# block 1

### src/rtl/ndn_ram_arb_pkg.sv
// Shared types and default widths for the content-RAM port arbiter.
// Optional statistics counters in the top are enabled by defining RAM_ARB_STATS_EN.
package ndn_ram_arb_pkg;

    localparam int DEF_ADDR_W = 10;
    localparam int DEF_BYTE_W = 10;
    localparam int DEF_DATA_W = 8;

    typedef enum logic [1:0] {
        ST_IDLE = 2'd0,
        ST_OWN0 = 2'd1,
        ST_OWN1 = 2'd2
    } arb_state_t;

    typedef logic port_idx_t;

    localparam port_idx_t PORT0 = 1'b0;
    localparam port_idx_t PORT1 = 1'b1;

endpackage

### src/rtl/ram_arb_read_tracker.sv
// One-deep read tag pipeline: remembers which port issued a read so the
// RAM's 1-cycle-latency data is returned to that port on the next cycle.
module ram_arb_read_tracker
    import ndn_ram_arb_pkg::*;
#(
    parameter int DATA_W = DEF_DATA_W
) (
    input  logic              clk,
    input  logic              rst,
    input  logic              i_issue,
    input  port_idx_t         i_port,
    input  logic [DATA_W-1:0] i_ram_q,
    output logic              o_rvalid0,
    output logic              o_rvalid1,
    output logic [DATA_W-1:0] o_rdata
);

    logic      r_vld;
    port_idx_t r_port;

    always_ff @(posedge clk or posedge rst) begin
        if (rst) begin
            r_vld  <= 1'b0;
            r_port <= PORT0;
        end else begin
            r_vld  <= i_issue;
            r_port <= i_port;
        end
    end

    // Bus is forced to zero when no read is returning so it is quiet after reset.
    assign o_rvalid0 = r_vld && (r_port == PORT0);
    assign o_rvalid1 = r_vld && (r_port == PORT1);
    assign o_rdata   = r_vld ? i_ram_q : '0;

endmodule

### src/rtl/ram_port_arbiter.sv
// Burst-granular round-robin arbiter sharing the single-port content RAM between
// the PIT datapath (port 0) and the readout path (port 1). Macro RAM_ARB_STATS_EN adds grant/abort counters.
module ram_port_arbiter
    import ndn_ram_arb_pkg::*;
#(
    parameter int ADDR_W    = DEF_ADDR_W,
    parameter int BYTE_W    = DEF_BYTE_W,
    parameter int DATA_W    = DEF_DATA_W,
    parameter int MAX_BURST = 64
) (
    input  logic              clk,
    input  logic              rst,
    input  logic              req0,
    input  logic              req1,
    input  logic              last0,
    input  logic              last1,
    input  logic              we0,
    input  logic              we1,
    input  logic [ADDR_W-1:0] addr0,
    input  logic [ADDR_W-1:0] addr1,
    input  logic [BYTE_W-1:0] byte0,
    input  logic [BYTE_W-1:0] byte1,
    input  logic [DATA_W-1:0] wdata0,
    input  logic [DATA_W-1:0] wdata1,
    output logic              gnt0,
    output logic              gnt1,
    output logic              rvalid0,
    output logic              rvalid1,
    output logic [DATA_W-1:0] rdata,
    output logic              burst_abort,
    output logic [ADDR_W-1:0] ram_addr,
    output logic [BYTE_W-1:0] ram_byte,
    output logic [DATA_W-1:0] ram_data,
    output logic              ram_we,
    input  logic [DATA_W-1:0] ram_q
`ifdef RAM_ARB_STATS_EN
    ,
    output logic [15:0]       grant_cnt0,
    output logic [15:0]       grant_cnt1,
    output logic [7:0]        abort_cnt
`endif
);

    localparam int CNT_W = 10;
    localparam logic [CNT_W-1:0] WD_LAST = CNT_W'(MAX_BURST - 1);

    arb_state_t        r_state;
    arb_state_t        w_state_nxt;
    port_idx_t         r_rr_last;
    logic [CNT_W-1:0]  r_beat_cnt;
    logic              r_abort;
    logic [ADDR_W-1:0] r_addr_hold;
    logic [BYTE_W-1:0] r_byte_hold;
    logic [DATA_W-1:0] r_data_hold;

    port_idx_t         w_sel;
    logic              w_accept;
    logic              w_last;
    logic              w_wd;
    logic              w_end;
    logic              w_grant0;
    logic              w_grant1;
    logic              w_port_we;
    logic [ADDR_W-1:0] w_port_addr;
    logic [BYTE_W-1:0] w_port_byte;
    logic [DATA_W-1:0] w_port_data;

    always_comb begin
        w_state_nxt = r_state;
        w_sel       = PORT0;
        w_accept    = 1'b0;
        w_last      = 1'b0;
        w_grant0    = 1'b0;
        w_grant1    = 1'b0;
        case (r_state)
            ST_IDLE: begin
                if (req0 && req1) begin
                    if (r_rr_last == PORT1) w_grant0 = 1'b1;
                    else                    w_grant1 = 1'b1;
                end else if (req0) begin
                    w_grant0 = 1'b1;
                end else if (req1) begin
                    w_grant1 = 1'b1;
                end
            end
            ST_OWN0: begin
                w_sel    = PORT0;
                w_accept = req0;
                w_last   = last0;
            end
            ST_OWN1: begin
                w_sel    = PORT1;
                w_accept = req1;
                w_last   = last1;
            end
            default: w_state_nxt = ST_IDLE;
        endcase

        // Watchdog fires when this beat would be the MAX_BURST-th without last.
        w_wd  = w_accept && !w_last && (r_beat_cnt == WD_LAST);
        w_end = w_accept && (w_last || w_wd);

        if (w_end) begin
            w_state_nxt = ST_IDLE;
            if (w_sel == PORT0 && req1) w_grant1 = 1'b1;
            if (w_sel == PORT1 && req0) w_grant0 = 1'b1;
        end
        if (w_grant0) w_state_nxt = ST_OWN0;
        if (w_grant1) w_state_nxt = ST_OWN1;
    end

    assign w_port_we   = (w_sel == PORT1) ? we1    : we0;
    assign w_port_addr = (w_sel == PORT1) ? addr1  : addr0;
    assign w_port_byte = (w_sel == PORT1) ? byte1  : byte0;
    assign w_port_data = (w_sel == PORT1) ? wdata1 : wdata0;

    always_ff @(posedge clk or posedge rst) begin
        if (rst) begin
            r_state     <= ST_IDLE;
            r_rr_last   <= PORT1;
            r_beat_cnt  <= '0;
            r_abort     <= 1'b0;
            r_addr_hold <= '0;
            r_byte_hold <= '0;
            r_data_hold <= '0;
        end else begin
            r_state <= w_state_nxt;
            r_abort <= w_wd;
            if (w_end) r_rr_last <= w_sel;
            if (w_grant0 || w_grant1) r_beat_cnt <= '0;
            else if (w_accept)        r_beat_cnt <= r_beat_cnt + 1'b1;
            if (w_accept) begin
                r_addr_hold <= w_port_addr;
                r_byte_hold <= w_port_byte;
                r_data_hold <= w_port_data;
            end
        end
    end

    // RAM fields pass through during an accepted beat and otherwise hold the last beat.
    assign ram_we      = w_accept && w_port_we;
    assign ram_addr    = w_accept ? w_port_addr : r_addr_hold;
    assign ram_byte    = w_accept ? w_port_byte : r_byte_hold;
    assign ram_data    = w_accept ? w_port_data : r_data_hold;
    assign gnt0        = (r_state == ST_OWN0);
    assign gnt1        = (r_state == ST_OWN1);
    assign burst_abort = r_abort;

    ram_arb_read_tracker #(
        .DATA_W (DATA_W)
    ) u_read_tracker (
        .clk       (clk),
        .rst       (rst),
        .i_issue   (w_accept && !w_port_we),
        .i_port    (w_sel),
        .i_ram_q   (ram_q),
        .o_rvalid0 (rvalid0),
        .o_rvalid1 (rvalid1),
        .o_rdata   (rdata)
    );

`ifdef RAM_ARB_STATS_EN
    logic [15:0] r_grant_cnt0;
    logic [15:0] r_grant_cnt1;
    logic [7:0]  r_abort_cnt;

    always_ff @(posedge clk or posedge rst) begin
        if (rst) begin
            r_grant_cnt0 <= '0;
            r_grant_cnt1 <= '0;
            r_abort_cnt  <= '0;
        end else begin
            if (w_grant0 && r_grant_cnt0 != '1) r_grant_cnt0 <= r_grant_cnt0 + 1'b1;
            if (w_grant1 && r_grant_cnt1 != '1) r_grant_cnt1 <= r_grant_cnt1 + 1'b1;
            if (r_abort && r_abort_cnt != '1)   r_abort_cnt  <= r_abort_cnt + 1'b1;
        end
    end

    assign grant_cnt0 = r_grant_cnt0;
    assign grant_cnt1 = r_grant_cnt1;
    assign abort_cnt  = r_abort_cnt;
`endif

endmodule

### config.mk
export PLATFORM = sky130hd
export DESIGN_NAME = ram_port_arbiter
export DESIGN_NICKNAME = d
export VERILOG_FILES = /design/src/rtl/ndn_ram_arb_pkg.sv /design/src/rtl/ram_arb_read_tracker.sv /design/src/rtl/ram_port_arbiter.sv
export SDC_FILE = /design/constraint.sdc
export NUM_CORES = 1
export LEC_CHECK = 0
export ABC_AREA = 1
export CAP_MARGIN = 30
export CELL_PAD_IN_SITES_DETAIL_PLACEMENT = 1
export CELL_PAD_IN_SITES_GLOBAL_PLACEMENT = 1
export CORE_MARGIN = 10
export CORE_UTILIZATION = 31
export DETAILED_ROUTE_END_ITERATION = 10
export PLACE_DENSITY = 0.91
export SYNTH_ARGS = -nofsm -noshare
export SYNTH_HDL_FRONTEND = slang
export SYNTH_SLANG_ARGS = --single-unit
### constraint.sdc
create_clock -name clk -period 5 [get_ports clk]
set_clock_uncertainty 0.15 [all_clocks]
set_input_delay 1 -clock clk [delete_from_list [all_inputs] [get_ports clk]]
set_output_delay 1 -clock clk [all_outputs]
set_load 0.03 [all_outputs]
==> CHANGELOG.md <==
### Changed

- Status: finished clean
- Register share after synthesis: 45.0%
- Pin count of the biggest net entering global routing: 65
- Top logic family: simple AND/OR/NAND/NOR gates
- Leading cell kind: buffers
- H-tree levels: 2
- Inserted Clock Buffers: 5
- Post-synth top flop: dfrtp_1
- Clock network power share: 10.7%
- Fmax: 235 MHz
- Most frequent logic cells in the routed design: clkdlybuf4s50_1 (113), nand2_1 (93), o21ai_0 (54)
- Reg2Reg Depth: 10
- Most common cell in the netlist: nand2_1
- CP max FO: 37
- Clock buffers: 7
- Reg2reg start: r_state[0]
- Power in the clock group: 237 uW
- Syn Std Cell Area: 2450 sq um
- Post-CTS Resized: 0
- Slowest cell on crit path: clkdlybuf4s50_1
- Worst hold path startpoint: r_rr_last
- WL per Instance: 15.0 microns
- M1 GR Usage: 13.9%
- Buffers outside the clock class: 117
- Seq power: 546 uW
- Aoi share: 14.7%
- Share of layout cells above drive strength 1: 8.86%
- Top cell excl fill/tap: clkdlybuf4s50_1
- Synth mux share: 0%
- Clk root buf: clkbuf_8
- Synth top area share: 43.9%
- P_comb: 1.42 mW
- Gate power share: 64.5%
- CP bufs+invs: 3
- RSZ-0062 raised after global routing: no
- Met2 WL post-DR: 4.10 mm
- Yosys adder share: 2.55%
- Number of setup buffers added after CTS: 0
- Power per cell area: 585 nW/um^2
- Synth warnings: 0
- ANT cells: 0
- Pre-CTS WS: 0.773 ns
- Row count: 32
- Ys cells: 319
- Maximum clock insertion buffer count: 2
- WS Path Type: in -> out
- Worst setup margin: 0.748 ns
- Vias in the first global route: 2665
- Multi-input gates: 207
- Reg power frac: 24.8%
- Placed insts: 522
- DRC: 0
- CP endpoint: ram_byte[6]
- Antenna-violating nets left: 0
- CP startpoint kind: primary input
- Yosys Chip Area: 2450 sq um
- Min-Delay Path Class: reg -> reg
- Family with the most delay on the worst path: buffers and inverters
- GR Util All Layers: 13.4%
- Ys async rst share: 100%
- Distinct cells, synth: 28
- Tally of OpenROAD warnings: 29
- DP HPWL: 6.26 mm
- Clock period minus worst slack: 4.25 ns
- Drt via density: 4.56
- Comb/total area: 28.5%
- TAP cells: 102
- DR vias: 2421
- Routed length on met3: 770 microns
==> block_1/final_placement.png <==
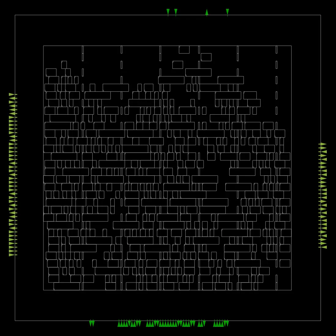
seq_cells: 44
# fillers: 956
final core occ: 49.1%
sequential portion of the cell area: 29.2%
core footprint: 7690 sq um

==> block_1/port_nets.png <==
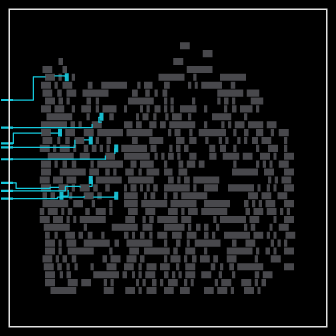
Key: wdata1 = cyan [direction input, end cells 8, buffers 8, wire 221 microns]
Port-buffer cells: 113
I/O Pins: 114


# block 2

$ cat config.mk
export PLATFORM = sky130hd
export DESIGN_NAME = mem_alu_exec
export DESIGN_NICKNAME = d
export VERILOG_FILES = /design/src/rtl/mem_alu_exec.sv
export SDC_FILE = /design/constraint.sdc
export NUM_CORES = 1
export LEC_CHECK = 0
export CORE_MARGIN = 3
export CORE_UTILIZATION = 45
export CTS_BUF_LIST = sky130_fd_sc_hd__clkbuf_4 sky130_fd_sc_hd__clkbuf_8
export DETAILED_ROUTE_END_ITERATION = 12
export PLACE_DENSITY = 0.69
export REMOVE_ABC_BUFFERS = 1
export SLEW_MARGIN = 25
export SYNTH_ARGS = -nofsm -noshare
export SYNTH_HDL_FRONTEND = slang
export SYNTH_SLANG_ARGS = --single-unit
$ cat constraint.sdc
create_clock -name clk -period 6.56 [get_ports clk]
set_clock_uncertainty 0.2 [all_clocks]
set_input_delay 1.312 -clock clk [delete_from_list [all_inputs] [get_ports clk]]
set_output_delay 1.312 -clock clk [all_outputs]
set_load 0.02 [all_outputs]
$ cat src/rtl/mem_alu_exec.sv
// mem_alu_exec: single-accumulator execution unit with a request/acknowledge
// memory port. One instruction runs per start: the operand address goes into
// MAR, memory is read into MBR or written from AC, and the ALU updates AC and
// the carry/zero flags. A stalled memory access is abandoned after TIMEOUT
// wait cycles.
//
// Memory handshake: mem_req is high for the whole time the unit sits in READ
// or WRITE. A transfer completes on the rising edge where mem_req and mem_ack
// are both high. mem_we, mem_addr and mem_wdata are stable while mem_req is
// high. mem_rdata is sampled on that same edge. mem_ack is ignored while
// mem_req is low.
module mem_alu_exec #(
    parameter int DATA_W  = 16,
    parameter int ADDR_W  = 14,
    parameter int TIMEOUT = 255
) (
    input  logic              clk,
    input  logic              reset,
    input  logic              start,
    input  logic [2:0]        op,
    input  logic [ADDR_W-1:0] addr,
    output logic              busy,
    output logic              done,
    output logic              err,
    output logic [DATA_W-1:0] acc,
    output logic              carry,
    output logic              zero,
    output logic [ADDR_W-1:0] mar,
    output logic [DATA_W-1:0] mbr,
    output logic              mem_req,
    output logic              mem_we,
    output logic [ADDR_W-1:0] mem_addr,
    output logic [DATA_W-1:0] mem_wdata,
    input  logic [DATA_W-1:0] mem_rdata,
    input  logic              mem_ack,
    output logic [2:0]        dbg_state
);

    // Opcode encoding
    localparam logic [2:0] OP_LOAD  = 3'b000;
    localparam logic [2:0] OP_STORE = 3'b001;
    localparam logic [2:0] OP_ADD   = 3'b010;
    localparam logic [2:0] OP_SUB   = 3'b011;
    localparam logic [2:0] OP_AND   = 3'b100;
    localparam logic [2:0] OP_OR    = 3'b101;
    localparam logic [2:0] OP_XOR   = 3'b110;
    localparam logic [2:0] OP_CLEAR = 3'b111;

    // The wait counter must be able to hold TIMEOUT itself
    localparam int CNT_W = (TIMEOUT < 2) ? 1 : $clog2(TIMEOUT + 1);

    // The count about to reach TIMEOUT: with no ack in this cycle we abort
    localparam logic [CNT_W-1:0] CNT_LAST = CNT_W'(TIMEOUT - 1);

    typedef enum logic [2:0] {
        S_IDLE  = 3'd0,
        S_LDMAR = 3'd1,
        S_READ  = 3'd2,
        S_WRITE = 3'd3,
        S_EXEC  = 3'd4,
        S_DONE  = 3'd5,
        S_ABORT = 3'd6
    } state_t;

    state_t            state;
    state_t            state_nxt;
    logic [2:0]        op_r;
    logic [CNT_W-1:0]  wait_cnt;
    logic              timed_out;
    logic [DATA_W-1:0] alu_res;
    logic              alu_carry;

    // The memory port mirrors the address and accumulator registers
    assign mem_addr  = mar;
    assign mem_wdata = acc;
    assign dbg_state = state;

    // State register
    always_ff @(posedge clk or negedge reset) begin
        if (!reset) begin
            state <= S_IDLE;
        end else begin
            state <= state_nxt;
        end
    end

    // Next-state logic and state-decoded outputs. Every output here is a pure
    // function of the state, so the asynchronous reset also clears them at once.
    always_comb begin
        state_nxt = state;
        busy      = (state != S_IDLE);
        done      = (state == S_DONE);
        err       = (state == S_ABORT);
        mem_req   = 1'b0;
        mem_we    = 1'b0;
        timed_out = (wait_cnt == CNT_LAST);
        case (state)
            S_IDLE: begin
                if (start) begin
                    state_nxt = S_LDMAR;
                end
            end
            S_LDMAR: begin
                case (op_r)
                    OP_CLEAR: state_nxt = S_EXEC;
                    OP_STORE: state_nxt = S_WRITE;
                    default:  state_nxt = S_READ;
                endcase
            end
            S_READ: begin
                mem_req = 1'b1;
                // An ack in the last allowed cycle still completes the read
                if (mem_ack) begin
                    state_nxt = S_EXEC;
                end else if (timed_out) begin
                    state_nxt = S_ABORT;
                end
            end
            S_WRITE: begin
                mem_req = 1'b1;
                mem_we  = 1'b1;
                if (mem_ack) begin
                    state_nxt = S_DONE;
                end else if (timed_out) begin
                    state_nxt = S_ABORT;
                end
            end
            S_EXEC:  state_nxt = S_DONE;
            S_DONE:  state_nxt = S_IDLE;
            S_ABORT: state_nxt = S_IDLE;
            default: state_nxt = S_IDLE;
        endcase
    end

    // ALU: result and carry/borrow for the latched opcode, applied in EXEC
    always_comb begin
        alu_res   = acc;
        alu_carry = 1'b0;
        case (op_r)
            OP_LOAD:  alu_res = mbr;
            OP_ADD:   {alu_carry, alu_res} = {1'b0, acc} + {1'b0, mbr};
            OP_SUB: begin
                alu_res   = acc - mbr;
                alu_carry = (acc < mbr);
            end
            OP_AND:   alu_res = acc & mbr;
            OP_OR:    alu_res = acc | mbr;
            OP_XOR:   alu_res = acc ^ mbr;
            OP_CLEAR: alu_res = '0;
            default: begin
                // STORE never reaches EXEC; keep the flags as they are
                alu_res   = acc;
                alu_carry = carry;
            end
        endcase
    end

    // Datapath registers: opcode/MAR capture, MBR load and accumulator update
    always_ff @(posedge clk or negedge reset) begin
        if (!reset) begin
            op_r  <= OP_LOAD;
            mar   <= '0;
            mbr   <= '0;
            acc   <= '0;
            carry <= 1'b0;
            zero  <= 1'b0;
        end else begin
            case (state)
                S_IDLE: begin
                    if (start) begin
                        op_r <= op;
                        mar  <= addr;
                    end
                end
                S_READ: begin
                    if (mem_ack) begin
                        mbr <= mem_rdata;
                    end
                end
                S_EXEC: begin
                    acc   <= alu_res;
                    carry <= alu_carry;
                    zero  <= (alu_res == '0);
                end
                default: begin
                end
            endcase
        end
    end

    // Wait counter: counts unacknowledged request cycles and is zero on entry
    // to READ or WRITE because every other state holds it at zero
    always_ff @(posedge clk or negedge reset) begin
        if (!reset) begin
            wait_cnt <= '0;
        end else if ((state == S_READ || state == S_WRITE) && !mem_ack) begin
            wait_cnt <= wait_cnt + CNT_W'(1);
        end else begin
            wait_cnt <= '0;
        end
    end

endmodule

==> block_2/density.png <==
12 x 12 tiles, from black (low) to pale yellow (high), 0 to 100% covered.
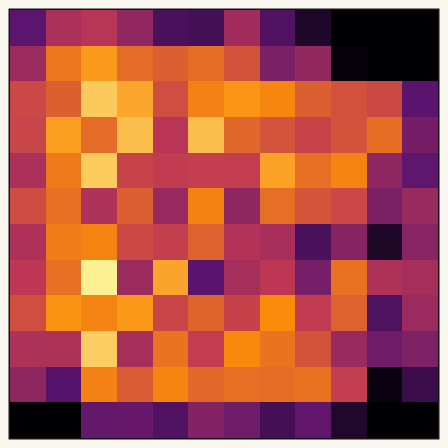
The fullest tile reaches 97%. 9.7% of the tiles are over 75% full. 6.9% of the tiles are nearly empty. The emptiest ninth of the die: upper right. The mean over all tiles is 49%.
final core occ: 57.1%
core footprint: 12100 sq um

==> block_2/gate_families.png <==
Bar = 20 microns.
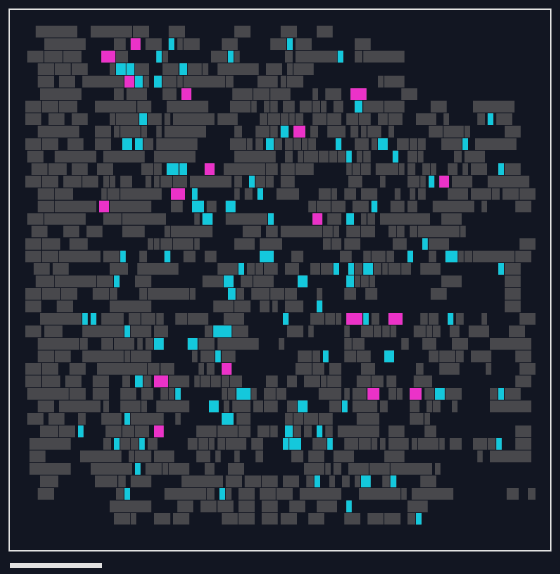
Key: AND and OR gates = magenta [cells 18]; NAND gates = cyan [cells 91, most used nand2_1]
Top cell excl fill/tap: clkdlybuf4s50_1
Comb/total area: 50.1%
Post-Layout Cell Count: 918

==> CHANGELOG.md <==
### Changed

- Status: finished clean
- Most common cell in the netlist: dfrtp_1
- Reg2Reg Depth: 12
- Clock period minus worst slack: 3.91 ns
- Family with the most delay on the worst path: AND-OR/OR-AND gates
- Distinct cells, synth: 75
- Leading cell kind: multi-input combinational cells
- Share of layout cells above drive strength 1: 7.47%
- M1 GR Usage: 34.5%
- First-pass GRT wire length: 28.6 mm
- Post-synthesis simple-gate area fraction: 17.3%
- Initial antenna violation count: 0
- Fp util: 46.3%
- Fin. max-slew vios: 0
- Inserted Clock Buffers: 9
- Vert. Die Dim: 118 microns
- WL per Instance: 19.3 microns
- Fmax: 256 MHz
- Maximum clock insertion buffer count: 2
- Reg2reg start: acc[0]
- TritonCTS clock tree: built
- CP max FO: 5
- Slew margin rel.: 31.6%
- NonClk Buf Share: 18.3%
- # setup viols final: 0
- Worst setup margin: 2.65 ns
- Ys cells: 675
- Setup crit start: acc[0]
- TAP cells: 168
- Largest area contributor in the netlist: dfrtp_1
- Most Used Layer, Global Route: met2
- Remaining Overflow, GRT: 0
- Regs by FF count: acc x16, mbr x16, mar x14

# block 3

### src/rtl/fetch_sequencer_if.sv
// fetch_sequencer_if: run handshake plus fetch bus between the sequencer, register file, ROM and testbench.
interface fetch_sequencer_if;
  logic        req;
  logic [1:0]  prog_sel;
  logic [9:0]  rp;
  logic [8:0]  rom_data;
  logic        start;
  logic [9:0]  start_addr;
  logic [9:0]  rom_addr;
  logic [8:0]  instr;
  logic        instr_valid;
  logic        done;
  logic        timeout;
  logic [15:0] cycle_count;
  modport master (
    output req, prog_sel, rp, rom_data,
    input  start, start_addr, rom_addr, instr, instr_valid, done, timeout, cycle_count
  );
  modport slave (
    input  req, prog_sel, rp, rom_data,
    output start, start_addr, rom_addr, instr, instr_valid, done, timeout, cycle_count
  );
endinterface

### src/rtl/fetch_sequencer.sv
// fetch_sequencer: program-level load/run/halt sequencer with cycle counter and watchdog.
module fetch_sequencer #(
  parameter logic [9:0]  PROG0_ADDR  = 10'h000,
  parameter logic [9:0]  PROG1_ADDR  = 10'h100,
  parameter logic [9:0]  PROG2_ADDR  = 10'h200,
  parameter logic [9:0]  PROG3_ADDR  = 10'h300,
  parameter int          LOAD_CYCLES = 2,
  parameter logic [8:0]  HALT_OP     = 9'h1FF,
  parameter logic [8:0]  NOP_OP      = 9'h000,
  parameter logic [15:0] MAX_CYCLES  = 16'hFFF0
) (
  input logic clk,
  input logic rst_n,
  fetch_sequencer_if.slave bus
);
  localparam int LW = $clog2(LOAD_CYCLES + 1);
  typedef enum logic [1:0] {IDLE, LOAD, RUN, DONE} state_t;
  state_t state, state_n;
  logic [1:0] sel;
  logic [LW-1:0] load_cnt;
  logic [15:0] cnt;
  logic to;
  logic run, halt, wd;
  logic [9:0] addr;
  assign run  = state == RUN;
  assign halt = run && bus.rom_data == HALT_OP;
  assign wd   = cnt == MAX_CYCLES - 16'd1;
  assign addr = sel == 2'd0 ? PROG0_ADDR :
                sel == 2'd1 ? PROG1_ADDR :
                sel == 2'd2 ? PROG2_ADDR : PROG3_ADDR;
  assign bus.start       = !run;
  assign bus.start_addr  = addr;
  assign bus.rom_addr    = run ? bus.rp : addr;
  assign bus.instr       = run ? bus.rom_data : NOP_OP;
  assign bus.instr_valid = run;
  assign bus.done        = state == DONE;
  assign bus.timeout     = to;
  assign bus.cycle_count = cnt;
  always_comb begin
    state_n = state;
    case (state)
      IDLE:    state_n = bus.req ? LOAD : IDLE;
      LOAD:    state_n = !bus.req ? IDLE : load_cnt == '0 ? RUN : LOAD;
      RUN:     state_n = !bus.req ? IDLE : (halt || wd) ? DONE : RUN;
      DONE:    state_n = bus.req ? DONE : IDLE;
      default: state_n = IDLE;
    endcase
  end
  always_ff @(posedge clk or negedge rst_n) begin
    if (!rst_n) begin
      state    <= IDLE;
      sel      <= 2'd0;
      load_cnt <= '0;
      cnt      <= 16'd0;
      to       <= 1'b0;
    end else begin
      state <= state_n;
      if (state == IDLE && bus.req) begin
        sel      <= bus.prog_sel;
        load_cnt <= LW'(LOAD_CYCLES - 1);
        cnt      <= 16'd0;
        to       <= 1'b0;
      end
      if (state == LOAD && load_cnt != '0) load_cnt <= load_cnt - 1'b1;
      if (run) begin
        cnt <= cnt == 16'hFFFF ? cnt : cnt + 16'd1;
        // halt outranks the watchdog, and an abort sets neither
        if (bus.req && !halt && wd) to <= 1'b1;
      end
    end
  end
endmodule

### src/flat_wrapper.sv
// flat-port wrapper written by rule: the top's interface ports become plain ports
module fetch_sequencer_flat 
#(
  parameter logic [9:0]  PROG0_ADDR  = 10'h000,
  parameter logic [9:0]  PROG1_ADDR  = 10'h100,
  parameter logic [9:0]  PROG2_ADDR  = 10'h200,
  parameter logic [9:0]  PROG3_ADDR  = 10'h300,
  parameter int          LOAD_CYCLES = 2,
  parameter logic [8:0]  HALT_OP     = 9'h1FF,
  parameter logic [8:0]  NOP_OP      = 9'h000,
  parameter logic [15:0] MAX_CYCLES  = 16'hFFF0
)
  (clk, rst_n, bus_req, bus_prog_sel, bus_rp, bus_rom_data, bus_start, bus_start_addr, bus_rom_addr, bus_instr, bus_instr_valid, bus_done, bus_timeout, bus_cycle_count);
  fetch_sequencer_if bus_i ();
  input logic clk;
  input logic rst_n;
  input wire logic [$bits(bus_i.req)-1:0] bus_req;
  input wire logic [$bits(bus_i.prog_sel)-1:0] bus_prog_sel;
  input wire logic [$bits(bus_i.rp)-1:0] bus_rp;
  input wire logic [$bits(bus_i.rom_data)-1:0] bus_rom_data;
  output wire logic [$bits(bus_i.start)-1:0] bus_start;
  output wire logic [$bits(bus_i.start_addr)-1:0] bus_start_addr;
  output wire logic [$bits(bus_i.rom_addr)-1:0] bus_rom_addr;
  output wire logic [$bits(bus_i.instr)-1:0] bus_instr;
  output wire logic [$bits(bus_i.instr_valid)-1:0] bus_instr_valid;
  output wire logic [$bits(bus_i.done)-1:0] bus_done;
  output wire logic [$bits(bus_i.timeout)-1:0] bus_timeout;
  output wire logic [$bits(bus_i.cycle_count)-1:0] bus_cycle_count;
  assign bus_i.req = bus_req;
  assign bus_i.prog_sel = bus_prog_sel;
  assign bus_i.rp = bus_rp;
  assign bus_i.rom_data = bus_rom_data;
  assign bus_start = bus_i.start;
  assign bus_start_addr = bus_i.start_addr;
  assign bus_rom_addr = bus_i.rom_addr;
  assign bus_instr = bus_i.instr;
  assign bus_instr_valid = bus_i.instr_valid;
  assign bus_done = bus_i.done;
  assign bus_timeout = bus_i.timeout;
  assign bus_cycle_count = bus_i.cycle_count;
  fetch_sequencer #(.PROG0_ADDR(PROG0_ADDR), .PROG1_ADDR(PROG1_ADDR), .PROG2_ADDR(PROG2_ADDR), .PROG3_ADDR(PROG3_ADDR), .LOAD_CYCLES(LOAD_CYCLES), .HALT_OP(HALT_OP), .NOP_OP(NOP_OP), .MAX_CYCLES(MAX_CYCLES)) u_core (.clk(clk), .rst_n(rst_n), .bus(bus_i));
endmodule
### config.mk
export PLATFORM = sky130hd
export DESIGN_NAME = fetch_sequencer_flat
export DESIGN_NICKNAME = d
export VERILOG_FILES = /design/src/rtl/fetch_sequencer_if.sv /design/src/rtl/fetch_sequencer.sv /design/src/flat_wrapper.sv
export SDC_FILE = /design/constraint.sdc
export NUM_CORES = 1
export LEC_CHECK = 0
export CELL_PAD_IN_SITES_DETAIL_PLACEMENT = 0
export CELL_PAD_IN_SITES_GLOBAL_PLACEMENT = 1
export CORE_MARGIN = 2
export CORE_UTILIZATION = 25
export CTS_CLUSTER_SIZE = 10
export DETAILED_ROUTE_END_ITERATION = 12
export HOLD_SLACK_MARGIN = 0.08
export PLACE_DENSITY = 0.83
export SLEW_MARGIN = 10
export SYNTH_ARGS = -nofsm -noshare
export SYNTH_HDL_FRONTEND = slang
export SYNTH_SLANG_ARGS = --single-unit
### constraint.sdc
create_clock -name clk -period 1.7 [get_ports clk]
set_input_delay 0.34 -clock clk [delete_from_list [all_inputs] [get_ports clk]]
set_output_delay 0.34 -clock clk [all_outputs]
set_load 0.02 [all_outputs]
==> block_3/gate_families.png <==
Bar = 20 microns.
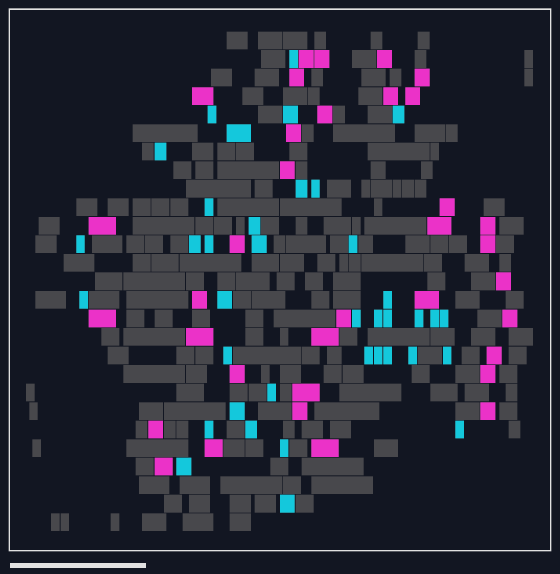
Key: NAND gates = cyan [cells 38, most used nand2_1]; AND and OR gates = magenta [cells 35, most used and2_1]
Comb/total area: 34.7%
Post-Layout Cell Count: 341
Top cell excl fill/tap: buf_4

==> block_3/final_placement.png <==
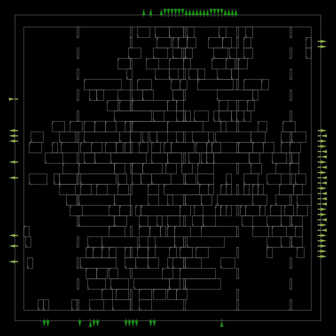
# fillers: 567
seq_cells: 23
sequential portion of the cell area: 23.2%
TAP cells: 72
core footprint: 5470 sq um

==> CHANGELOG.md <==
### Changed

- Setup crit start: u_core.bus.cycle_count[0]
- Clock sink count: 23
- CP max FO: 8
- Worst setup margin: -0.108 ns
- Fin. max-slew vios: 0
- NonClk Buf Share: 35.8%
- Max reg flops: 16
- Vias in the first global route: 1492
- Status: finished, violations left
- Number of setup buffers added after CTS: 10
- Inserted Clock Buffers: 3
- Top post-synthesis cells by count: nand2_1 (25), dfrtp_1 (23), and2_1 (20)
- Leakage power: 1.23 nW
- Multi-input gates: 131
- NetSw: 665 uW
- Finished Cell Area: 2500 sq um
- Post-CTS Resized: 107
- Initial antenna violation count: 0
- Top logic family: simple AND/OR/NAND/NOR gates
- WS Path Type: reg -> reg
- Remaining Overflow, GRT: 0
- # setup viols final: 5
- Port-buffer cells: 64
- Most Used Layer, Global Route: met2
- P_comb: 849 uW
- Total wire length: 4.54 mm
- DRC: 0
- Routability Congestion: 0.733
- Pre-CTS WS: -0.292 ns
- Reg2reg start: u_core.bus.cycle_count[0]
- Synth top area share: 40.6%
- Violated checks: setup timing
- Antenna-violating nets left: 0
- Pin count of the biggest net entering global routing: 24
- Hold Buf Count CTS: 0
- Setup TNS: -0.286 ns
- Top pwr grp: combinational logic
- Most frequent logic cells in the routed design: buf_4 (43), clkdlybuf4s50_1 (27), nand2_1 (25)
- Clock period minus worst slack: 1.81 ns

# block 4

`config.mk`:
```
export PLATFORM = sky130hd
export DESIGN_NAME = block_seq_ctrl
export DESIGN_NICKNAME = d
export VERILOG_FILES = /design/src/rtl/block_seq_ctrl.sv
export SDC_FILE = /design/constraint.sdc
export NUM_CORES = 1
export LEC_CHECK = 0
export CORE_MARGIN = 2
export CORE_UTILIZATION = 53
export DETAILED_ROUTE_END_ITERATION = 8
export GPL_TIMING_DRIVEN = 1
export PLACE_DENSITY = 0.87
export SLEW_MARGIN = 20
export SYNTH_ARGS = -nofsm -noshare
export SYNTH_HDL_FRONTEND = slang
export SYNTH_SLANG_ARGS = --single-unit
```
`constraint.sdc`:
```
create_clock -name clk -period 3.78 [get_ports clk]
set_input_delay 1.134 -clock clk [delete_from_list [all_inputs] [get_ports clk]]
set_output_delay 1.134 -clock clk [all_outputs]
set_load 0.005 [all_outputs]
```
`src/rtl/block_seq_ctrl.sv`:
```
// Transformer block sequencer: walks LN/projection/attention/FFN engines per head and layer.
// Optional stage watchdog enabled by defining BLOCK_SEQ_WATCHDOG_EN.
module block_seq_ctrl #(
    parameter int N_LAYERS       = 4,
    parameter int N_HEADS        = 4,
    parameter int TIMEOUT_CYCLES = 65535
) (
    input  logic       clk,
    input  logic       reset,
    input  logic       start,
    input  logic       ln_done,
    input  logic       proj_done,
    input  logic       qk_matmul_done,
    input  logic       attn_reader_done,
    input  logic       linear1_done,
    input  logic       linear2_done,
    output logic       ln_start,
    output logic       proj_start,
    output logic       qk_matmul_start,
    output logic       attn_reader_start,
    output logic       linear1_start,
    output logic       linear2_start,
    output logic [1:0] proj_sel,
    output logic [7:0] layer_idx,
    output logic [7:0] head_idx,
    output logic       busy,
    output logic       done,
    output logic       err,
    output logic [3:0] state
);

    // state    | meaning
    // IDLE     | waiting for start
    // LN1/LN2  | layer norm before attention / before FFN
    // PRJ_Q/K/V| Q, K, V projections for the current head
    // QK_MM    | Q x K^T matmul
    // ATTN_R   | attention readout, then next head or output projection
    // OUT_PRJ  | output projection
    // FFN1/FFN2| feed-forward linears, then next layer or finish
    // FINISH   | one-cycle done pulse
    typedef enum logic [3:0] {
        S_IDLE = 4'd0, S_LN1 = 4'd1, S_PRJ_Q = 4'd2, S_PRJ_K = 4'd3,
        S_PRJ_V = 4'd4, S_QK_MM = 4'd5, S_ATTN_R = 4'd6, S_OUT_PRJ = 4'd7,
        S_LN2 = 4'd8, S_FFN1 = 4'd9, S_FFN2 = 4'd10, S_FINISH = 4'd11
    } state_t;

    localparam logic [7:0] LAST_LAYER = 8'(N_LAYERS - 1);
    localparam logic [7:0] LAST_HEAD  = 8'(N_HEADS - 1);

    state_t     cur, nxt;
    logic [7:0] nxt_layer, nxt_head;
    logic [1:0] nxt_sel;
    logic       first, eng_done, working, honoured, entering, timeout;

    assign state    = cur;
    assign working  = (cur >= S_LN1) && (cur <= S_FFN2);
    // The start-pulse cycle never counts a done, so residency is at least two cycles.
    assign honoured = working && !first && eng_done;
    assign entering = (nxt != cur);

`ifdef BLOCK_SEQ_WATCHDOG_EN
    localparam int WD_W = $clog2(TIMEOUT_CYCLES + 1);
    localparam logic [WD_W-1:0] WD_LAST = WD_W'(TIMEOUT_CYCLES - 1);
    logic [WD_W-1:0] wd_cnt;
    assign timeout = working && !honoured && (wd_cnt == WD_LAST);
`else
    assign timeout = 1'b0;
`endif

    always_comb begin
        eng_done = 1'b0;
        case (cur)
            S_LN1, S_LN2:                         eng_done = ln_done;
            S_PRJ_Q, S_PRJ_K, S_PRJ_V, S_OUT_PRJ: eng_done = proj_done;
            S_QK_MM:                              eng_done = qk_matmul_done;
            S_ATTN_R:                             eng_done = attn_reader_done;
            S_FFN1:                               eng_done = linear1_done;
            S_FFN2:                               eng_done = linear2_done;
            default:                              eng_done = 1'b0;
        endcase
    end

    always_comb begin
        nxt       = cur;
        nxt_layer = layer_idx;
        nxt_head  = head_idx;
        case (cur)
            S_IDLE: if (start) begin
                nxt       = S_LN1;
                nxt_layer = '0;
                nxt_head  = '0;
            end
            S_LN1:     if (honoured) nxt = S_PRJ_Q;
            S_PRJ_Q:   if (honoured) nxt = S_PRJ_K;
            S_PRJ_K:   if (honoured) nxt = S_PRJ_V;
            S_PRJ_V:   if (honoured) nxt = S_QK_MM;
            S_QK_MM:   if (honoured) nxt = S_ATTN_R;
            S_ATTN_R: if (honoured) begin
                if (head_idx < LAST_HEAD) begin
                    nxt_head = head_idx + 8'd1;
                    nxt      = S_PRJ_Q;
                end else begin
                    nxt = S_OUT_PRJ;
                end
            end
            S_OUT_PRJ: if (honoured) nxt = S_LN2;
            S_LN2:     if (honoured) nxt = S_FFN1;
            S_FFN1:    if (honoured) nxt = S_FFN2;
            S_FFN2: if (honoured) begin
                if (layer_idx < LAST_LAYER) begin
                    nxt_layer = layer_idx + 8'd1;
                    nxt_head  = '0;
                    nxt       = S_LN1;
                end else begin
                    nxt = S_FINISH;
                end
            end
            S_FINISH:  nxt = S_IDLE;
            default:   nxt = S_IDLE;
        endcase
        if (timeout) nxt = S_IDLE;
    end

    always_comb begin
        nxt_sel = 2'd0;
        case (nxt)
            S_PRJ_K:   nxt_sel = 2'd1;
            S_PRJ_V:   nxt_sel = 2'd2;
            S_OUT_PRJ: nxt_sel = 2'd3;
            default:   nxt_sel = 2'd0;
        endcase
    end

    always_ff @(posedge clk) begin
        if (!reset) begin
            cur               <= S_IDLE;
            first             <= 1'b0;
            ln_start          <= 1'b0;
            proj_start        <= 1'b0;
            qk_matmul_start   <= 1'b0;
            attn_reader_start <= 1'b0;
            linear1_start     <= 1'b0;
            linear2_start     <= 1'b0;
            proj_sel          <= 2'd0;
            layer_idx         <= 8'd0;
            head_idx          <= 8'd0;
            busy              <= 1'b0;
            done              <= 1'b0;
            err               <= 1'b0;
`ifdef BLOCK_SEQ_WATCHDOG_EN
            wd_cnt            <= '0;
`endif
        end else begin
            cur               <= nxt;
            first             <= entering;
            ln_start          <= entering && (nxt == S_LN1 || nxt == S_LN2);
            proj_start        <= entering && (nxt == S_PRJ_Q || nxt == S_PRJ_K ||
                                              nxt == S_PRJ_V || nxt == S_OUT_PRJ);
            qk_matmul_start   <= entering && (nxt == S_QK_MM);
            attn_reader_start <= entering && (nxt == S_ATTN_R);
            linear1_start     <= entering && (nxt == S_FFN1);
            linear2_start     <= entering && (nxt == S_FFN2);
            proj_sel          <= nxt_sel;
            layer_idx         <= nxt_layer;
            head_idx          <= nxt_head;
            busy              <= (nxt != S_IDLE);
            done              <= (nxt == S_FINISH);
`ifdef BLOCK_SEQ_WATCHDOG_EN
            err               <= timeout;
            if (entering)     wd_cnt <= '0;
            else if (working) wd_cnt <= wd_cnt + 1'b1;
`else
            err               <= 1'b0;
`endif
        end
    end

endmodule

```
==> block_4/port_nets.png <==
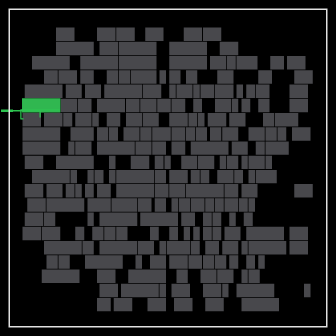
Key: qk_matmul_start = green [direction output, end cells 1, buffers 1, wire 16.0 microns]
I/O Pins: 40
Port-buffer cells: 38

==> block_4/density.png <==
6 x 6 tiles, from black (low) to pale yellow (high), 0 to 100% covered.
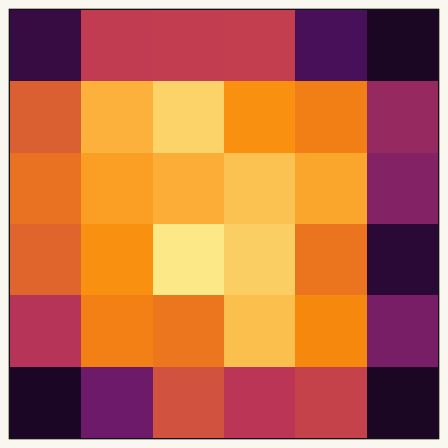
The emptiest ninth of the die: upper right. 31% of the tiles are over 75% full. The mean over all tiles is 57%. The fullest tile reaches 95%.
core footprint: 3030 sq um
fp util: 55.7%
final core occ: 70.1%

==> block_4/final_placement.png <==
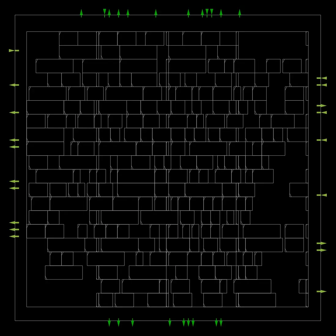
Post-Layout Cell Count: 271
row count: 20

==> CHANGELOG.md <==
### Changed

- Reg2reg start: state[3]
- Critical path cell sequence: clkdlybuf4s50_1 > and3_1 > a31oi_1 > a21o_2 > a21oi_1 > o211ai_1 > a211oi_1 > a2111oi_2
- Initial antenna violation count: 0
- Largest area contributor in the netlist: dfxtp_1
- Sw Ratio: 41.6%
- Reg power frac: 34.1%
- XORs/XNORs by Area: 2.08%
- Pre-Repair DR Iteration Count: 4
- P_comb: 676 uW
- Hold Buf Count CTS: 0
- Maximum clock insertion buffer count: 2
- Leakage power: 0.840 nW
- Crit path depth: 8
- Synth warnings: 0
- Skew final: 0.00429 ns
- DP HPWL: 2.71 mm
- Synth top area share: 36.8%
- Int Pwr: 793 uW
- Reg2Reg Depth: 7
- Share of layout cells above drive strength 1: 10.6%
- TritonCTS clock tree: built
- Clock buffers: 7
- Clock-cell share of area: 3.42%
- H-tree levels: 2
- Gate Area: 957 sq um
- Setup crit start: proj_done
- Distinct cells, synth: 64
- M1 GR Usage: 30.8%
- Met2 WL post-DR: 1.60 mm
- Status: finished clean
- # fillers: 238
- Routed length on met3: 275 microns
- Mean Syn Cell Area: 8.83 sq um

# block 5

==> block_5/final_placement.png <==
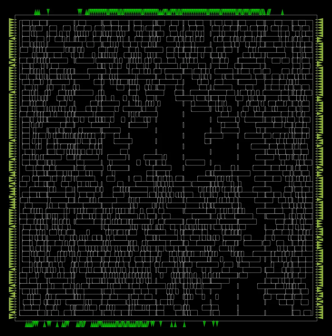
==> block_5/density.png <==
15 x 16 tiles, from black (low) to pale yellow (high), 0 to 100% covered.
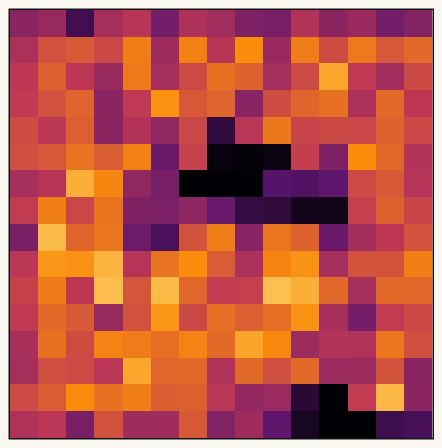
## src/rtl/coll_inject_sched.sv

```systemverilog
// coll_inject_sched: shares the collective router's single injection port among
// NREQ local requesters. Grants round-robin, captures the winner's descriptor,
// streams its payload beats, waits for router done (with timeout) and returns a
// per-requester completion pulse.
module coll_inject_sched #(
    parameter int NREQ  = 4,
    parameter int LEN_W = 4,
    parameter int TMO   = 256
) (
    input  logic                          clk,
    input  logic                          rst,
    input  logic [NREQ-1:0]               req_valid,
    input  logic [NREQ*(31+LEN_W)-1:0]    req_desc,
    output logic [NREQ-1:0]               req_ready,
    input  logic [NREQ*32-1:0]            pl_data,
    input  logic [NREQ-1:0]               pl_valid,
    output logic [NREQ-1:0]               pl_ready,
    input  logic [2:0]                    src_z,
    input  logic [2:0]                    src_y,
    input  logic [2:0]                    src_x,
    input  logic [8:0]                    rank_base,
    output logic                          valid_in,
    output logic [2:0]                    dst_z,
    output logic [2:0]                    dst_y,
    output logic [2:0]                    dst_x,
    output logic [2:0]                    src_z_o,
    output logic [2:0]                    src_y_o,
    output logic [2:0]                    src_x_o,
    output logic [8:0]                    rank,
    output logic [7:0]                    contextId,
    output logic [7:0]                    tag,
    output logic [1:0]                    algtype,
    output logic [3:0]                    op,
    output logic [31:0]                   payload,
    input  logic                          router_done,
    output logic [NREQ-1:0]               cpl_valid,
    output logic                          cpl_err,
    output logic                          busy
);

    localparam int DESC_W = 31 + LEN_W;
    localparam int IDX_W  = (NREQ > 1) ? $clog2(NREQ) : 1;
    localparam int TMO_W  = (TMO > 1) ? $clog2(TMO) : 1;

    typedef enum logic [1:0] {IDLE, ISSUE, WAIT_DONE, CPL} state_t;

    state_t             state;
    logic [IDX_W-1:0]   rr_ptr;
    logic [IDX_W-1:0]   grant;
    logic [LEN_W-1:0]   len_reg;
    logic [LEN_W-1:0]   beat_cnt;
    logic [TMO_W-1:0]   tmo_cnt;
    logic               done_latch;

    logic               sel_found;
    logic [IDX_W-1:0]   sel_idx;
    logic [IDX_W-1:0]   cand;
    logic [DESC_W-1:0]  sel_desc;
    logic [31:0]        cur_data;
    logic               cur_valid;

    // Round-robin pick: first pending requester at or after rr_ptr, wrapping.
    // NREQ is a power of two so the index addition wraps naturally.
    always_comb begin
        sel_found = 1'b0;
        sel_idx   = '0;
        cand      = '0;
        for (int k = 0; k < NREQ; k++) begin
            cand = rr_ptr + IDX_W'(k);
            if (!sel_found && req_valid[cand]) begin
                sel_found = 1'b1;
                sel_idx   = cand;
            end
        end
    end

    assign sel_desc  = req_desc[int'(sel_idx)*DESC_W +: DESC_W];
    assign cur_data  = pl_data[int'(grant)*32 +: 32];
    assign cur_valid = pl_valid[grant];
    assign busy      = (state != IDLE);

    // Payload handshake is open only to the granted requester while issuing.
    always_comb begin
        pl_ready = '0;
        if (state == ISSUE) begin
            pl_ready[grant] = 1'b1;
        end
    end

    // Scheduler FSM with all router fields and handshake pulses registered.
    always_ff @(posedge clk or negedge rst) begin
        if (!rst) begin
            state      <= IDLE;
            rr_ptr     <= '0;
            grant      <= '0;
            len_reg    <= '0;
            beat_cnt   <= '0;
            tmo_cnt    <= '0;
            done_latch <= 1'b0;
            req_ready  <= '0;
            valid_in   <= 1'b0;
            payload    <= '0;
            cpl_valid  <= '0;
            cpl_err    <= 1'b0;
            op         <= '0;
            algtype    <= '0;
            tag        <= '0;
            contextId  <= '0;
            dst_z      <= '0;
            dst_y      <= '0;
            dst_x      <= '0;
            src_z_o    <= '0;
            src_y_o    <= '0;
            src_x_o    <= '0;
            rank       <= '0;
        end else begin
            req_ready <= '0;
            cpl_valid <= '0;
            case (state)
                IDLE: begin
                    valid_in <= 1'b0;
                    if (sel_found) begin
                        grant              <= sel_idx;
                        req_ready[sel_idx] <= 1'b1;
                        op                 <= sel_desc[DESC_W-1 -: 4];
                        algtype            <= sel_desc[DESC_W-5 -: 2];
                        tag                <= sel_desc[DESC_W-7 -: 8];
                        contextId          <= sel_desc[DESC_W-15 -: 8];
                        dst_z              <= sel_desc[LEN_W+8 -: 3];
                        dst_y              <= sel_desc[LEN_W+5 -: 3];
                        dst_x              <= sel_desc[LEN_W+2 -: 3];
                        len_reg            <= sel_desc[LEN_W-1:0];
                        src_z_o            <= src_z;
                        src_y_o            <= src_y;
                        src_x_o            <= src_x;
                        rank               <= rank_base + 9'(sel_idx);
                        beat_cnt           <= '0;
                        state              <= ISSUE;
                    end
                end
                ISSUE: begin
                    // A done that arrives before the last beat must not be lost.
                    if (router_done) begin
                        done_latch <= 1'b1;
                    end
                    if (cur_valid) begin
                        payload  <= cur_data;
                        valid_in <= 1'b1;
                        if (beat_cnt == len_reg) begin
                            beat_cnt <= '0;
                            tmo_cnt  <= '0;
                            state    <= WAIT_DONE;
                        end else begin
                            beat_cnt <= beat_cnt + 1'b1;
                        end
                    end else begin
                        valid_in <= 1'b0;
                    end
                end
                WAIT_DONE: begin
                    valid_in <= 1'b0;
                    if (router_done || done_latch) begin
                        cpl_valid[grant] <= 1'b1;
                        cpl_err          <= 1'b0;
                        state            <= CPL;
                    end else if (tmo_cnt == TMO_W'(TMO-1)) begin
                        cpl_valid[grant] <= 1'b1;
                        cpl_err          <= 1'b1;
                        state            <= CPL;
                    end else begin
                        tmo_cnt <= tmo_cnt + 1'b1;
                    end
                end
                CPL: begin
                    cpl_err    <= 1'b0;
                    done_latch <= 1'b0;
                    tmo_cnt    <= '0;
                    rr_ptr     <= grant + 1'b1;
                    state      <= IDLE;
                end
                default: begin
                    state <= IDLE;
                end
            endcase
        end
    end

endmodule

```

## config.mk

```make
export PLATFORM = sky130hd
export DESIGN_NAME = coll_inject_sched
export DESIGN_NICKNAME = d
export VERILOG_FILES = /design/src/rtl/coll_inject_sched.sv
export SDC_FILE = /design/constraint.sdc
export NUM_CORES = 1
export LEC_CHECK = 0
export ABC_AREA = 1
export CAP_MARGIN = 20
export CORE_AREA = 2 2 151 153
export CTS_CLUSTER_DIAMETER = 200
export CTS_CLUSTER_SIZE = 20
export DETAILED_ROUTE_END_ITERATION = 10
export DIE_AREA = 0 0 153 155
export GPL_TIMING_DRIVEN = 0
export PLACE_DENSITY_LB_ADDON = 0.15
export SLEW_MARGIN = 5
export SYNTH_ARGS = -nofsm -noshare
export SYNTH_HDL_FRONTEND = slang
export SYNTH_SLANG_ARGS = --single-unit
export TNS_END_PERCENT = 1
```

## constraint.sdc

```tcl
create_clock -name clk -period 2.8 [get_ports clk]
set_input_delay 0.42 -clock clk [delete_from_list [all_inputs] [get_ports clk]]
set_output_delay 0.42 -clock clk [all_outputs]
set_load 0.02 [all_outputs]
```

==> CHANGELOG.md <==
### Changed

- Status: finished clean
- Reg power frac: 19.0%
- Top pwr grp: combinational logic
- Seq_cells: 114
- Regs by FF count: payload x32, rank x9
- Met3 Use GR: 8.72%
- Antenna-violating nets left: 0
- Pre-Repair DR Iteration Count: 5
- Pin count of the biggest net entering global routing: 72
- Least-Margin Pin Slew: 0.663 ns
- Setup crit start: rr_ptr[0]
- Int Pwr: 7.93 mW
- M1 wire length: 11.7 mm
- Power in the clock group: 2.23 mW
- Hold Buf Count CTS: 1
- Synth top area share: 38.6%
- DP HPWL: 23.1 mm
- CP startpoint kind: flip-flop
- Vias in the first global route: 8265
- Post-synth top flop: dfrtp_1
- H-tree levels: 4
- RSZ-0062 raised after global routing: yes
- Dpl cell area: 11700 sq um
- Most common cell in the netlist: nand2_1
- Hold slack: 0.480 ns
- Crit path depth: 18
- P_comb: 10.1 mW
- Placed insts: 1734
- Core footprint: 22200 sq um
- Post-CTS Resized: 17
- Final hold vios: 0
- Largest area contributor in the netlist: dfrtp_1
- Pre-CTS WS: -0.725 ns
- Number of setup buffers added after CTS: 1
- Sequential cell area: 2860 sq um
- Sw Ratio: 47.7%
- Crit share post-route: 97.3%
- Crit-path max cell delay: 0.38 ns
- Synth warnings: 0
- Ys async rst share: 100%
- Power per cell area: 1210 nW/um^2
- XORs/XNORs by Area: 1.66%
- Most frequent logic cells in the routed design: clkdlybuf4s50_1 (388), nand2_1 (379), dfrtp_1 (112)
- Setup TNS: 0 ns
## Picture notes: block_5/final_placement.png
Post-Layout Cell Count: 1783
TAP cells: 285
# fillers: 2200

## Picture notes: block_5/density.png
The mean over all tiles is 51%. 8.3% of the tiles are over 75% full. The fullest tile reaches 86%. 2.9% of the tiles are nearly empty.
fp util: 33.3%
final core occ: 56.3%


# block 6

==> block_6/gate_families.png <==
Bar = 20 microns.
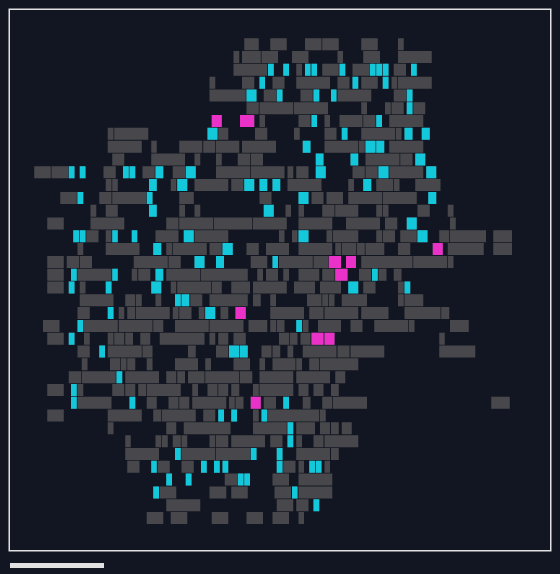
==> block_6/density.png <==
11 x 11 tiles, from black (low) to pale yellow (high), 0 to 100% covered.
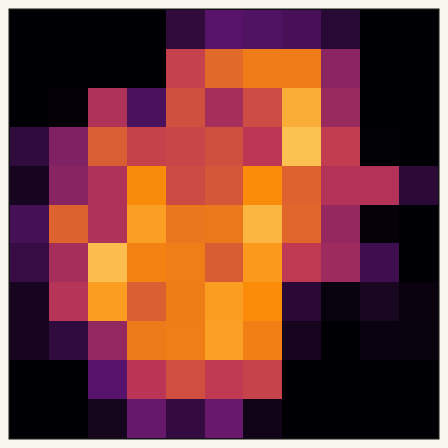
<file path="config.mk">
export PLATFORM = sky130hd
export DESIGN_NAME = i2s_tx
export DESIGN_NICKNAME = d
export VERILOG_FILES = /design/src/rtl/i2s_tx.sv
export SDC_FILE = /design/constraint.sdc
export NUM_CORES = 1
export LEC_CHECK = 0
export CAP_MARGIN = 40
export CORE_MARGIN = 5
export CORE_UTILIZATION = 30
export DETAILED_ROUTE_END_ITERATION = 12
export GPL_ROUTABILITY_DRIVEN = 0
export HOLD_SLACK_MARGIN = 0.08
export SYNTH_ARGS = -nofsm -noshare
export SYNTH_HDL_FRONTEND = slang
export SYNTH_SLANG_ARGS = --single-unit
</file>
<file path="constraint.sdc">
create_clock -name sclk_i -period 2.55 [get_ports sclk_i]
set_clock_uncertainty 0.15 [all_clocks]
set_input_delay 0.51 -clock sclk_i [delete_from_list [all_inputs] [get_ports sclk_i]]
set_output_delay 0.51 -clock sclk_i [all_outputs]
set_load 0.02 [all_outputs]
</file>
<file path="src/rtl/i2s_tx.sv">
// I2S bus-master transmitter: one stereo pair buffered ahead of the frame being shifted out.
// Every register updates on the falling edge of sclk_i, so the receiver gets half a period of setup.
module i2s_tx #(
   parameter int WIDTH = 16,
   parameter int SLOT  = 16
) (
   input  logic             sclk_i,
   input  logic             rst_i,
   input  logic [WIDTH-1:0] leftChan_i,
   input  logic [WIDTH-1:0] rightChan_i,
   input  logic             sampleValid_i,
   output logic             sampleReady_o,
   output logic             ws_o,
   output logic             sdata_o,
   output logic             frameStart_o,
   output logic             underrun_o
);

   localparam int FRAME = 2 * SLOT;
   localparam int CW    = $clog2(FRAME);
   localparam int IW    = (WIDTH > 1) ? $clog2(WIDTH) : 1;
   localparam logic [CW-1:0] CNT_LAST = CW'(FRAME - 1);

   logic [CW-1:0]    cnt_q, cnt_d;
   logic [WIDTH-1:0] hold_l_q, hold_l_d, hold_r_q, hold_r_d;
   logic             hold_full_q, hold_full_d;
   logic [WIDTH-1:0] frame_l_q, frame_l_d, frame_r_q, frame_r_d;
   logic             ready_q, ready_d;
   logic             ws_q, ws_d;
   logic             sdata_q, sdata_d;
   logic             frame_start_q, frame_start_d;
   logic             underrun_q, underrun_d;

   logic             load;
   logic             accept;
   int               pos_n;
   int               bit_k;
   logic             use_right;
   logic             in_data;
   logic [IW-1:0]    bit_idx;

   always_comb begin
      cnt_d         = cnt_q;
      hold_l_d      = hold_l_q;
      hold_r_d      = hold_r_q;
      hold_full_d   = hold_full_q;
      frame_l_d     = frame_l_q;
      frame_r_d     = frame_r_q;
      load          = (cnt_q == CNT_LAST);
      accept        = sampleValid_i & ready_q;

      if (load) begin
         cnt_d = '0;
         if (hold_full_q) begin
            frame_l_d   = hold_l_q;
            frame_r_d   = hold_r_q;
            hold_full_d = 1'b0;
         end else begin
            frame_l_d = '0;
            frame_r_d = '0;
         end
      end else begin
         cnt_d = cnt_q + CW'(1);
      end

      // ready_q is 0 whenever the holding register is full, so accept never collides with a pending pair
      if (accept) begin
         hold_l_d    = leftChan_i;
         hold_r_d    = rightChan_i;
         hold_full_d = 1'b1;
      end

      ready_d       = ~hold_full_d;
      frame_start_d = load;
      underrun_d    = load & ~hold_full_q;

      // outputs are registered, so they are derived from the position being entered
      pos_n     = int'(cnt_d);
      ws_d      = (pos_n >= SLOT - 1) && (pos_n <= FRAME - 2);
      use_right = (pos_n >= SLOT);
      bit_k     = use_right ? (pos_n - SLOT) : pos_n;
      in_data   = (bit_k < WIDTH);
      bit_idx   = IW'(WIDTH - 1 - bit_k);
      sdata_d   = in_data & (use_right ? frame_r_d[bit_idx] : frame_l_d[bit_idx]);
   end

   always_ff @(negedge sclk_i) begin
      if (!rst_i) begin
         cnt_q         <= CNT_LAST;
         hold_l_q      <= '0;
         hold_r_q      <= '0;
         hold_full_q   <= 1'b0;
         frame_l_q     <= '0;
         frame_r_q     <= '0;
         ready_q       <= 1'b0;
         ws_q          <= 1'b0;
         sdata_q       <= 1'b0;
         frame_start_q <= 1'b0;
         underrun_q    <= 1'b0;
      end else begin
         cnt_q         <= cnt_d;
         hold_l_q      <= hold_l_d;
         hold_r_q      <= hold_r_d;
         hold_full_q   <= hold_full_d;
         frame_l_q     <= frame_l_d;
         frame_r_q     <= frame_r_d;
         ready_q       <= ready_d;
         ws_q          <= ws_d;
         sdata_q       <= sdata_d;
         frame_start_q <= frame_start_d;
         underrun_q    <= underrun_d;
      end
   end

   assign sampleReady_o = ready_q;
   assign ws_o          = ws_q;
   assign sdata_o       = sdata_q;
   assign frameStart_o  = frame_start_q;
   assign underrun_o    = underrun_q;

endmodule

</file>
==> CHANGELOG.md <==
### Changed

- TAP cells: 140
- Ys async rst share: 0%
- Chip Width: 115 microns
- Post-CTS Resized: 37
- Post-synth top flop: dfxtp_1
- Syn_nets: 405
- Fin. max-slew vios: 0
- Top pwr grp: clock
- Int Pwr: 2.52 mW
- M1 wire length: 3.30 mm
- Slew margin rel.: 71.7%
- Seq power: 1.33 mW
- Remaining Overflow, GRT: 0
- Clock network power share: 36.7%
- Gate power share: 28.8%
- Violated checks: setup timing
- Minimum setup slack among reg-to-reg paths: 0.13 ns
- DP HPWL: 4.67 mm
- Clock buffers: 9
- Die Size: 13200 sq um
- Final hold vios: 0
- Pre-CTS WS: -0.510 ns
- DRT iter0 DRCs: 128
- Distinct cells, synth: 38
- Total wire length: 7.33 mm
- DRC: 0
- # setup viols final: 5
- NetSw: 1.34 mW
- Gate Count Post-Synth: 367
- Crit-path max cell delay: 0.31 ns
- Critical Path End Type: output port
- Row count: 38
- Top layer in use: met4
- Inserted Clock Buffers: 9
- VDD IR max: 0.000340 V
- Antenna-violating nets left: 0
- M2 GR Usage: 18.7%
- Worst setup margin: -0.198 ns
- Multi-input gates: 258
- CP startpoint kind: flip-flop
- Worst r2r dst: sdata_o
- Critical path cell sequence: buf_6
- Port-buffer cells: 39
- Status: finished, violations left
## Picture notes: block_6/gate_families.png
Key: NAND gates = cyan [cells 110, most used nand2_1]; AND and OR gates = magenta [cells 10, most used and2_1, where center]
Post-Layout Cell Count: 623
Comb/total area: 36.7%
Top cell excl fill/tap: inv_1

## Picture notes: block_6/density.png
The fullest tile reaches 87%. 8.3% of the tiles are over 75% full. The mean over all tiles is 32%. The emptiest ninth of the die: lower right.
fp util: 30.5%
core footprint: 10800 sq um
final core occ: 41.0%


# block 7

`config.mk`:
```
export PLATFORM = sky130hd
export DESIGN_NAME = operand_fwd_stage
export DESIGN_NICKNAME = d
export VERILOG_FILES = /design/src/rtl/operand_fwd_stage.sv
export SDC_FILE = /design/constraint.sdc
export NUM_CORES = 1
export LEC_CHECK = 0
export CORE_MARGIN = 5
export CORE_UTILIZATION = 50
export CTS_BUF_LIST = sky130_fd_sc_hd__clkbuf_2 sky130_fd_sc_hd__clkbuf_4 sky130_fd_sc_hd__clkbuf_8
export DETAILED_ROUTE_END_ITERATION = 10
export DONT_BUFFER_PORTS = 1
export PLACE_DENSITY = 0.66
export SLEW_MARGIN = 20
export SYNTH_ARGS = -nofsm -noshare
export SYNTH_HDL_FRONTEND = slang
export SYNTH_SLANG_ARGS = --single-unit
```
`constraint.sdc`:
```
create_clock -name clk_i -period 3.8 [get_ports clk_i]
set_input_delay 0.38 -clock clk_i [delete_from_list [all_inputs] [get_ports clk_i]]
set_output_delay 0.38 -clock clk_i [all_outputs]
set_load 0.02 [all_outputs]
```
`src/rtl/operand_fwd_stage.sv`:
```
// -----------------------------------------------------------------------------
// operand_fwd_stage
//
// Purpose:
//   The operand-selection and forwarding stage between decode and execute.
//   Each of NUM_OPS operands takes one of four sources: the immediate, x0
//   (always zero), a forwarded result from a later pipeline stage, or
//   register-file data. Among the forwarding sources, index 0 is the youngest
//   and has the highest priority.
//   A load-use hazard is flagged when the youngest matching source does not
//   yet have its data. In that case a bubble is inserted into the ID/EX
//   register. A saturating 16-bit counter records how many operands were
//   forwarded.
//
// Ports:
//   clk_i, rst_i   clock and synchronous active-high reset
//   valid_i        decode presents an instruction
//   ready_o        instruction accepted this cycle (~stall & ~hazard)
//   rs_addr_i      per-operand source register address
//   rf_data_i      per-operand register-file read data
//   imm_i          immediate shared by all operands
//   imm_sel_i      per-operand immediate select
//   src_we_i       per-source write enable
//   src_rd_i       per-source destination address
//   src_data_i     per-source result data
//   src_rdy_i      per-source data-valid (0 = load in flight)
//   stall_i        execute cannot take new data
//   flush_i        kill contents of this stage
//   op_data_o      registered operands
//   op_valid_o     registered operands valid
//   fwd_sel_o      registered select codes
//                  (0 = RF, k+1 = source k, NUM_SRC+1 = immediate)
//   hazard_o       combinational load-use hazard
//   fwd_count_o    saturating forwarded-operand count
// -----------------------------------------------------------------------------
module operand_fwd_stage #(
  parameter int XLEN    = 32,
  parameter int AW      = 5,
  parameter int NUM_OPS = 2,
  parameter int NUM_SRC = 2,
  parameter int SELW    = $clog2(NUM_SRC + 2)
) (
  input  logic                     clk_i,
  input  logic                     rst_i,
  input  logic                     valid_i,
  output logic                     ready_o,
  input  logic [NUM_OPS*AW-1:0]    rs_addr_i,
  input  logic [NUM_OPS*XLEN-1:0]  rf_data_i,
  input  logic [XLEN-1:0]          imm_i,
  input  logic [NUM_OPS-1:0]       imm_sel_i,
  input  logic [NUM_SRC-1:0]       src_we_i,
  input  logic [NUM_SRC*AW-1:0]    src_rd_i,
  input  logic [NUM_SRC*XLEN-1:0]  src_data_i,
  input  logic [NUM_SRC-1:0]       src_rdy_i,
  input  logic                     stall_i,
  input  logic                     flush_i,
  output logic [NUM_OPS*XLEN-1:0]  op_data_o,
  output logic                     op_valid_o,
  output logic [NUM_OPS*SELW-1:0]  fwd_sel_o,
  output logic                     hazard_o,
  output logic [15:0]              fwd_count_o
);

  localparam logic [SELW-1:0] CODE_IMM = SELW'(NUM_SRC + 1);
  localparam int              ADDW     = $clog2(NUM_OPS + 1);

  logic [NUM_OPS*XLEN-1:0] res_data;
  logic [NUM_OPS*SELW-1:0] res_sel;
  logic [NUM_OPS-1:0]      op_hazard;
  logic [NUM_OPS-1:0]      op_fwd;

  // Per-operand resolution
  genvar gi;
  generate
    for (gi = 0; gi < NUM_OPS; gi++) begin : g_op
      logic [AW-1:0]   rs;
      logic [XLEN-1:0] data;
      logic [SELW-1:0] sel;
      logic            hz;
      logic            fwd;

      assign rs = rs_addr_i[gi*AW +: AW];

      always_comb begin
        data = rf_data_i[gi*XLEN +: XLEN];
        sel  = '0;
        hz   = 1'b0;
        fwd  = 1'b0;
        if (imm_sel_i[gi]) begin
          data = imm_i;
          sel  = CODE_IMM;
        end else if (rs == '0) begin
          data = '0;
        end else begin
          // Walk from oldest to youngest so the youngest match is written
          // last. Only that match's ready bit decides the hazard; older
          // matches are ignored, even when they are ready.
          for (int k = NUM_SRC - 1; k >= 0; k--) begin
            if (src_we_i[k] && (src_rd_i[k*AW +: AW] == rs)) begin
              data = src_data_i[k*XLEN +: XLEN];
              sel  = SELW'(k + 1);
              hz   = ~src_rdy_i[k];
              fwd  = 1'b1;
            end
          end
        end
      end

      assign res_data[gi*XLEN +: XLEN] = data;
      assign res_sel[gi*SELW +: SELW]  = sel;
      assign op_hazard[gi]             = hz;
      assign op_fwd[gi]                = fwd;
    end
  endgenerate

  logic accept;

  assign hazard_o = valid_i & (|op_hazard);
  assign ready_o  = ~stall_i & ~hazard_o;
  assign accept   = valid_i & ready_o;

  // Number of operands forwarded in this transfer
  logic [ADDW-1:0] fwd_add;
  always_comb begin
    fwd_add = '0;
    for (int n = 0; n < NUM_OPS; n++) begin
      if (op_fwd[n]) fwd_add = fwd_add + ADDW'(1);
    end
  end

  logic [15:0] cnt_reg, cnt_next;
  logic [16:0] cnt_sum;

  // The 17-bit sum exposes any overflow in bit 16, so the count clamps at
  // 0xFFFF instead of wrapping.
  assign cnt_sum  = {1'b0, cnt_reg} + 17'(fwd_add);
  assign cnt_next = cnt_sum[16] ? 16'hFFFF : cnt_sum[15:0];

  logic [NUM_OPS*XLEN-1:0] op_data_reg;
  logic [NUM_OPS*SELW-1:0] fwd_sel_reg;
  logic                    op_valid_reg;

  always_ff @(posedge clk_i) begin
    if (rst_i) begin
      op_data_reg  <= '0;
      fwd_sel_reg  <= '0;
      op_valid_reg <= 1'b0;
      cnt_reg      <= '0;
    end else if (flush_i) begin
      // A flush kills the stage even while stalled. New data is captured
      // only when the stage is not frozen. The count is not incremented.
      op_valid_reg <= 1'b0;
      if (!stall_i) begin
        op_data_reg <= res_data;
        fwd_sel_reg <= res_sel;
      end
    end else if (stall_i) begin
      // hold everything, including op_valid
    end else if (hazard_o) begin
      op_valid_reg <= 1'b0;
    end else begin
      op_valid_reg <= valid_i;
      if (accept) begin
        op_data_reg <= res_data;
        fwd_sel_reg <= res_sel;
        cnt_reg     <= cnt_next;
      end
    end
  end

  assign op_data_o   = op_data_reg;
  assign fwd_sel_o   = fwd_sel_reg;
  assign op_valid_o  = op_valid_reg;
  assign fwd_count_o = cnt_reg;

endmodule

```
==> block_7/density.png <==
12 x 12 tiles, from black (low) to pale yellow (high), 0 to 100% covered.
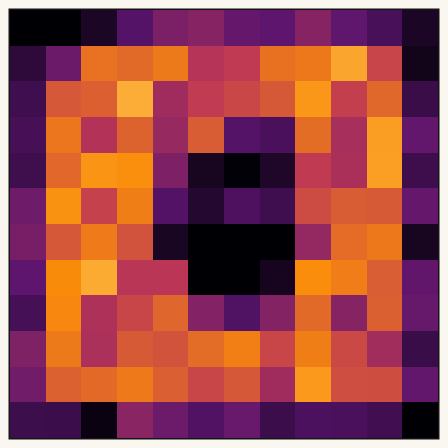
7.6% of the tiles are over 75% full. 6.2% of the tiles are nearly empty. The densest ninth of the die: middle left. The fullest tile reaches 82%. The emptiest ninth of the die: center.
fp util: 50.4%
final core occ: 52.3%
core footprint: 11300 sq um

==> block_7/met3.png <==
Bar = 20 microns.
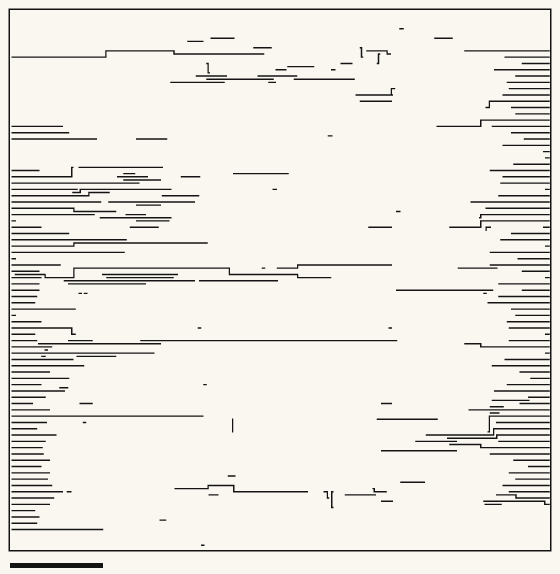
The wires run mostly horizontal. The layer carries 2180 microns of wire.
total wire length: 19.0 mm
met3 Use GR: 8.76%

==> CHANGELOG.md <==
### Changed

- Synth top area share: 29.9%
- Skew final: 0.00221 ns
- Sw Ratio: 30.5%
- CTS clk-pin slew, worst paths: 0.08 ns
- Status: finished clean
- WS Path Type: in -> reg
- Most frequent logic cells in the routed design: nor2_1 (145), dfxtp_1 (85), a21oi_1 (68)
- CP max FO: 7
- Routed length on met3: 2.18 mm
- Register share after synthesis: 29.9%
- DP HPWL: 13.1 mm
- Clock sink count: 85
- Total power: 2.11 mW
- Critical path cell sequence: or4_1 > nor2_2 > or2_2 > a21oi_1 > ha_1 > ha_1 > inv_1 > fa_1 > nor2b_1 > nand3_1 > nor2_1 > nand4_1 > buf_4 > a31oi_1
- Max reg flops: 64
- Setup crit start: rs_addr_i[2]
- I/O Pins: 278
- TritonCTS clock tree: built
- CP arrival: 3.48 ns
- Finished Cell Area: 5890 sq um
- Setup TNS: 0 ns
- VDD IR max: 0.000174 V
- Top layer in use: met4

# block 8

==> src/rtl/mem_arb_pkg.sv <==
// mem_arb_pkg: shared types and limits for the unified-memory port arbiter
package mem_arb_pkg;
    typedef enum logic [1:0] {IDLE, ISSUE, WAIT, DONE} state_t;
    typedef enum logic {OWN_IF = 1'b0, OWN_DM = 1'b1} owner_t;
    localparam int MEM_LAT_MAX = 15;
endpackage

==> src/rtl/mem_arb_lat_cnt.sv <==
// mem_arb_lat_cnt: loadable down-counter timing the fixed memory latency
module mem_arb_lat_cnt
    import mem_arb_pkg::*;
#(
    parameter int W = $clog2(MEM_LAT_MAX + 1)
) (
    input  logic         clk,
    input  logic         reset,
    input  logic         load,
    input  logic         dec,
    input  logic [W-1:0] load_val,
    output logic         done
);
    logic [W-1:0] cnt;
    // reload at every issue, count down while waiting for read data
    always_ff @(posedge clk) begin
        if (reset)
            cnt <= '0;
        else if (load)
            cnt <= load_val;
        else if (dec)
            cnt <= cnt - 1'b1;
    end
    assign done = cnt == W'(1);
endmodule

==> src/rtl/mem_port_arbiter.sv <==
// mem_port_arbiter: serialises IF and MEM stage accesses onto one fixed-latency memory port; ARB_RR_EN selects round-robin tie-break
module mem_port_arbiter
    import mem_arb_pkg::*;
#(
    parameter int ADDR_W  = 32,
    parameter int DATA_W  = 32,
    parameter int MEM_LAT = 2
) (
    input  logic              clk,
    input  logic              reset,
    input  logic              if_req,
    input  logic [ADDR_W-1:0] if_addr,
    output logic              if_ack,
    output logic [DATA_W-1:0] if_rdata,
    input  logic              dm_req,
    input  logic              dm_we,
    input  logic [ADDR_W-1:0] dm_addr,
    input  logic [DATA_W-1:0] dm_wdata,
    output logic              dm_ack,
    output logic [DATA_W-1:0] dm_rdata,
    output logic              mem_en,
    output logic              mem_we,
    output logic [ADDR_W-1:0] mem_addr,
    output logic [DATA_W-1:0] mem_wdata,
    input  logic [DATA_W-1:0] mem_rdata,
    output logic              pipe_stall
);
    localparam int CW = $clog2(MEM_LAT + 1);

    state_t state, state_nx;
    owner_t owner, grant;
    logic   lat_we;
    logic   cnt_done;

`ifdef ARB_RR_EN
    // owner still names the last-served side while idle, so a tie goes to the other one
    assign grant = (dm_req && (!if_req || owner == OWN_IF)) ? OWN_DM : OWN_IF;
`else
    // MEM stage holds the older instruction, so it always wins
    assign grant = dm_req ? OWN_DM : OWN_IF;
`endif

    mem_arb_lat_cnt #(.W(CW)) u_lat_cnt (
        .clk      (clk),
        .reset    (reset),
        .load     (state == ISSUE),
        .dec      (state == WAIT),
        .load_val (CW'(MEM_LAT - 1)),
        .done     (cnt_done)
    );

    // next state: requests are only looked at in IDLE, never in DONE
    always_comb begin
        state_nx = state;
        case (state)
            IDLE:    state_nx = (if_req || dm_req) ? ISSUE : IDLE;
            ISSUE:   state_nx = (MEM_LAT == 1) ? DONE : WAIT;
            WAIT:    state_nx = cnt_done ? DONE : WAIT;
            default: state_nx = IDLE;
        endcase
    end

    // state register plus the granted request's fields, held stable until the next grant
    always_ff @(posedge clk) begin
        if (reset) begin
            state     <= IDLE;
            owner     <= OWN_IF;
            lat_we    <= 1'b0;
            mem_addr  <= '0;
            mem_wdata <= '0;
        end else begin
            state <= state_nx;
            if (state == IDLE && (if_req || dm_req)) begin
                owner     <= grant;
                lat_we    <= grant == OWN_DM && dm_we;
                mem_addr  <= grant == OWN_DM ? dm_addr : if_addr;
                mem_wdata <= grant == OWN_DM ? dm_wdata : '0;
            end
        end
    end

    assign mem_en     = state == ISSUE;
    assign mem_we     = lat_we && owner == OWN_DM;
    assign if_ack     = state == DONE && owner == OWN_IF;
    assign dm_ack     = state == DONE && owner == OWN_DM;
    assign if_rdata   = if_ack ? mem_rdata : '0;
    assign dm_rdata   = (dm_ack && !lat_we) ? mem_rdata : '0;
    assign pipe_stall = !reset && ((if_req && !if_ack) || (dm_req && !dm_ack));
endmodule

==> config.mk <==
export PLATFORM = sky130hd
export DESIGN_NAME = mem_port_arbiter
export DESIGN_NICKNAME = d
export VERILOG_FILES = /design/src/rtl/mem_arb_pkg.sv /design/src/rtl/mem_arb_lat_cnt.sv /design/src/rtl/mem_port_arbiter.sv
export SDC_FILE = /design/constraint.sdc
export NUM_CORES = 1
export LEC_CHECK = 0
export ABC_AREA = 1
export CAP_MARGIN = 20
export CORE_MARGIN = 5
export CORE_UTILIZATION = 35
export CTS_CLUSTER_DIAMETER = 60
export DETAILED_ROUTE_END_ITERATION = 10
export HOLD_SLACK_MARGIN = 0.08
export PLACE_DENSITY = 0.9
export SETUP_SLACK_MARGIN = 0.15
export SYNTH_ARGS = -nofsm -noshare
export SYNTH_HDL_FRONTEND = slang
export SYNTH_SLANG_ARGS = --single-unit
==> constraint.sdc <==
create_clock -name clk -period 1.85 [get_ports clk]
set_input_delay 0.4625 -clock clk [delete_from_list [all_inputs] [get_ports clk]]
set_output_delay 0.4625 -clock clk [all_outputs]
set_load 0.01 [all_outputs]
==> CHANGELOG.md <==
### Changed

- NetSw: 1.74 mW
- Fin. max-slew vios: 0
- Multi-input gates: 417
- Remaining Overflow, GRT: 0
- CP endpoint: dm_rdata[11]
- Top post-synthesis cells by count: nand2_1 (171), nor2_1 (133), inv_1 (76)
- Most common cell in the netlist: nand2_1
- DP HPWL: 10.8 mm
- H-tree levels: 3
- CP bufs+invs: 2
- Leading cell kind: buffers
- Comb/total area: 28.1%
- Worst hold path startpoint: mem_wdata[18]
- Worst setup margin: -0.173 ns
- Post-CTS Resized: 345
- Sequential portion of the cell area: 20.9%
- Hold Crit Endpoint: mem_wdata[18]
- I/O Pins: 266
- VDD IR max: 0.000437 V
- Nets: 1007
- Tally of OpenROAD warnings: 33
- Skew final: 0.00718 ns
- Syn_nets: 744
- DR vias: 4552
- WS Path Type: reg -> out
- Clock sink count: 70
- Routability Congestion: 0.888
- Most Used Layer, Global Route: met2
- Sequential cell area: 1400 sq um
- P_comb: 2.04 mW
- Violated checks: setup timing
- Top layer in use: met4
- Ys cells: 605
- Seq power: 1.86 mW
- Post-synth top flop: dfxtp_1
- Inserted Clock Buffers: 9
- Hold Buf Count CTS: 0
- Clock buffers: 13
- Number of setup buffers added after CTS: 2
- Reg2Reg Depth: 7
- Slowest cell on crit path: dfxtp_2
- Setup TNS: -7.36 ns
- # fillers: 916
- Critical Path End Type: output port
- Total wire length: 14.5 mm
- M2 GR Usage: 40.7%
- Port-buffer cells: 265
- Family with the most delay on the worst path: simple AND/OR/NAND/NOR gates
- Regs by FF count: mem_addr x32, mem_wdata x32
- CP required: 1.39 ns
- M1 wire length: 5.11 mm
- # setup viols final: 59
- Synth top area share: 38.3%
- Vert. Die Dim: 112 microns
- Status: finished, violations left
- Gate Count Post-Synth: 605
- Synth warnings: 0
- Chip Width: 112 microns
- CP max FO: 16
- Power per cell area: 794 nW/um^2
- XORs/XNORs by Area: 0%
==> block_8/final_placement.png <==
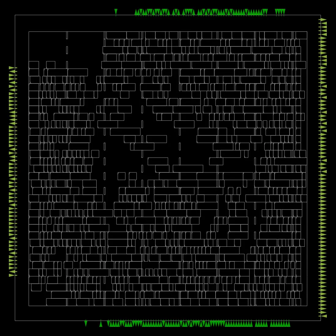
seq_cells: 70
core footprint: 10300 sq um
final core occ: 65.3%
TAP cells: 136

==> block_8/density.png <==
11 x 11 tiles, from black (low) to pale yellow (high), 0 to 100% covered.
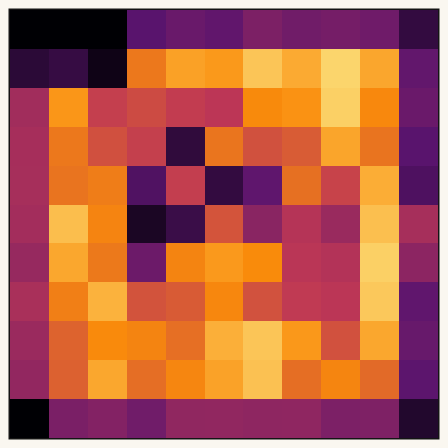
The fullest tile reaches 91%. 3.3% of the tiles are nearly empty. 21% of the tiles are over 75% full. The emptiest ninth of the die: upper left. The mean over all tiles is 52%.
fp util: 35.6%


# block 9

==> block_9/met3.png <==
Bar = 20 microns.
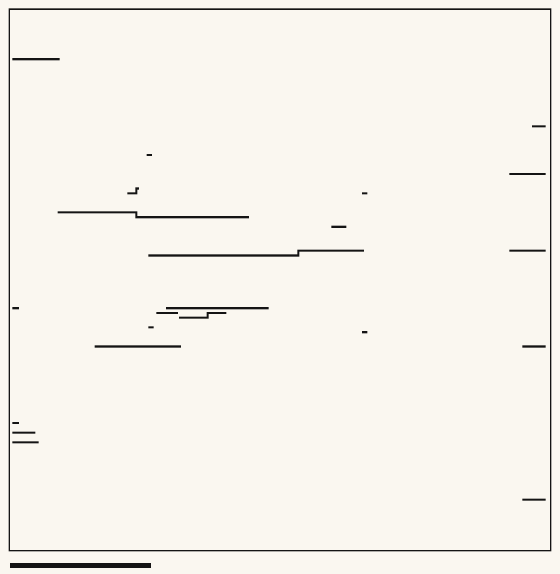
==> block_9/density.png <==
8 x 8 tiles, from black (low) to pale yellow (high), 0 to 100% covered.
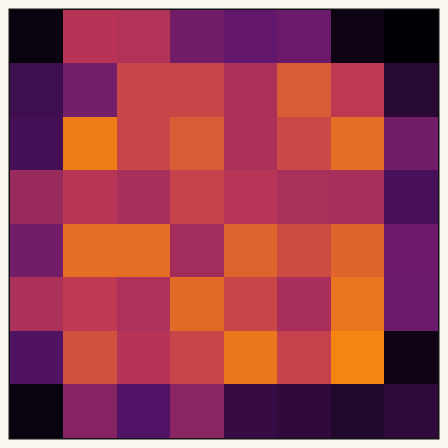
File: config.mk
export PLATFORM = sky130hd
export DESIGN_NAME = seq_multiplier_flat
export DESIGN_NICKNAME = d
export VERILOG_FILES = /design/src/rtl/seq_multiplier_if.sv /design/src/rtl/seq_multiplier.sv /design/src/flat_wrapper.sv
export SDC_FILE = /design/constraint.sdc
export NUM_CORES = 1
export LEC_CHECK = 0
export CAP_MARGIN = 15
export CORE_MARGIN = 2
export CORE_UTILIZATION = 40
export DETAILED_ROUTE_END_ITERATION = 6
export GPL_ROUTABILITY_DRIVEN = 0
export HOLD_SLACK_MARGIN = 0.12
export PLACE_DENSITY_LB_ADDON = 0.05
export SETUP_SLACK_MARGIN = 0.05
export SLEW_MARGIN = 20
export SYNTH_ARGS = -nofsm -noshare
export SYNTH_HDL_FRONTEND = slang
export SYNTH_SLANG_ARGS = --single-unit
export TNS_END_PERCENT = 5
File: constraint.sdc
create_clock -name clk -period 4.24 [get_ports clk]
set_input_delay 0.848 -clock clk [delete_from_list [all_inputs] [get_ports clk]]
set_output_delay 0.848 -clock clk [all_outputs]
set_load 0.02 [all_outputs]
File: src/rtl/seq_multiplier_if.sv
// Operand/result bus of the sequential multiplier: request side drives
// operands and start, the multiplier returns status and the product.
interface seq_multiplier_if #(
  parameter int unsigned WIDTH = 5
);
  logic                 start;
  logic                 signed_mode;
  logic [WIDTH-1:0]     a;
  logic [WIDTH-1:0]     b;
  logic                 busy;
  logic                 done;
  logic [2*WIDTH-1:0]   product;

  modport master (
    output start, signed_mode, a, b,
    input  busy, done, product
  );

  modport slave (
    input  start, signed_mode, a, b,
    output busy, done, product
  );
endinterface

File: src/rtl/seq_multiplier.sv
// Iterative shift-add multiplier, one partial product per cycle.
// Signed operands are multiplied as magnitudes and the sign is applied
// in a dedicated cycle, so the latency is fixed at WIDTH+2 cycles.
module seq_multiplier #(
  parameter int unsigned WIDTH = 5
) (
  input  logic             clk,
  input  logic             reset,
  seq_multiplier_if.slave  bus
);

  localparam int unsigned PW = 2 * WIDTH;
  localparam int unsigned CW = $clog2(WIDTH);

  typedef enum logic [1:0] {
    IDLE = 2'd0,
    CALC = 2'd1,
    SIGN = 2'd2,
    DONE = 2'd3
  } state_t;

  state_t            state_q, state_d;
  logic [WIDTH-1:0]  ma_q, ma_d;
  logic [WIDTH-1:0]  mb_q, mb_d;
  logic [PW-1:0]     acc_q, acc_d;
  logic [CW-1:0]     count_q, count_d;
  logic              neg_q, neg_d;
  logic [PW-1:0]     product_q, product_d;
  logic              busy_q, busy_d;
  logic              done_q, done_d;

  logic [WIDTH-1:0]  mag_a_c;
  logic [WIDTH-1:0]  mag_b_c;
  logic [WIDTH:0]    sum_c;

  // Operand magnitudes; the most negative value maps onto 2^(WIDTH-1) unsigned.
  always_comb begin
    mag_a_c = bus.a;
    mag_b_c = bus.b;
    if (bus.signed_mode && bus.a[WIDTH-1]) mag_a_c = WIDTH'(0) - bus.a;
    if (bus.signed_mode && bus.b[WIDTH-1]) mag_b_c = WIDTH'(0) - bus.b;
  end

  // Upper accumulator half plus the multiplicand when the current multiplier bit is set.
  always_comb begin
    sum_c = {1'b0, acc_q[PW-1:WIDTH]};
    if (mb_q[0]) sum_c = {1'b0, acc_q[PW-1:WIDTH]} + {1'b0, ma_q};
  end

  // Next-state and datapath update for every state.
  always_comb begin
    state_d   = state_q;
    ma_d      = ma_q;
    mb_d      = mb_q;
    acc_d     = acc_q;
    count_d   = count_q;
    neg_d     = neg_q;
    product_d = product_q;

    case (state_q)
      IDLE, DONE: begin
        if (bus.start) begin
          ma_d    = mag_a_c;
          mb_d    = mag_b_c;
          neg_d   = bus.signed_mode & (bus.a[WIDTH-1] ^ bus.b[WIDTH-1]);
          acc_d   = '0;
          count_d = '0;
          state_d = CALC;
        end else begin
          state_d = IDLE;
        end
      end
      CALC: begin
        acc_d   = {sum_c, acc_q[WIDTH-1:1]};
        mb_d    = mb_q >> 1;
        count_d = count_q + CW'(1);
        if (count_q == CW'(WIDTH - 1)) state_d = SIGN;
      end
      SIGN: begin
        product_d = neg_q ? (PW'(0) - acc_q) : acc_q;
        state_d   = DONE;
      end
      default: state_d = IDLE;
    endcase

    busy_d = (state_d == CALC) || (state_d == SIGN);
    done_d = (state_d == DONE);
  end

  // State and datapath registers; synchronous reset dominates.
  always_ff @(posedge clk) begin
    if (reset) begin
      state_q   <= IDLE;
      ma_q      <= '0;
      mb_q      <= '0;
      acc_q     <= '0;
      count_q   <= '0;
      neg_q     <= 1'b0;
      product_q <= '0;
      busy_q    <= 1'b0;
      done_q    <= 1'b0;
    end else begin
      state_q   <= state_d;
      ma_q      <= ma_d;
      mb_q      <= mb_d;
      acc_q     <= acc_d;
      count_q   <= count_d;
      neg_q     <= neg_d;
      product_q <= product_d;
      busy_q    <= busy_d;
      done_q    <= done_d;
    end
  end

  assign bus.busy    = busy_q;
  assign bus.done    = done_q;
  assign bus.product = product_q;

endmodule

File: src/flat_wrapper.sv
// flat-port wrapper written by rule: the top's interface ports become plain ports
module seq_multiplier_flat 
#(
  parameter int unsigned WIDTH = 5
)
  (clk, reset, bus_start, bus_signed_mode, bus_a, bus_b, bus_busy, bus_done, bus_product);
  seq_multiplier_if #(.WIDTH(WIDTH)) bus_i ();
  input  logic clk;
  input  logic reset;
  input wire logic [$bits(bus_i.start)-1:0] bus_start;
  input wire logic [$bits(bus_i.signed_mode)-1:0] bus_signed_mode;
  input wire logic [$bits(bus_i.a)-1:0] bus_a;
  input wire logic [$bits(bus_i.b)-1:0] bus_b;
  output wire logic [$bits(bus_i.busy)-1:0] bus_busy;
  output wire logic [$bits(bus_i.done)-1:0] bus_done;
  output wire logic [$bits(bus_i.product)-1:0] bus_product;
  assign bus_i.start = bus_start;
  assign bus_i.signed_mode = bus_signed_mode;
  assign bus_i.a = bus_a;
  assign bus_i.b = bus_b;
  assign bus_busy = bus_i.busy;
  assign bus_done = bus_i.done;
  assign bus_product = bus_i.product;
  seq_multiplier #(.WIDTH(WIDTH)) u_core (.clk(clk), .reset(reset), .bus(bus_i));
endmodule
==> CHANGELOG.md <==
### Changed

- Status: finished clean
- NonClk Buf Share: 10.7%
- CP endpoint: u_core.bus.product[9]
- Post-synthesis simple-gate area fraction: 20.1%
- Crit-path max cell delay: 1.05 ns
- Power in the clock group: 252 uW
- Sw Ratio: 25.5%
- Least-Margin Pin Slew: 0.882 ns
- Port-buffer cells: 25
- Gate power share: 13.6%
- DRC: 0
- Setup crit start: reset
- Yosys Chip Area: 2110 sq um
- Sequential portion of the cell area: 30.6%
- Critical Path End Type: flip-flop
- Clk latency late pin: 0.29 ns
- Met2 WL post-DR: 1.94 mm
- Power per cell area: 293 nW/um^2
- Finished Cell Area: 2490 sq um
- Area grow syn2layout: 17.7%
- Most Used Layer, Global Route: met2
- Top pwr grp: registers
- Total power: 728 uW
- Worst r2r dst: u_core.acc_q[7]
- Reg2Reg Depth: 6
- Pre-CTS WS: 1.58 ns
- # setup viols final: 0
- Final hold vios: 0
- Share of layout cells above drive strength 1: 5.93%
- Clock sink count: 38
- Top logic family: AND-OR/OR-AND gates
- Reg power frac: 51.8%
- Gate Area: 1230 sq um
- CP bufs+invs: 2
- Top cell excl fill/tap: dfxtp_1
- Syn_nets: 279
- Clock period minus worst slack: 2.35 ns
- WS Path Type: in -> reg
- Most common cell in the netlist: dfxtp_1
- Synth mux share: 4.14%
- Setup TNS: 0 ns
- WL per Instance: 12.8 microns
- Distinct cells, synth: 48
- Leakage power: 0.920 nW
- Min-Delay Path Class: reg -> reg
- Max Cap Viol: 0
- Minimum setup slack among reg-to-reg paths: 1.93 ns
- Aoi share: 21.0%
- RSZ-0062 raised after global routing: no
- Initial antenna violation count: 0
- Non-clk invs: 15
- VDD IR max: 0.000240 V
- Ys async rst share: 0%
- # fillers: 539
- Worst setup margin: 1.89 ns
- Row count: 26
- Clock-cell share of area: 3.67%
- Largest cells by area: dfxtp_1 (36%), ha_1 (7.7%), a21oi_1 (5.2%)
- Number of setup buffers added after CTS: 0
- Clock buffers: 7
- Leading cell kind: multi-input combinational cells
- Number of enable flip-flop cells: 0
- Slew margin rel.: 41.0%
- CP startpoint kind: primary input
- Dpl cell area: 2400 sq um
## Picture notes: block_9/met3.png
17 nets have wire on it. The longest straight run is 21.2 microns.
DR vias: 1779
total wire length: 4.35 mm
met3 Use GR: 3.18%

## Picture notes: block_9/density.png
1.6% of the tiles are nearly empty. The mean over all tiles is 41%. The fullest tile reaches 73%.
fp util: 41.4%
final core occ: 48.7%
core footprint: 5110 sq um


# block 10

**config.mk**
```make
export PLATFORM = sky130hd
export DESIGN_NAME = tff_counter_ctrl
export DESIGN_NICKNAME = d
export VERILOG_FILES = /design/src/rtl/tff_counter_ctrl.sv
export SDC_FILE = /design/constraint.sdc
export NUM_CORES = 1
export LEC_CHECK = 0
export CORE_UTILIZATION = 47
export DETAILED_ROUTE_END_ITERATION = 8
export MAX_ROUTING_LAYER = met4
export PLACE_DENSITY = 0.89
export SETUP_SLACK_MARGIN = 0.15
export SLEW_MARGIN = 40
export SYNTH_ARGS = -nofsm -noshare
export SYNTH_HDL_FRONTEND = slang
export SYNTH_SLANG_ARGS = --single-unit
```
**constraint.sdc**
```tcl
create_clock -name CLK -period 3.8 [get_ports CLK]
set_clock_uncertainty 0.1 [all_clocks]
set_input_delay 1.14 -clock CLK [delete_from_list [all_inputs] [get_ports CLK]]
set_output_delay 1.14 -clock CLK [all_outputs]
set_load 0.005 [all_outputs]
```
**src/rtl/tff_counter_ctrl.sv**
```systemverilog
// Run-control sequencer for a WIDTH-bit T flip-flop bank counting modulo MOD.
// Exposes the per-bit toggle enables so external T-FFs can track the bank.
`timescale 1ns/1ps
module tff_counter_ctrl #(
    parameter int WIDTH = 4,
    parameter int MOD   = 10
) (
    input  logic             CLK,
    input  logic             CLR,
    input  logic             START,
    input  logic             STOP,
    input  logic             UP,
    input  logic             ONESHOT,
    input  logic             LOAD,
    input  logic [WIDTH-1:0] DIN,
    output logic [WIDTH-1:0] T_EN,
    output logic [WIDTH-1:0] Q,
    output logic             TC,
    output logic             BUSY,
    output logic             DONE
);

    typedef enum logic [1:0] {
        S_IDLE = 2'd0,
        S_RUN  = 2'd1,
        S_DONE = 2'd2
    } state_t;

    localparam logic [WIDTH-1:0] MAXV = WIDTH'(MOD - 1);
    localparam logic [WIDTH:0]   MODW = (WIDTH + 1)'(MOD);

    state_t           state, state_nxt;
    logic [WIDTH-1:0] q_r;
    logic [WIDTH-1:0] cnt_nxt;
    logic [WIDTH-1:0] load_val;
    logic             load_en;
    logic             counting;
    logic             at_term;

    assign counting = (state == S_RUN) && !STOP;
    assign at_term  = UP ? (q_r == MAXV) : (q_r == '0);

    always_comb begin
        cnt_nxt = q_r;
        if (UP)
            cnt_nxt = (q_r == MAXV) ? '0 : q_r + 1'b1;
        else
            cnt_nxt = (q_r == '0) ? MAXV : q_r - 1'b1;
    end

    // Out-of-range presets clamp to the top of the count range.
    assign load_val = ({1'b0, DIN} >= MODW) ? MAXV : DIN;

    always_comb begin
        state_nxt = state;
        load_en   = 1'b0;
        unique case (state)
            S_IDLE, S_DONE: begin
                if (STOP) begin
                    state_nxt = state;
                end else if (LOAD) begin
                    state_nxt = S_IDLE;
                    load_en   = 1'b1;
                end else if (START) begin
                    state_nxt = S_RUN;
                end
            end
            S_RUN: begin
                if (STOP)
                    state_nxt = S_IDLE;
                else if (at_term && ONESHOT)
                    state_nxt = S_DONE;
            end
            default: state_nxt = S_IDLE;
        endcase
    end

    always_ff @(posedge CLK) begin
        if (CLR) begin
            state <= S_IDLE;
            q_r   <= '0;
        end else begin
            state <= state_nxt;
            if (load_en)
                q_r <= load_val;
            else
                q_r <= q_r ^ T_EN;
        end
    end

    assign T_EN = counting ? (q_r ^ cnt_nxt) : '0;
    assign TC   = counting && at_term;
    assign Q    = q_r;
    assign BUSY = (state == S_RUN);
    assign DONE = (state == S_DONE);

endmodule

```
==> block_10/density.png <==
8 x 8 tiles, from black (low) to pale yellow (high), 0 to 100% covered.
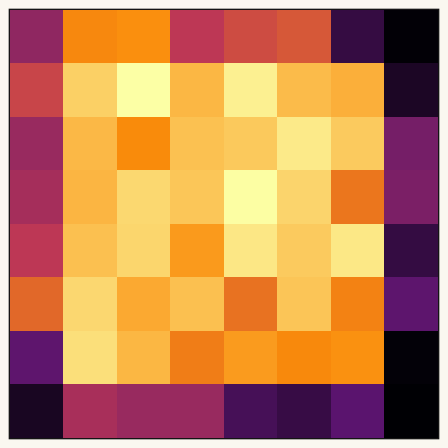
The fullest tile reaches 100%. The mean over all tiles is 63%. 48% of the tiles are over 75% full. The emptiest ninth of the die: lower right. 4.7% of the tiles are nearly empty. The densest ninth of the die: center.
final core occ: 76.1%
core footprint: 1300 sq um
fp util: 50.2%

==> block_10/final_placement.png <==
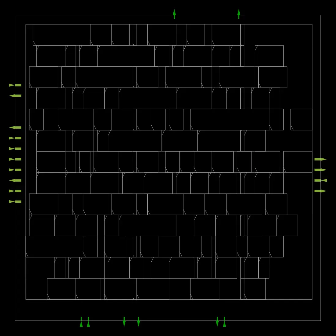
Post-Layout Cell Count: 136
# fillers: 103
TAP cells: 15
sequential portion of the cell area: 12.1%

==> CHANGELOG.md <==
### Changed

- Largest cells by area: dfxtp_1 (18%), a21oi_1 (6.1%), o21ai_0 (6.1%)
- Syn Std Cell Area: 653 sq um
- Reg power frac: 35.4%
- Distinct cells, synth: 36
- CP arrival: 2.32 ns
- M1 GR Usage: 32.8%
- CP required: 2.56 ns
- Critical Path End Type: output port
- TritonCTS clock tree: built
- Reg2Reg Depth: 7
- Pin count of the biggest net entering global routing: 15
- Slew margin rel.: 44.6%
- Synth mux share: 1.53%
- Status: finished clean
- ANT cells: 0
- Leakage power: 0.396 nW
- Total wire length: 2.19 mm
- Row count: 13
- Power per cell area: 217 nW/um^2
- CP bufs+invs: 3
- Vert. Die Dim: 39.3 microns
- Hold Buf Count CTS: 0
- XORs/XNORs by Area: 0%
- Most frequent logic cells in the routed design: buf_4 (15), clkdlybuf4s50_1 (14), o21ai_0 (8), nand2_1 (8), a21oi_1 (8)
- Pre-CTS WS: -0.326 ns
- RSZ-0062 raised after global routing: no
- Met2 WL post-DR: 1.16 mm
- Finished Cell Area: 990 sq um
- Synth warnings: 0
- Least-Margin Pin Slew: 0.829 ns

# block 11

==> block_11/final_placement.png <==
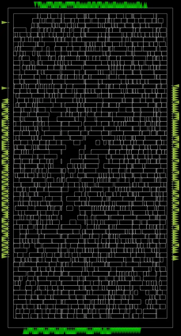
==> block_11/port_nets.png <==
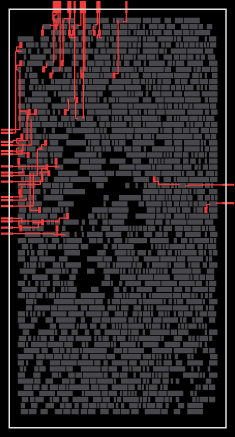
==> block_11/met3.png <==
Bar = 20 microns.
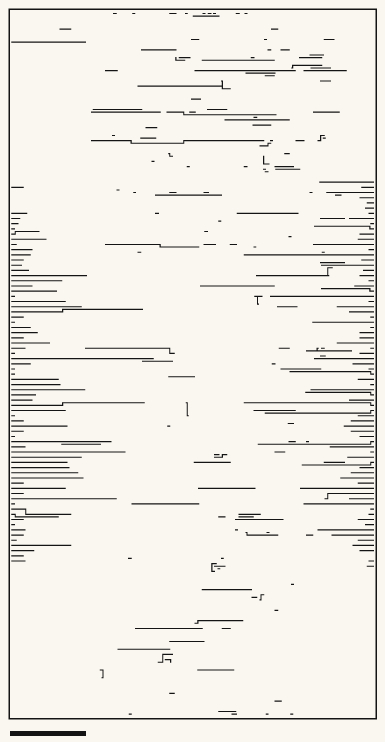
## src/rtl/memory_stage_pkg.sv

```systemverilog
// Shared pipeline definitions for the memory stage: control-bit positions,
// FSM encoding and the pipeline register layouts.
package memory_stage_pkg;

   // Bit positions inside the 4-bit execute/memory control bundle
   // {regwrite, memtoreg, memread, memwrite}.
   localparam logic [1:0] REGWRITE = 2'd3;
   localparam logic [1:0] MEMTOREG = 2'd2;
   localparam logic [1:0] MEMREAD  = 2'd1;
   localparam logic [1:0] MEMWRITE = 2'd0;

   // Bit positions inside the 2-bit writeback control bundle {regwrite, memtoreg}.
   localparam logic [0:0] W_REGWRITE = 1'd1;
   localparam logic [0:0] W_MEMTOREG = 1'd0;

   // Bus access FSM encoding.
   typedef enum logic {
      StIdle   = 1'b0,
      StAccess = 1'b1
   } mem_state_e;

   // M pipeline register contents.
   typedef struct packed {
      logic [3:0]  ctrls;
      logic [31:0] aluout;
      logic [31:0] writedata;
      logic [4:0]  writereg;
      logic        valid;
   } m_reg_t;

   // W pipeline register contents.
   typedef struct packed {
      logic [1:0]  ctrls;
      logic [31:0] aluout;
      logic [31:0] readdata;
      logic [4:0]  writereg;
      logic        valid;
      logic        misalign;
   } w_reg_t;

   // True for any instruction that touches data memory.
   function automatic logic is_mem_op(input logic [3:0] ctrls);
      return ctrls[MEMREAD] | ctrls[MEMWRITE];
   endfunction

   // True when an instruction will actually issue a bus transaction:
   // valid, a memory op, and word aligned.
   function automatic logic needs_access(input logic        valid,
                                         input logic [3:0]  ctrls,
                                         input logic [31:0] addr);
      return valid & is_mem_op(ctrls) & (addr[1:0] == 2'b00);
   endfunction

endpackage

```

## src/rtl/writeback_register.sv

```systemverilog
// W pipeline register: clears on reset, loads when enabled, holds otherwise.
module writeback_register
   import memory_stage_pkg::*;
(
   input  logic   clk,
   input  logic   reset,
   input  logic   en,
   input  w_reg_t d,
   output w_reg_t q
);

   // Reset wins over the enable so a stalled stage still clears.
   always_ff @(posedge clk) begin
      if (reset) begin
         q <= '0;
      end else if (en) begin
         q <= d;
      end
   end

endmodule

```

## src/rtl/memory_stage.sv

```systemverilog
// Memory pipeline stage: holds the M register, runs a single-outstanding
// data-memory access FSM, stalls upstream while waiting for ack, and feeds
// the W register with ALU result, load data and a misalignment flag.
module memory_stage
   import memory_stage_pkg::*;
(
   input  logic        clk,
   input  logic        reset,
   // Execute side
   input  logic [3:0]  ctrls_e,
   input  logic [31:0] aluout_e,
   input  logic [31:0] writedata_e,
   input  logic [4:0]  writereg_e,
   input  logic        valid_e,
   // Data memory
   output logic        dmem_req,
   output logic        dmem_we,
   output logic [31:0] dmem_addr,
   output logic [31:0] dmem_wdata,
   input  logic [31:0] dmem_rdata,
   input  logic        dmem_ack,
   // Hazard / forwarding
   output logic        stall_m,
   output logic        regwrite_m,
   output logic [31:0] aluout_m,
   output logic [4:0]  writereg_m,
   // Writeback side
   output logic [1:0]  ctrls_w,
   output logic [31:0] aluout_w,
   output logic [31:0] readdata_w,
   output logic [4:0]  writereg_w,
   output logic        valid_w,
   output logic        misalign_w
);

   m_reg_t     m_q, m_d;
   w_reg_t     w_q, w_d;
   mem_state_e state_q, state_d;

   logic in_access;
   logic qual_e;
   logic misalign_m;

   assign in_access = (state_q == StAccess);
   assign qual_e    = needs_access(valid_e, ctrls_e, aluout_e);
   assign stall_m   = in_access & ~dmem_ack;

   // Next M contents straight from the execute stage.
   always_comb begin
      m_d           = '0;
      m_d.ctrls     = ctrls_e;
      m_d.aluout    = aluout_e;
      m_d.writedata = writedata_e;
      m_d.writereg  = writereg_e;
      m_d.valid     = valid_e;
   end

   // M register: frozen while the bus access is waiting for ack.
   always_ff @(posedge clk) begin
      if (reset) begin
         m_q <= '0;
      end else if (!stall_m) begin
         m_q <= m_d;
      end
   end

   // FSM state register; reset abandons any in-flight access.
   always_ff @(posedge clk) begin
      if (reset) begin
         state_q <= StIdle;
      end else begin
         state_q <= state_d;
      end
   end

   // Next state: enter ACCESS when M captures a qualifying op; on ack, stay
   // in ACCESS only if the op loaded on that same edge qualifies as well.
   always_comb begin
      state_d = state_q;
      case (state_q)
         StIdle: begin
            if (qual_e) begin
               state_d = StAccess;
            end
         end
         StAccess: begin
            if (dmem_ack) begin
               state_d = qual_e ? StAccess : StIdle;
            end
         end
         default: state_d = StIdle;
      endcase
   end

   // Bus outputs come from M, so they stay stable until ack releases the stall.
   always_comb begin
      dmem_req   = 1'b0;
      dmem_we    = 1'b0;
      dmem_addr  = '0;
      dmem_wdata = '0;
      if (in_access) begin
         dmem_req   = 1'b1;
         dmem_we    = m_q.ctrls[MEMWRITE];
         dmem_addr  = m_q.aluout;
         dmem_wdata = m_q.writedata;
      end
   end

   // Forwarding view of M; bubbles look like no-ops.
   always_comb begin
      regwrite_m = m_q.valid & m_q.ctrls[REGWRITE];
      aluout_m   = m_q.valid ? m_q.aluout : '0;
      writereg_m = m_q.valid ? m_q.writereg : '0;
   end

   assign misalign_m = m_q.valid & is_mem_op(m_q.ctrls) & (m_q.aluout[1:0] != 2'b00);

   // Next W contents; bubbles are all zero, misaligned ops lose regwrite, and
   // read data is only taken on the ack edge of a load.
   always_comb begin
      w_d = '0;
      if (m_q.valid) begin
         w_d.ctrls[W_REGWRITE] = m_q.ctrls[REGWRITE] & ~misalign_m;
         w_d.ctrls[W_MEMTOREG] = m_q.ctrls[MEMTOREG];
         w_d.aluout            = m_q.aluout;
         w_d.writereg          = m_q.writereg;
         w_d.valid             = 1'b1;
         w_d.misalign          = misalign_m;
         if (in_access && dmem_ack && m_q.ctrls[MEMREAD]) begin
            w_d.readdata = dmem_rdata;
         end
      end
   end

   writeback_register u_writeback_register (
      .clk   (clk),
      .reset (reset),
      .en    (~stall_m),
      .d     (w_d),
      .q     (w_q)
   );

   assign ctrls_w    = w_q.ctrls;
   assign aluout_w   = w_q.aluout;
   assign readdata_w = w_q.readdata;
   assign writereg_w = w_q.writereg;
   assign valid_w    = w_q.valid;
   assign misalign_w = w_q.misalign;

endmodule

```

## config.mk

```make
export PLATFORM = sky130hd
export DESIGN_NAME = memory_stage
export DESIGN_NICKNAME = d
export VERILOG_FILES = /design/src/rtl/memory_stage_pkg.sv /design/src/rtl/writeback_register.sv /design/src/rtl/memory_stage.sv
export SDC_FILE = /design/constraint.sdc
export NUM_CORES = 1
export LEC_CHECK = 0
export ABC_AREA = 1
export CAP_MARGIN = 20
export CORE_ASPECT_RATIO = 2
export CORE_MARGIN = 3
export CORE_UTILIZATION = 39
export DETAILED_ROUTE_END_ITERATION = 10
export GPL_ROUTABILITY_DRIVEN = 0
export HOLD_SLACK_MARGIN = 0.1
export PLACE_DENSITY_LB_ADDON = 0.12
export SYNTH_ARGS = -nofsm -noshare
export SYNTH_HDL_FRONTEND = slang
export SYNTH_SLANG_ARGS = --single-unit
```

## constraint.sdc

```tcl
create_clock -name clk -period 1.32 [get_ports clk]
set_input_delay 0.198 -clock clk [delete_from_list [all_inputs] [get_ports clk]]
set_output_delay 0.198 -clock clk [all_outputs]
set_load 0.01 [all_outputs]
```

==> CHANGELOG.md <==
### Changed

- CP arrival: 2.00 ns
- Synth warnings: 0
- M1 wire length: 8.73 mm
- GR Util All Layers: 25.0%
- Pre-CTS WS: -0.313 ns
- Gate Area: 3500 sq um
- Sequential cell area: 2970 sq um
- Max Cap Viol: 0
- Worst r2r dst: u_writeback_register.q[66]
- Placed insts: 1356
- Finished Cell Area: 12600 sq um
- Skew final: 0.0103 ns
- CP required: 1.67 ns
- Dpl cell area: 9350 sq um
- Inserted Clock Buffers: 17
- Area grow syn2layout: 101%
- Top pwr grp: clock
- RSZ-0062 raised after global routing: yes
- Worst setup margin: -0.331 ns
- Clock network power share: 45.1%
- Most common cell in the netlist: nor2_1
- Violated checks: setup timing
- Status: finished, violations left
- Max reg flops: 74
- Nets: 1367
- Power per cell area: 948 nW/um^2
- Mean Syn Cell Area: 6.87 sq um
- Critical Path End Type: flip-flop
- H-tree levels: 4
- Multi-input gates: 560
- Vert. Die Dim: 186 microns
- Clock sink count: 148
- CTS clk-pin slew, worst paths: 0.06 ns
- Die Size: 17800 sq um
- # setup viols final: 252
Notes on block_11/final_placement.png above:
row count: 65
Post-Layout Cell Count: 1471

Notes on block_11/port_nets.png above:
Key: dmem_wdata = red [direction output, end cells 32, buffers 32, wire 776 microns]
I/O Pins: 287
Port-buffer cells: 286

Notes on block_11/met3.png above:
The layer holds 7.3% of the routed length. The wires run mostly horizontal. 221 nets have wire on it.
DR vias: 7338
met3 Use GR: 6.80%
total wire length: 27.7 mm


# block 12

===== src/rtl/conv_window_feeder.sv =====
// Streams 3-row pixel columns from a synchronous-read image memory into a 3-slot window adder.
// Optional build macro FEEDER_STALL_EN adds a stall input that holds column fetches in RD0.
module conv_window_feeder #(
   parameter int WIDTH  = 32,
   parameter int HEIGHT = 32,
   parameter int DATA_W = 16,
   parameter int ADDR_W = 10
) (
   input  logic              clk,
   input  logic              rst,
`ifdef FEEDER_STALL_EN
   input  logic              stall,
`endif
   input  logic              start,
   output logic              busy,
   output logic              done,
   output logic              mem_rd_en,
   output logic [ADDR_W-1:0] mem_rd_addr,
   input  logic [DATA_W-1:0] mem_rd_data,
   output logic [DATA_W-1:0] din1,
   output logic [DATA_W-1:0] din2,
   output logic [DATA_W-1:0] din3,
   output logic [1:0]        addr,
   output logic              enable,
   output logic              endSign
);

   localparam int CW = (WIDTH > 2) ? $clog2(WIDTH) : 2;
   localparam int RW = (HEIGHT > 3) ? $clog2(HEIGHT - 2) : 1;
   localparam logic [ADDR_W-1:0] W_STEP = ADDR_W'(WIDTH);

   if (WIDTH < 3 || HEIGHT < 3) begin : g_bad_dims
      $error("conv_window_feeder: WIDTH and HEIGHT must both be >= 3");
   end
   if (WIDTH * HEIGHT > 2 ** ADDR_W) begin : g_bad_addr
      $error("conv_window_feeder: WIDTH*HEIGHT does not fit in ADDR_W address bits");
   end

   typedef enum logic [2:0] {
      S_IDLE = 3'd0,
      S_RD0  = 3'd1,
      S_RD1  = 3'd2,
      S_RD2  = 3'd3,
      S_LAST = 3'd4,
      S_DONE = 3'd5
   } state_t;

   state_t              state_r;
   state_t              state_s;
   logic [RW-1:0]       row_r;
   logic [CW-1:0]       col_r;
   logic [1:0]          slot_r;
   logic [ADDR_W-1:0]   base_r;
   logic [ADDR_W-1:0]   rd_addr_r;
   logic                rd_en_r;
   logic [DATA_W-1:0]   h0_r;
   logic [DATA_W-1:0]   h1_r;
   logic [DATA_W-1:0]   din1_r;
   logic [DATA_W-1:0]   din2_r;
   logic [DATA_W-1:0]   din3_r;
   logic [1:0]          addr_r;
   logic                enable_r;
   logic                end_r;
   logic                busy_r;
   logic                done_r;
   logic                stall_s;
   logic                col_last_s;
   logic                row_last_s;

`ifdef FEEDER_STALL_EN
   assign stall_s = stall;
`else
   assign stall_s = 1'b0;
`endif

   assign col_last_s = (col_r == CW'(WIDTH - 1));
   assign row_last_s = (row_r == RW'(HEIGHT - 3));

   // State register.
   always_ff @(posedge clk or posedge rst) begin
      if (rst) begin
         state_r <= S_IDLE;
      end else begin
         state_r <= state_s;
      end
   end

   // Next-state logic for the 4-cycle column fetch sequence.
   always_comb begin
      state_s = state_r;
      case (state_r)
         S_IDLE: begin
            if (start) begin
               state_s = S_RD0;
            end else begin
               state_s = S_IDLE;
            end
         end
         S_RD0: begin
            if (stall_s) begin
               state_s = S_RD0;
            end else begin
               state_s = S_RD1;
            end
         end
         S_RD1:  state_s = S_RD2;
         S_RD2:  state_s = S_LAST;
         S_LAST: begin
            if (col_last_s && row_last_s) begin
               state_s = S_DONE;
            end else begin
               state_s = S_RD0;
            end
         end
         S_DONE:  state_s = S_IDLE;
         default: state_s = S_IDLE;
      endcase
   end

   // Counters, read port, hold registers and the registered adder-side beat.
   always_ff @(posedge clk or posedge rst) begin
      if (rst) begin
         row_r     <= '0;
         col_r     <= '0;
         slot_r    <= 2'd0;
         base_r    <= '0;
         rd_addr_r <= '0;
         rd_en_r   <= 1'b0;
         h0_r      <= '0;
         h1_r      <= '0;
         din1_r    <= '0;
         din2_r    <= '0;
         din3_r    <= '0;
         addr_r    <= 2'd0;
         enable_r  <= 1'b0;
         end_r     <= 1'b0;
         busy_r    <= 1'b0;
         done_r    <= 1'b0;
      end else begin
         rd_en_r  <= (state_s == S_RD0) || (state_s == S_RD1) || (state_s == S_RD2);
         done_r   <= (state_s == S_DONE);
         enable_r <= 1'b0;
         end_r    <= 1'b0;
         case (state_r)
            S_IDLE: begin
               if (start) begin
                  busy_r    <= 1'b1;
                  row_r     <= '0;
                  col_r     <= '0;
                  slot_r    <= 2'd0;
                  base_r    <= '0;
                  rd_addr_r <= '0;
               end
            end
            S_RD0: begin
               if (!stall_s) begin
                  rd_addr_r <= rd_addr_r + W_STEP;
               end
            end
            S_RD1: begin
               h0_r      <= mem_rd_data;
               rd_addr_r <= rd_addr_r + W_STEP;
            end
            S_RD2: begin
               h1_r <= mem_rd_data;
            end
            S_LAST: begin
               din1_r   <= h0_r;
               din2_r   <= h1_r;
               din3_r   <= mem_rd_data;
               addr_r   <= slot_r;
               enable_r <= (col_r >= CW'(2));
               end_r    <= (col_r >= CW'(2)) && col_last_s && row_last_s;
               // Row-major layout: the next column's top pixel is always base + 1, even across a row change.
               if (col_last_s && row_last_s) begin
                  base_r    <= '0;
                  rd_addr_r <= '0;
                  row_r     <= '0;
               end else begin
                  base_r    <= base_r + ADDR_W'(1);
                  rd_addr_r <= base_r + ADDR_W'(1);
                  if (col_last_s) begin
                     row_r <= row_r + RW'(1);
                  end
               end
               if (col_last_s) begin
                  col_r  <= '0;
                  slot_r <= 2'd0;
               end else begin
                  col_r  <= col_r + CW'(1);
                  slot_r <= (slot_r == 2'd2) ? 2'd0 : slot_r + 2'd1;
               end
            end
            S_DONE: begin
               busy_r <= 1'b0;
            end
            default: begin
               busy_r <= 1'b0;
            end
         endcase
      end
   end

   // A stalled RD0 masks the strobe in the same cycle so no read is issued.
   assign mem_rd_en   = rd_en_r & ~((state_r == S_RD0) & stall_s);
   assign mem_rd_addr = rd_addr_r;
   assign din1        = din1_r;
   assign din2        = din2_r;
   assign din3        = din3_r;
   assign addr        = addr_r;
   assign enable      = enable_r;
   assign endSign     = end_r;
   assign busy        = busy_r;
   assign done        = done_r;

endmodule


===== config.mk =====
export PLATFORM = sky130hd
export DESIGN_NAME = conv_window_feeder
export DESIGN_NICKNAME = d
export VERILOG_FILES = /design/src/rtl/conv_window_feeder.sv
export SDC_FILE = /design/constraint.sdc
export NUM_CORES = 1
export LEC_CHECK = 0
export CAP_MARGIN = 0
export CELL_PAD_IN_SITES_DETAIL_PLACEMENT = 0
export CELL_PAD_IN_SITES_GLOBAL_PLACEMENT = 1
export CORE_UTILIZATION = 40
export CTS_BUF_LIST = sky130_fd_sc_hd__clkbuf_8
export DETAILED_ROUTE_END_ITERATION = 7
export PLACE_DENSITY = 0.84
export SETUP_SLACK_MARGIN = 0.3
export SLEW_MARGIN = 0
export SYNTH_ARGS = -nofsm -noshare
export SYNTH_HDL_FRONTEND = slang
export SYNTH_SLANG_ARGS = --single-unit

===== constraint.sdc =====
create_clock -name clk -period 7.1 [get_ports clk]
set_input_delay 1.42 -clock clk [delete_from_list [all_inputs] [get_ports clk]]
set_output_delay 1.42 -clock clk [all_outputs]
set_load 0.1 [all_outputs]

==> block_12/port_nets.png <==
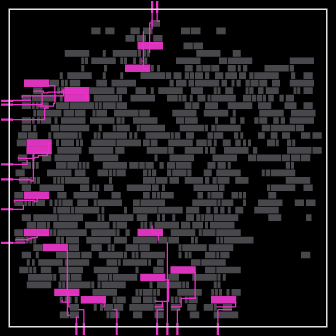
Key: din3 = magenta [direction output, end cells 16, buffers 16, wire 416 microns]
Port-buffer cells: 83
I/O Pins: 84

==> CHANGELOG.md <==
### Changed

- Synth mux share: 7.49%
- Chip Width: 115 microns
- Sequential cell area: 3050 sq um
- Clock period minus worst slack: 3.46 ns
- WL per Instance: 14.8 microns
- Multi-input gates: 323
- Area grow syn2layout: 26.3%
- Top post-synthesis cells by count: nand2_1 (169), dfrtp_1 (122), mux2_2 (34)
- Routed length on met3: 672 microns
- Least-Margin Pin Slew: 1.03 ns
- Number of setup buffers added after CTS: 0
- Non-clk invs: 9
- Status: finished clean
- Hold slack: 0.463 ns
- Largest area contributor in the netlist: dfrtp_1
- CP required: 5.68 ns
- CP startpoint kind: flip-flop
- M1 wire length: 4.93 mm
- Clock-cell share of area: 6.30%
- Distinct cells, synth: 48
- Min-Delay Path Class: reg -> reg
- CP endpoint: mem_rd_addr[5]
- Post-CTS Resized: 0
- Die Size: 13200 sq um
- CTS clk-pin slew, worst paths: 0.08 ns
- Ys async rst share: 100%
- Initial antenna violation count: 0
- Largest cells by area: dfrtp_1 (60%), nand2_1 (12%), mux2_2 (7.5%)
- TritonCTS clock tree: built
- Clk latency late pin: 0.43 ns
- Pin count of the biggest net entering global routing: 76
- CP arrival: 2.04 ns
- Pre-CTS WS: 3.76 ns
- ANT cells: 0
- Mean Syn Cell Area: 10.8 sq um
- # fillers: 1115
- Synth top area share: 59.7%
- Hold Crit Endpoint: din1[4]
- Antenna-violating nets left: 0
- Syn Std Cell Area: 5110 sq um
- Worst r2r dst: base_r[6]
- Setup TNS: 0 ns
- H-tree levels: 4
- Top layer in use: met4
- Worst setup margin: 3.64 ns
- Fin. max-slew vios: 0
- First-pass GRT wire length: 18.5 mm
- # setup viols final: 0
- Synth warnings: 0
- Clk root buf: clkbuf_8
==> block_12/final_placement.png <==
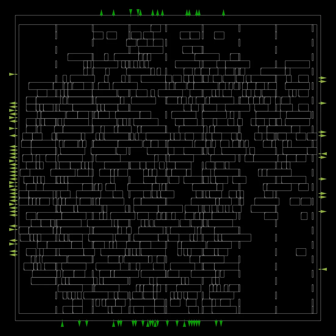
seq_cells: 122
row count: 40
TAP cells: 168


# block 13

==> block_13/port_nets.png <==
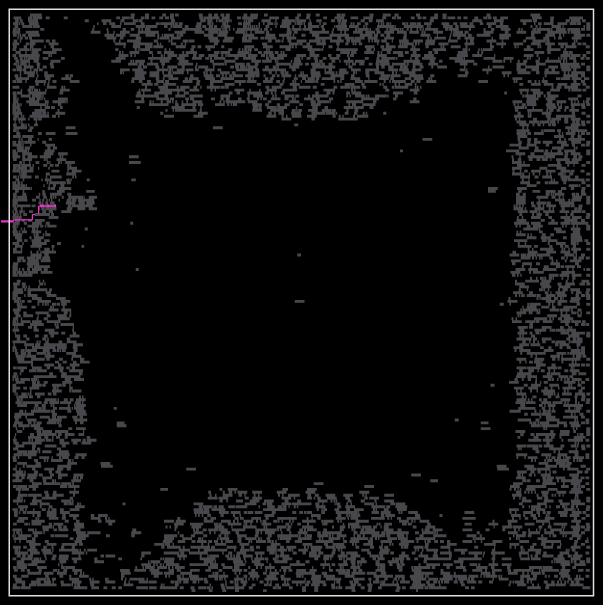
==> block_13/final_placement.png <==
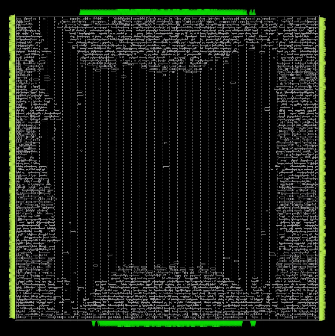
$ cat src/rtl/cc_fill_ctrl.sv
// rtl/cc_fill_ctrl.sv - instruction cache refill engine
// Filters a miss against the cache, fetches eight beats, writes the line, reports evictions.
module cc_fill_ctrl #(
  parameter int IP_WIDTH   = 44,
  parameter int BEAT_WIDTH = 130,
  parameter int BEATS      = 8
) (
  input  logic                             clk,
  input  logic                             rst,
  input  logic                             miss_en,
  input  logic [IP_WIDTH-6:0]              miss_IP,
  output logic                             miss_busy,
  input  logic                             flush,
  output logic [IP_WIDTH-6:0]              chkCL_IP,
  output logic                             chkCL_clkEn,
  input  logic                             chkCL_hit,
  output logic                             req_en,
  output logic [IP_WIDTH-6:0]              req_addr,
  input  logic                             req_ack,
  input  logic                             rsp_en,
  input  logic [BEAT_WIDTH-1:0]            rsp_data,
  input  logic                             rsp_err,
  output logic [IP_WIDTH-6:0]              write_IP,
  output logic [BEAT_WIDTH*BEATS-1:0]      write_data,
  output logic                             write_wen,
  input  logic                             expun_hit,
  input  logic [IP_WIDTH-8:0]              expun_addr,
  output logic                             expun_en,
  output logic [IP_WIDTH-8:0]              expun_addr_out,
  output logic                             fill_done,
  output logic [1:0]                       fill_status
);

  localparam int LA_W  = IP_WIDTH - 5;
  localparam int EA_W  = IP_WIDTH - 7;
  localparam int CNT_W = $clog2(BEATS);
  localparam logic [CNT_W-1:0] LAST_BEAT = CNT_W'(BEATS - 1);

  localparam logic [1:0] ST_WRITTEN = 2'd0;
  localparam logic [1:0] ST_PRESENT = 2'd1;
  localparam logic [1:0] ST_BUSERR  = 2'd2;
  localparam logic [1:0] ST_FLUSHED = 2'd3;

  typedef enum logic [2:0] {
    S_IDLE,
    S_CHECK,
    S_REQ,
    S_COLLECT,
    S_WRITE,
    S_EXPUN
  } state_t;

  state_t           state;
  state_t           state_nxt;
  logic [LA_W-1:0]  line_reg;
  logic [CNT_W-1:0] cnt;
  logic             err_flag;
  logic             abort_flag;
  logic [EA_W-1:0]  expun_reg;

  always_ff @(posedge clk or posedge rst) begin
    if (rst) begin
      state      <= S_IDLE;
      line_reg   <= '0;
      cnt        <= '0;
      err_flag   <= 1'b0;
      abort_flag <= 1'b0;
      write_data <= '0;
      expun_reg  <= '0;
    end else begin
      state <= state_nxt;
      if (state == S_IDLE && miss_en) begin
        line_reg <= miss_IP;
      end
      // A flush in the ack cycle cannot cancel the bus, so it becomes a drain-and-abort.
      if (state == S_REQ && req_ack) begin
        cnt        <= '0;
        err_flag   <= 1'b0;
        abort_flag <= flush;
      end
      if (state == S_COLLECT) begin
        if (flush) begin
          abort_flag <= 1'b1;
        end
        if (rsp_en) begin
          for (int k = 0; k < BEATS; k++) begin
            if (cnt == CNT_W'(k)) begin
              write_data[k*BEAT_WIDTH +: BEAT_WIDTH] <= rsp_data;
            end
          end
          cnt <= cnt + CNT_W'(1);
          if (rsp_err) begin
            err_flag <= 1'b1;
          end
        end
      end
      if (expun_en) begin
        expun_reg <= expun_addr;
      end
    end
  end

  always_comb begin
    state_nxt   = state;
    chkCL_clkEn = 1'b0;
    chkCL_IP    = '0;
    req_en      = 1'b0;
    req_addr    = '0;
    write_wen   = 1'b0;
    write_IP    = '0;
    expun_en    = 1'b0;
    fill_done   = 1'b0;
    fill_status = ST_WRITTEN;
    case (state)
      S_IDLE: begin
        if (miss_en) begin
          chkCL_clkEn = 1'b1;
          chkCL_IP    = miss_IP;
          state_nxt   = S_CHECK;
        end
      end
      S_CHECK: begin
        if (flush) begin
          fill_done   = 1'b1;
          fill_status = ST_FLUSHED;
          state_nxt   = S_IDLE;
        end else if (chkCL_hit) begin
          fill_done   = 1'b1;
          fill_status = ST_PRESENT;
          state_nxt   = S_IDLE;
        end else begin
          state_nxt = S_REQ;
        end
      end
      S_REQ: begin
        req_en   = 1'b1;
        req_addr = line_reg;
        if (req_ack) begin
          state_nxt = S_COLLECT;
        end else if (flush) begin
          fill_done   = 1'b1;
          fill_status = ST_FLUSHED;
          state_nxt   = S_IDLE;
        end
      end
      S_COLLECT: begin
        if (rsp_en && cnt == LAST_BEAT) begin
          if (abort_flag || flush) begin
            fill_done   = 1'b1;
            fill_status = ST_FLUSHED;
            state_nxt   = S_IDLE;
          end else if (err_flag || rsp_err) begin
            fill_done   = 1'b1;
            fill_status = ST_BUSERR;
            state_nxt   = S_IDLE;
          end else begin
            state_nxt = S_WRITE;
          end
        end
      end
      S_WRITE: begin
        write_wen = 1'b1;
        write_IP  = line_reg;
        state_nxt = S_EXPUN;
      end
      S_EXPUN: begin
        expun_en    = expun_hit;
        fill_done   = 1'b1;
        fill_status = ST_WRITTEN;
        state_nxt   = S_IDLE;
      end
      default: begin
        state_nxt = S_IDLE;
      end
    endcase
  end

  assign miss_busy = (state != S_IDLE);

  // Bypass so the new address is visible alongside the expun_en pulse, then held.
  assign expun_addr_out = expun_en ? expun_addr : expun_reg;

endmodule

$ cat config.mk
export PLATFORM = sky130hd
export DESIGN_NAME = cc_fill_ctrl
export DESIGN_NICKNAME = d
export VERILOG_FILES = /design/src/rtl/cc_fill_ctrl.sv
export SDC_FILE = /design/constraint.sdc
export NUM_CORES = 2
export LEC_CHECK = 0
export ABC_AREA = 1
export CAP_MARGIN = 15
export CORE_AREA = 2 2 546 548
export CTS_CLUSTER_DIAMETER = 40
export DETAILED_ROUTE_END_ITERATION = 10
export DIE_AREA = 0 0 548 550
export PLACE_DENSITY = 0.44
export REMOVE_ABC_BUFFERS = 1
export SYNTH_ARGS = -nofsm -noshare
export SYNTH_HDL_FRONTEND = slang
export SYNTH_SLANG_ARGS = --single-unit
$ cat constraint.sdc
create_clock -name clk -period 49.5 [get_ports clk]
set_clock_uncertainty 0.1 [all_clocks]
set_input_delay 4.95 -clock clk [delete_from_list [all_inputs] [get_ports clk]]
set_output_delay 4.95 -clock clk [all_outputs]
set_load 0.01 [all_outputs]
==> CHANGELOG.md <==
### Changed

- Minimum setup slack among reg-to-reg paths: 45.77 ns
- Clock period minus worst slack: 12.84 ns
- TritonCTS clock tree: built
- Power in the clock group: 1.55 mW
- Remaining Overflow, GRT: 0
- Drt via density: 3.62
- Fp util: 14.0%
- Post-CTS Resized: 0
- CTS clk-pin slew, worst paths: 0.04 ns
- Met2 WL post-DR: 87.8 mm
- Gate Count Post-Synth: 4060
- Leakage power: 29.2 nW
- Sequential cell area: 28100 sq um
- Ys cells: 4060
- CP startpoint kind: primary input
- Yosys Chip Area: 41500 sq um
- Max Cap Viol: 0
- Status: finished clean
- M1 GR Usage: 15.4%
- M2 GR Usage: 19.5%
- XORs/XNORs by Area: 0%
- Distinct cells, synth: 23
- CP arrival: 7.79 ns
- Family with the most delay on the worst path: buffers and inverters
- Synth top area share: 67.8%
- Clk root buf: clkbuf_16
- Inserted Clock Buffers: 222
- Clock buffers: 275
- CP max FO: 38
- VDD IR max: 0.0000309 V
- WS Path Type: in -> out
## Picture notes: block_13/port_nets.png
Key: flush = magenta [direction input, end cells 4, buffers 1, wire 56.2 microns]
Port-buffer cells: 1416
I/O Pins: 1417

## Picture notes: block_13/final_placement.png
sequential portion of the cell area: 41.7%
row count: 200
seq_cells: 1124
TAP cells: 3939
Post-Layout Cell Count: 9654



==> gallery <==
Logic cells by family.
image #1
Bar = 10 microns.
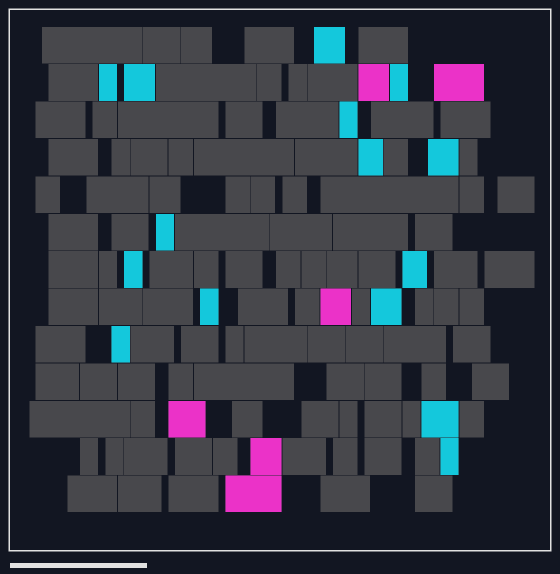
image #2
Bar = 20 microns.
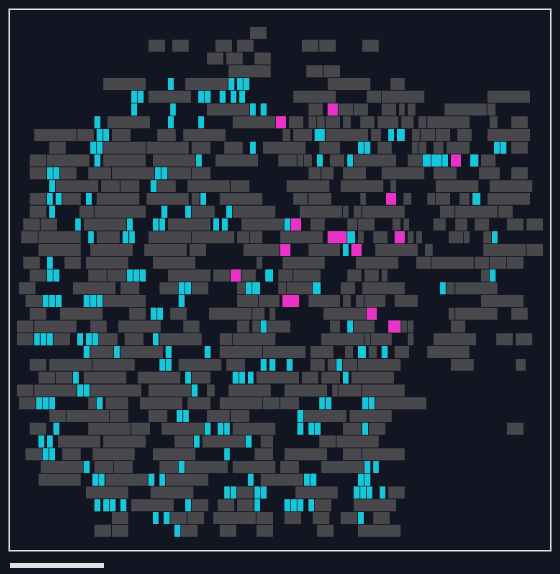
image #3
Bar = 20 microns.
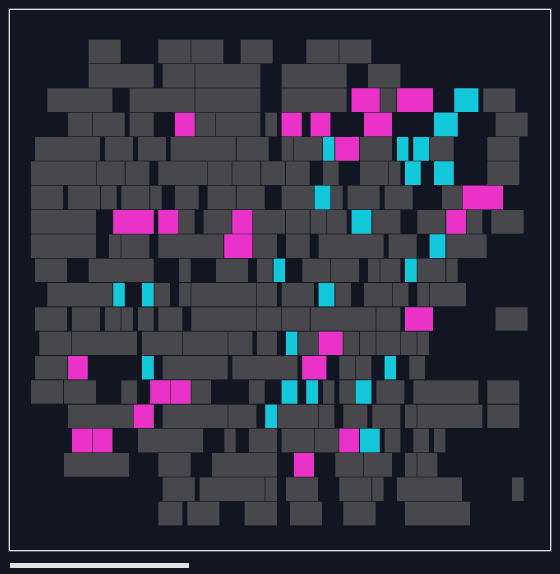
image #4
Bar = 20 microns.
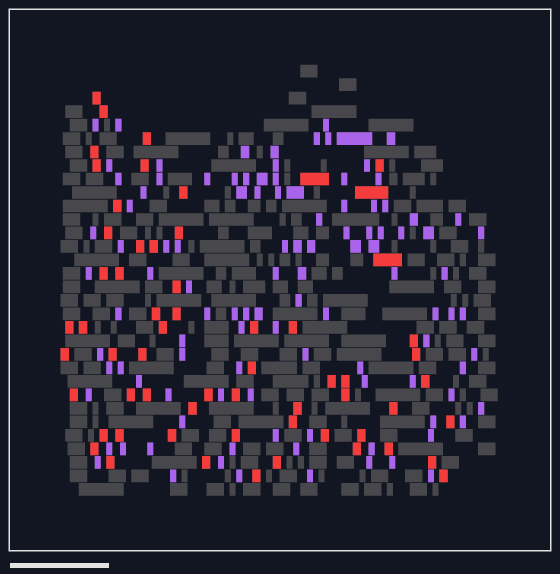
image #5
Bar = 20 microns.
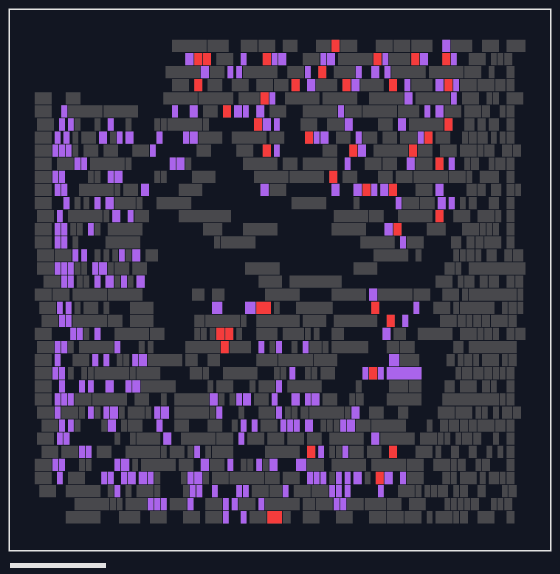
image #6
Bar = 20 microns.
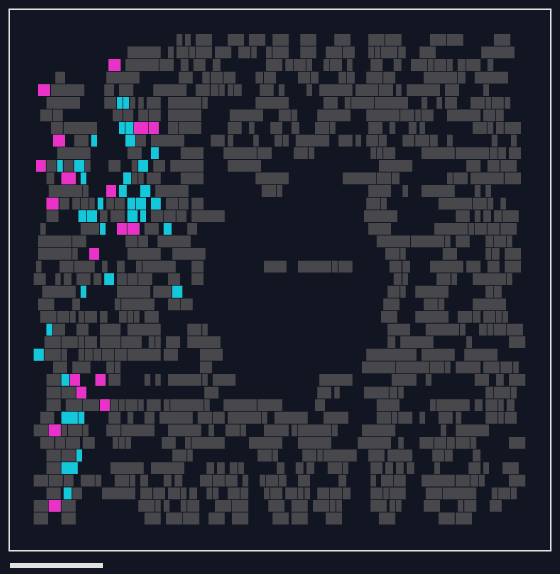
- image #6 = block 7
- image #5 = block 8
- image #4 = block 1
- image #2 = block 12
- image #3 = block 4
- image #1 = block 10


==> notes/layouts.md <==
Pictures saved along the way, in no particular order.

Cell density map.
panel A
12 x 12 tiles, from black (low) to pale yellow (high), 0 to 100% covered.
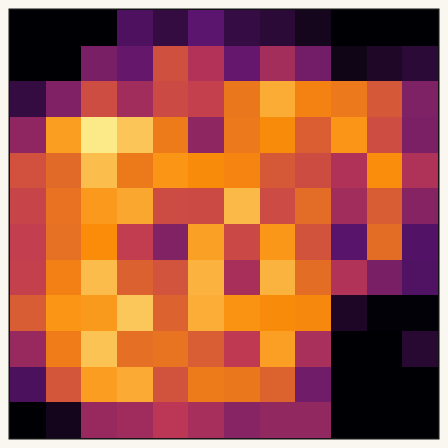
panel B
27 x 28 tiles, from black (low) to pale yellow (high), 0 to 100% covered.
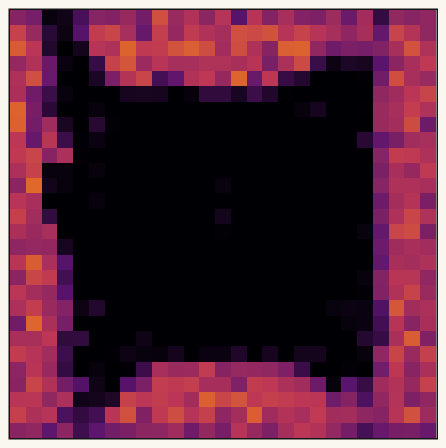
panel C
8 x 8 tiles, from black (low) to pale yellow (high), 0 to 100% covered.
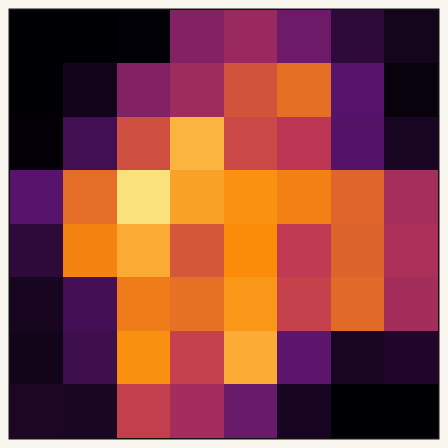
panel D
11 x 11 tiles, from black (low) to pale yellow (high), 0 to 100% covered.
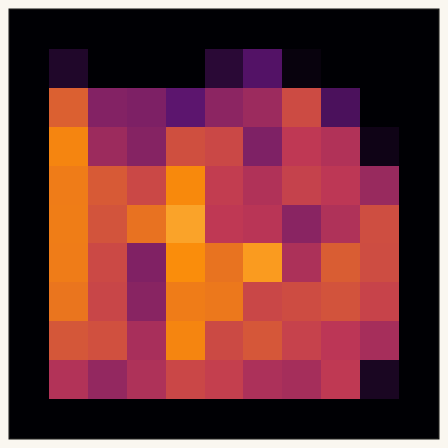
panel E
10 x 19 tiles, from black (low) to pale yellow (high), 0 to 100% covered.
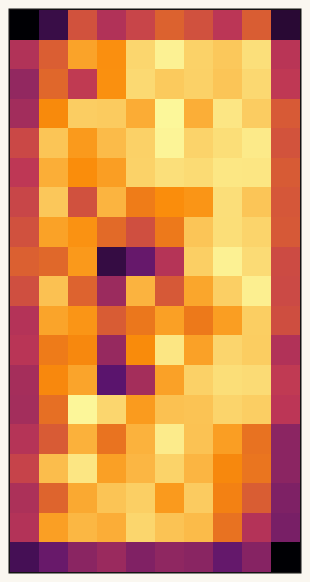
- block 3 = panel C
- block 13 = panel B
- block 1 = panel D
- block 12 = panel A
- block 11 = panel E
The one with the lowest utilization is panel B.

Power is estimated from default activity; no workload was simulated.
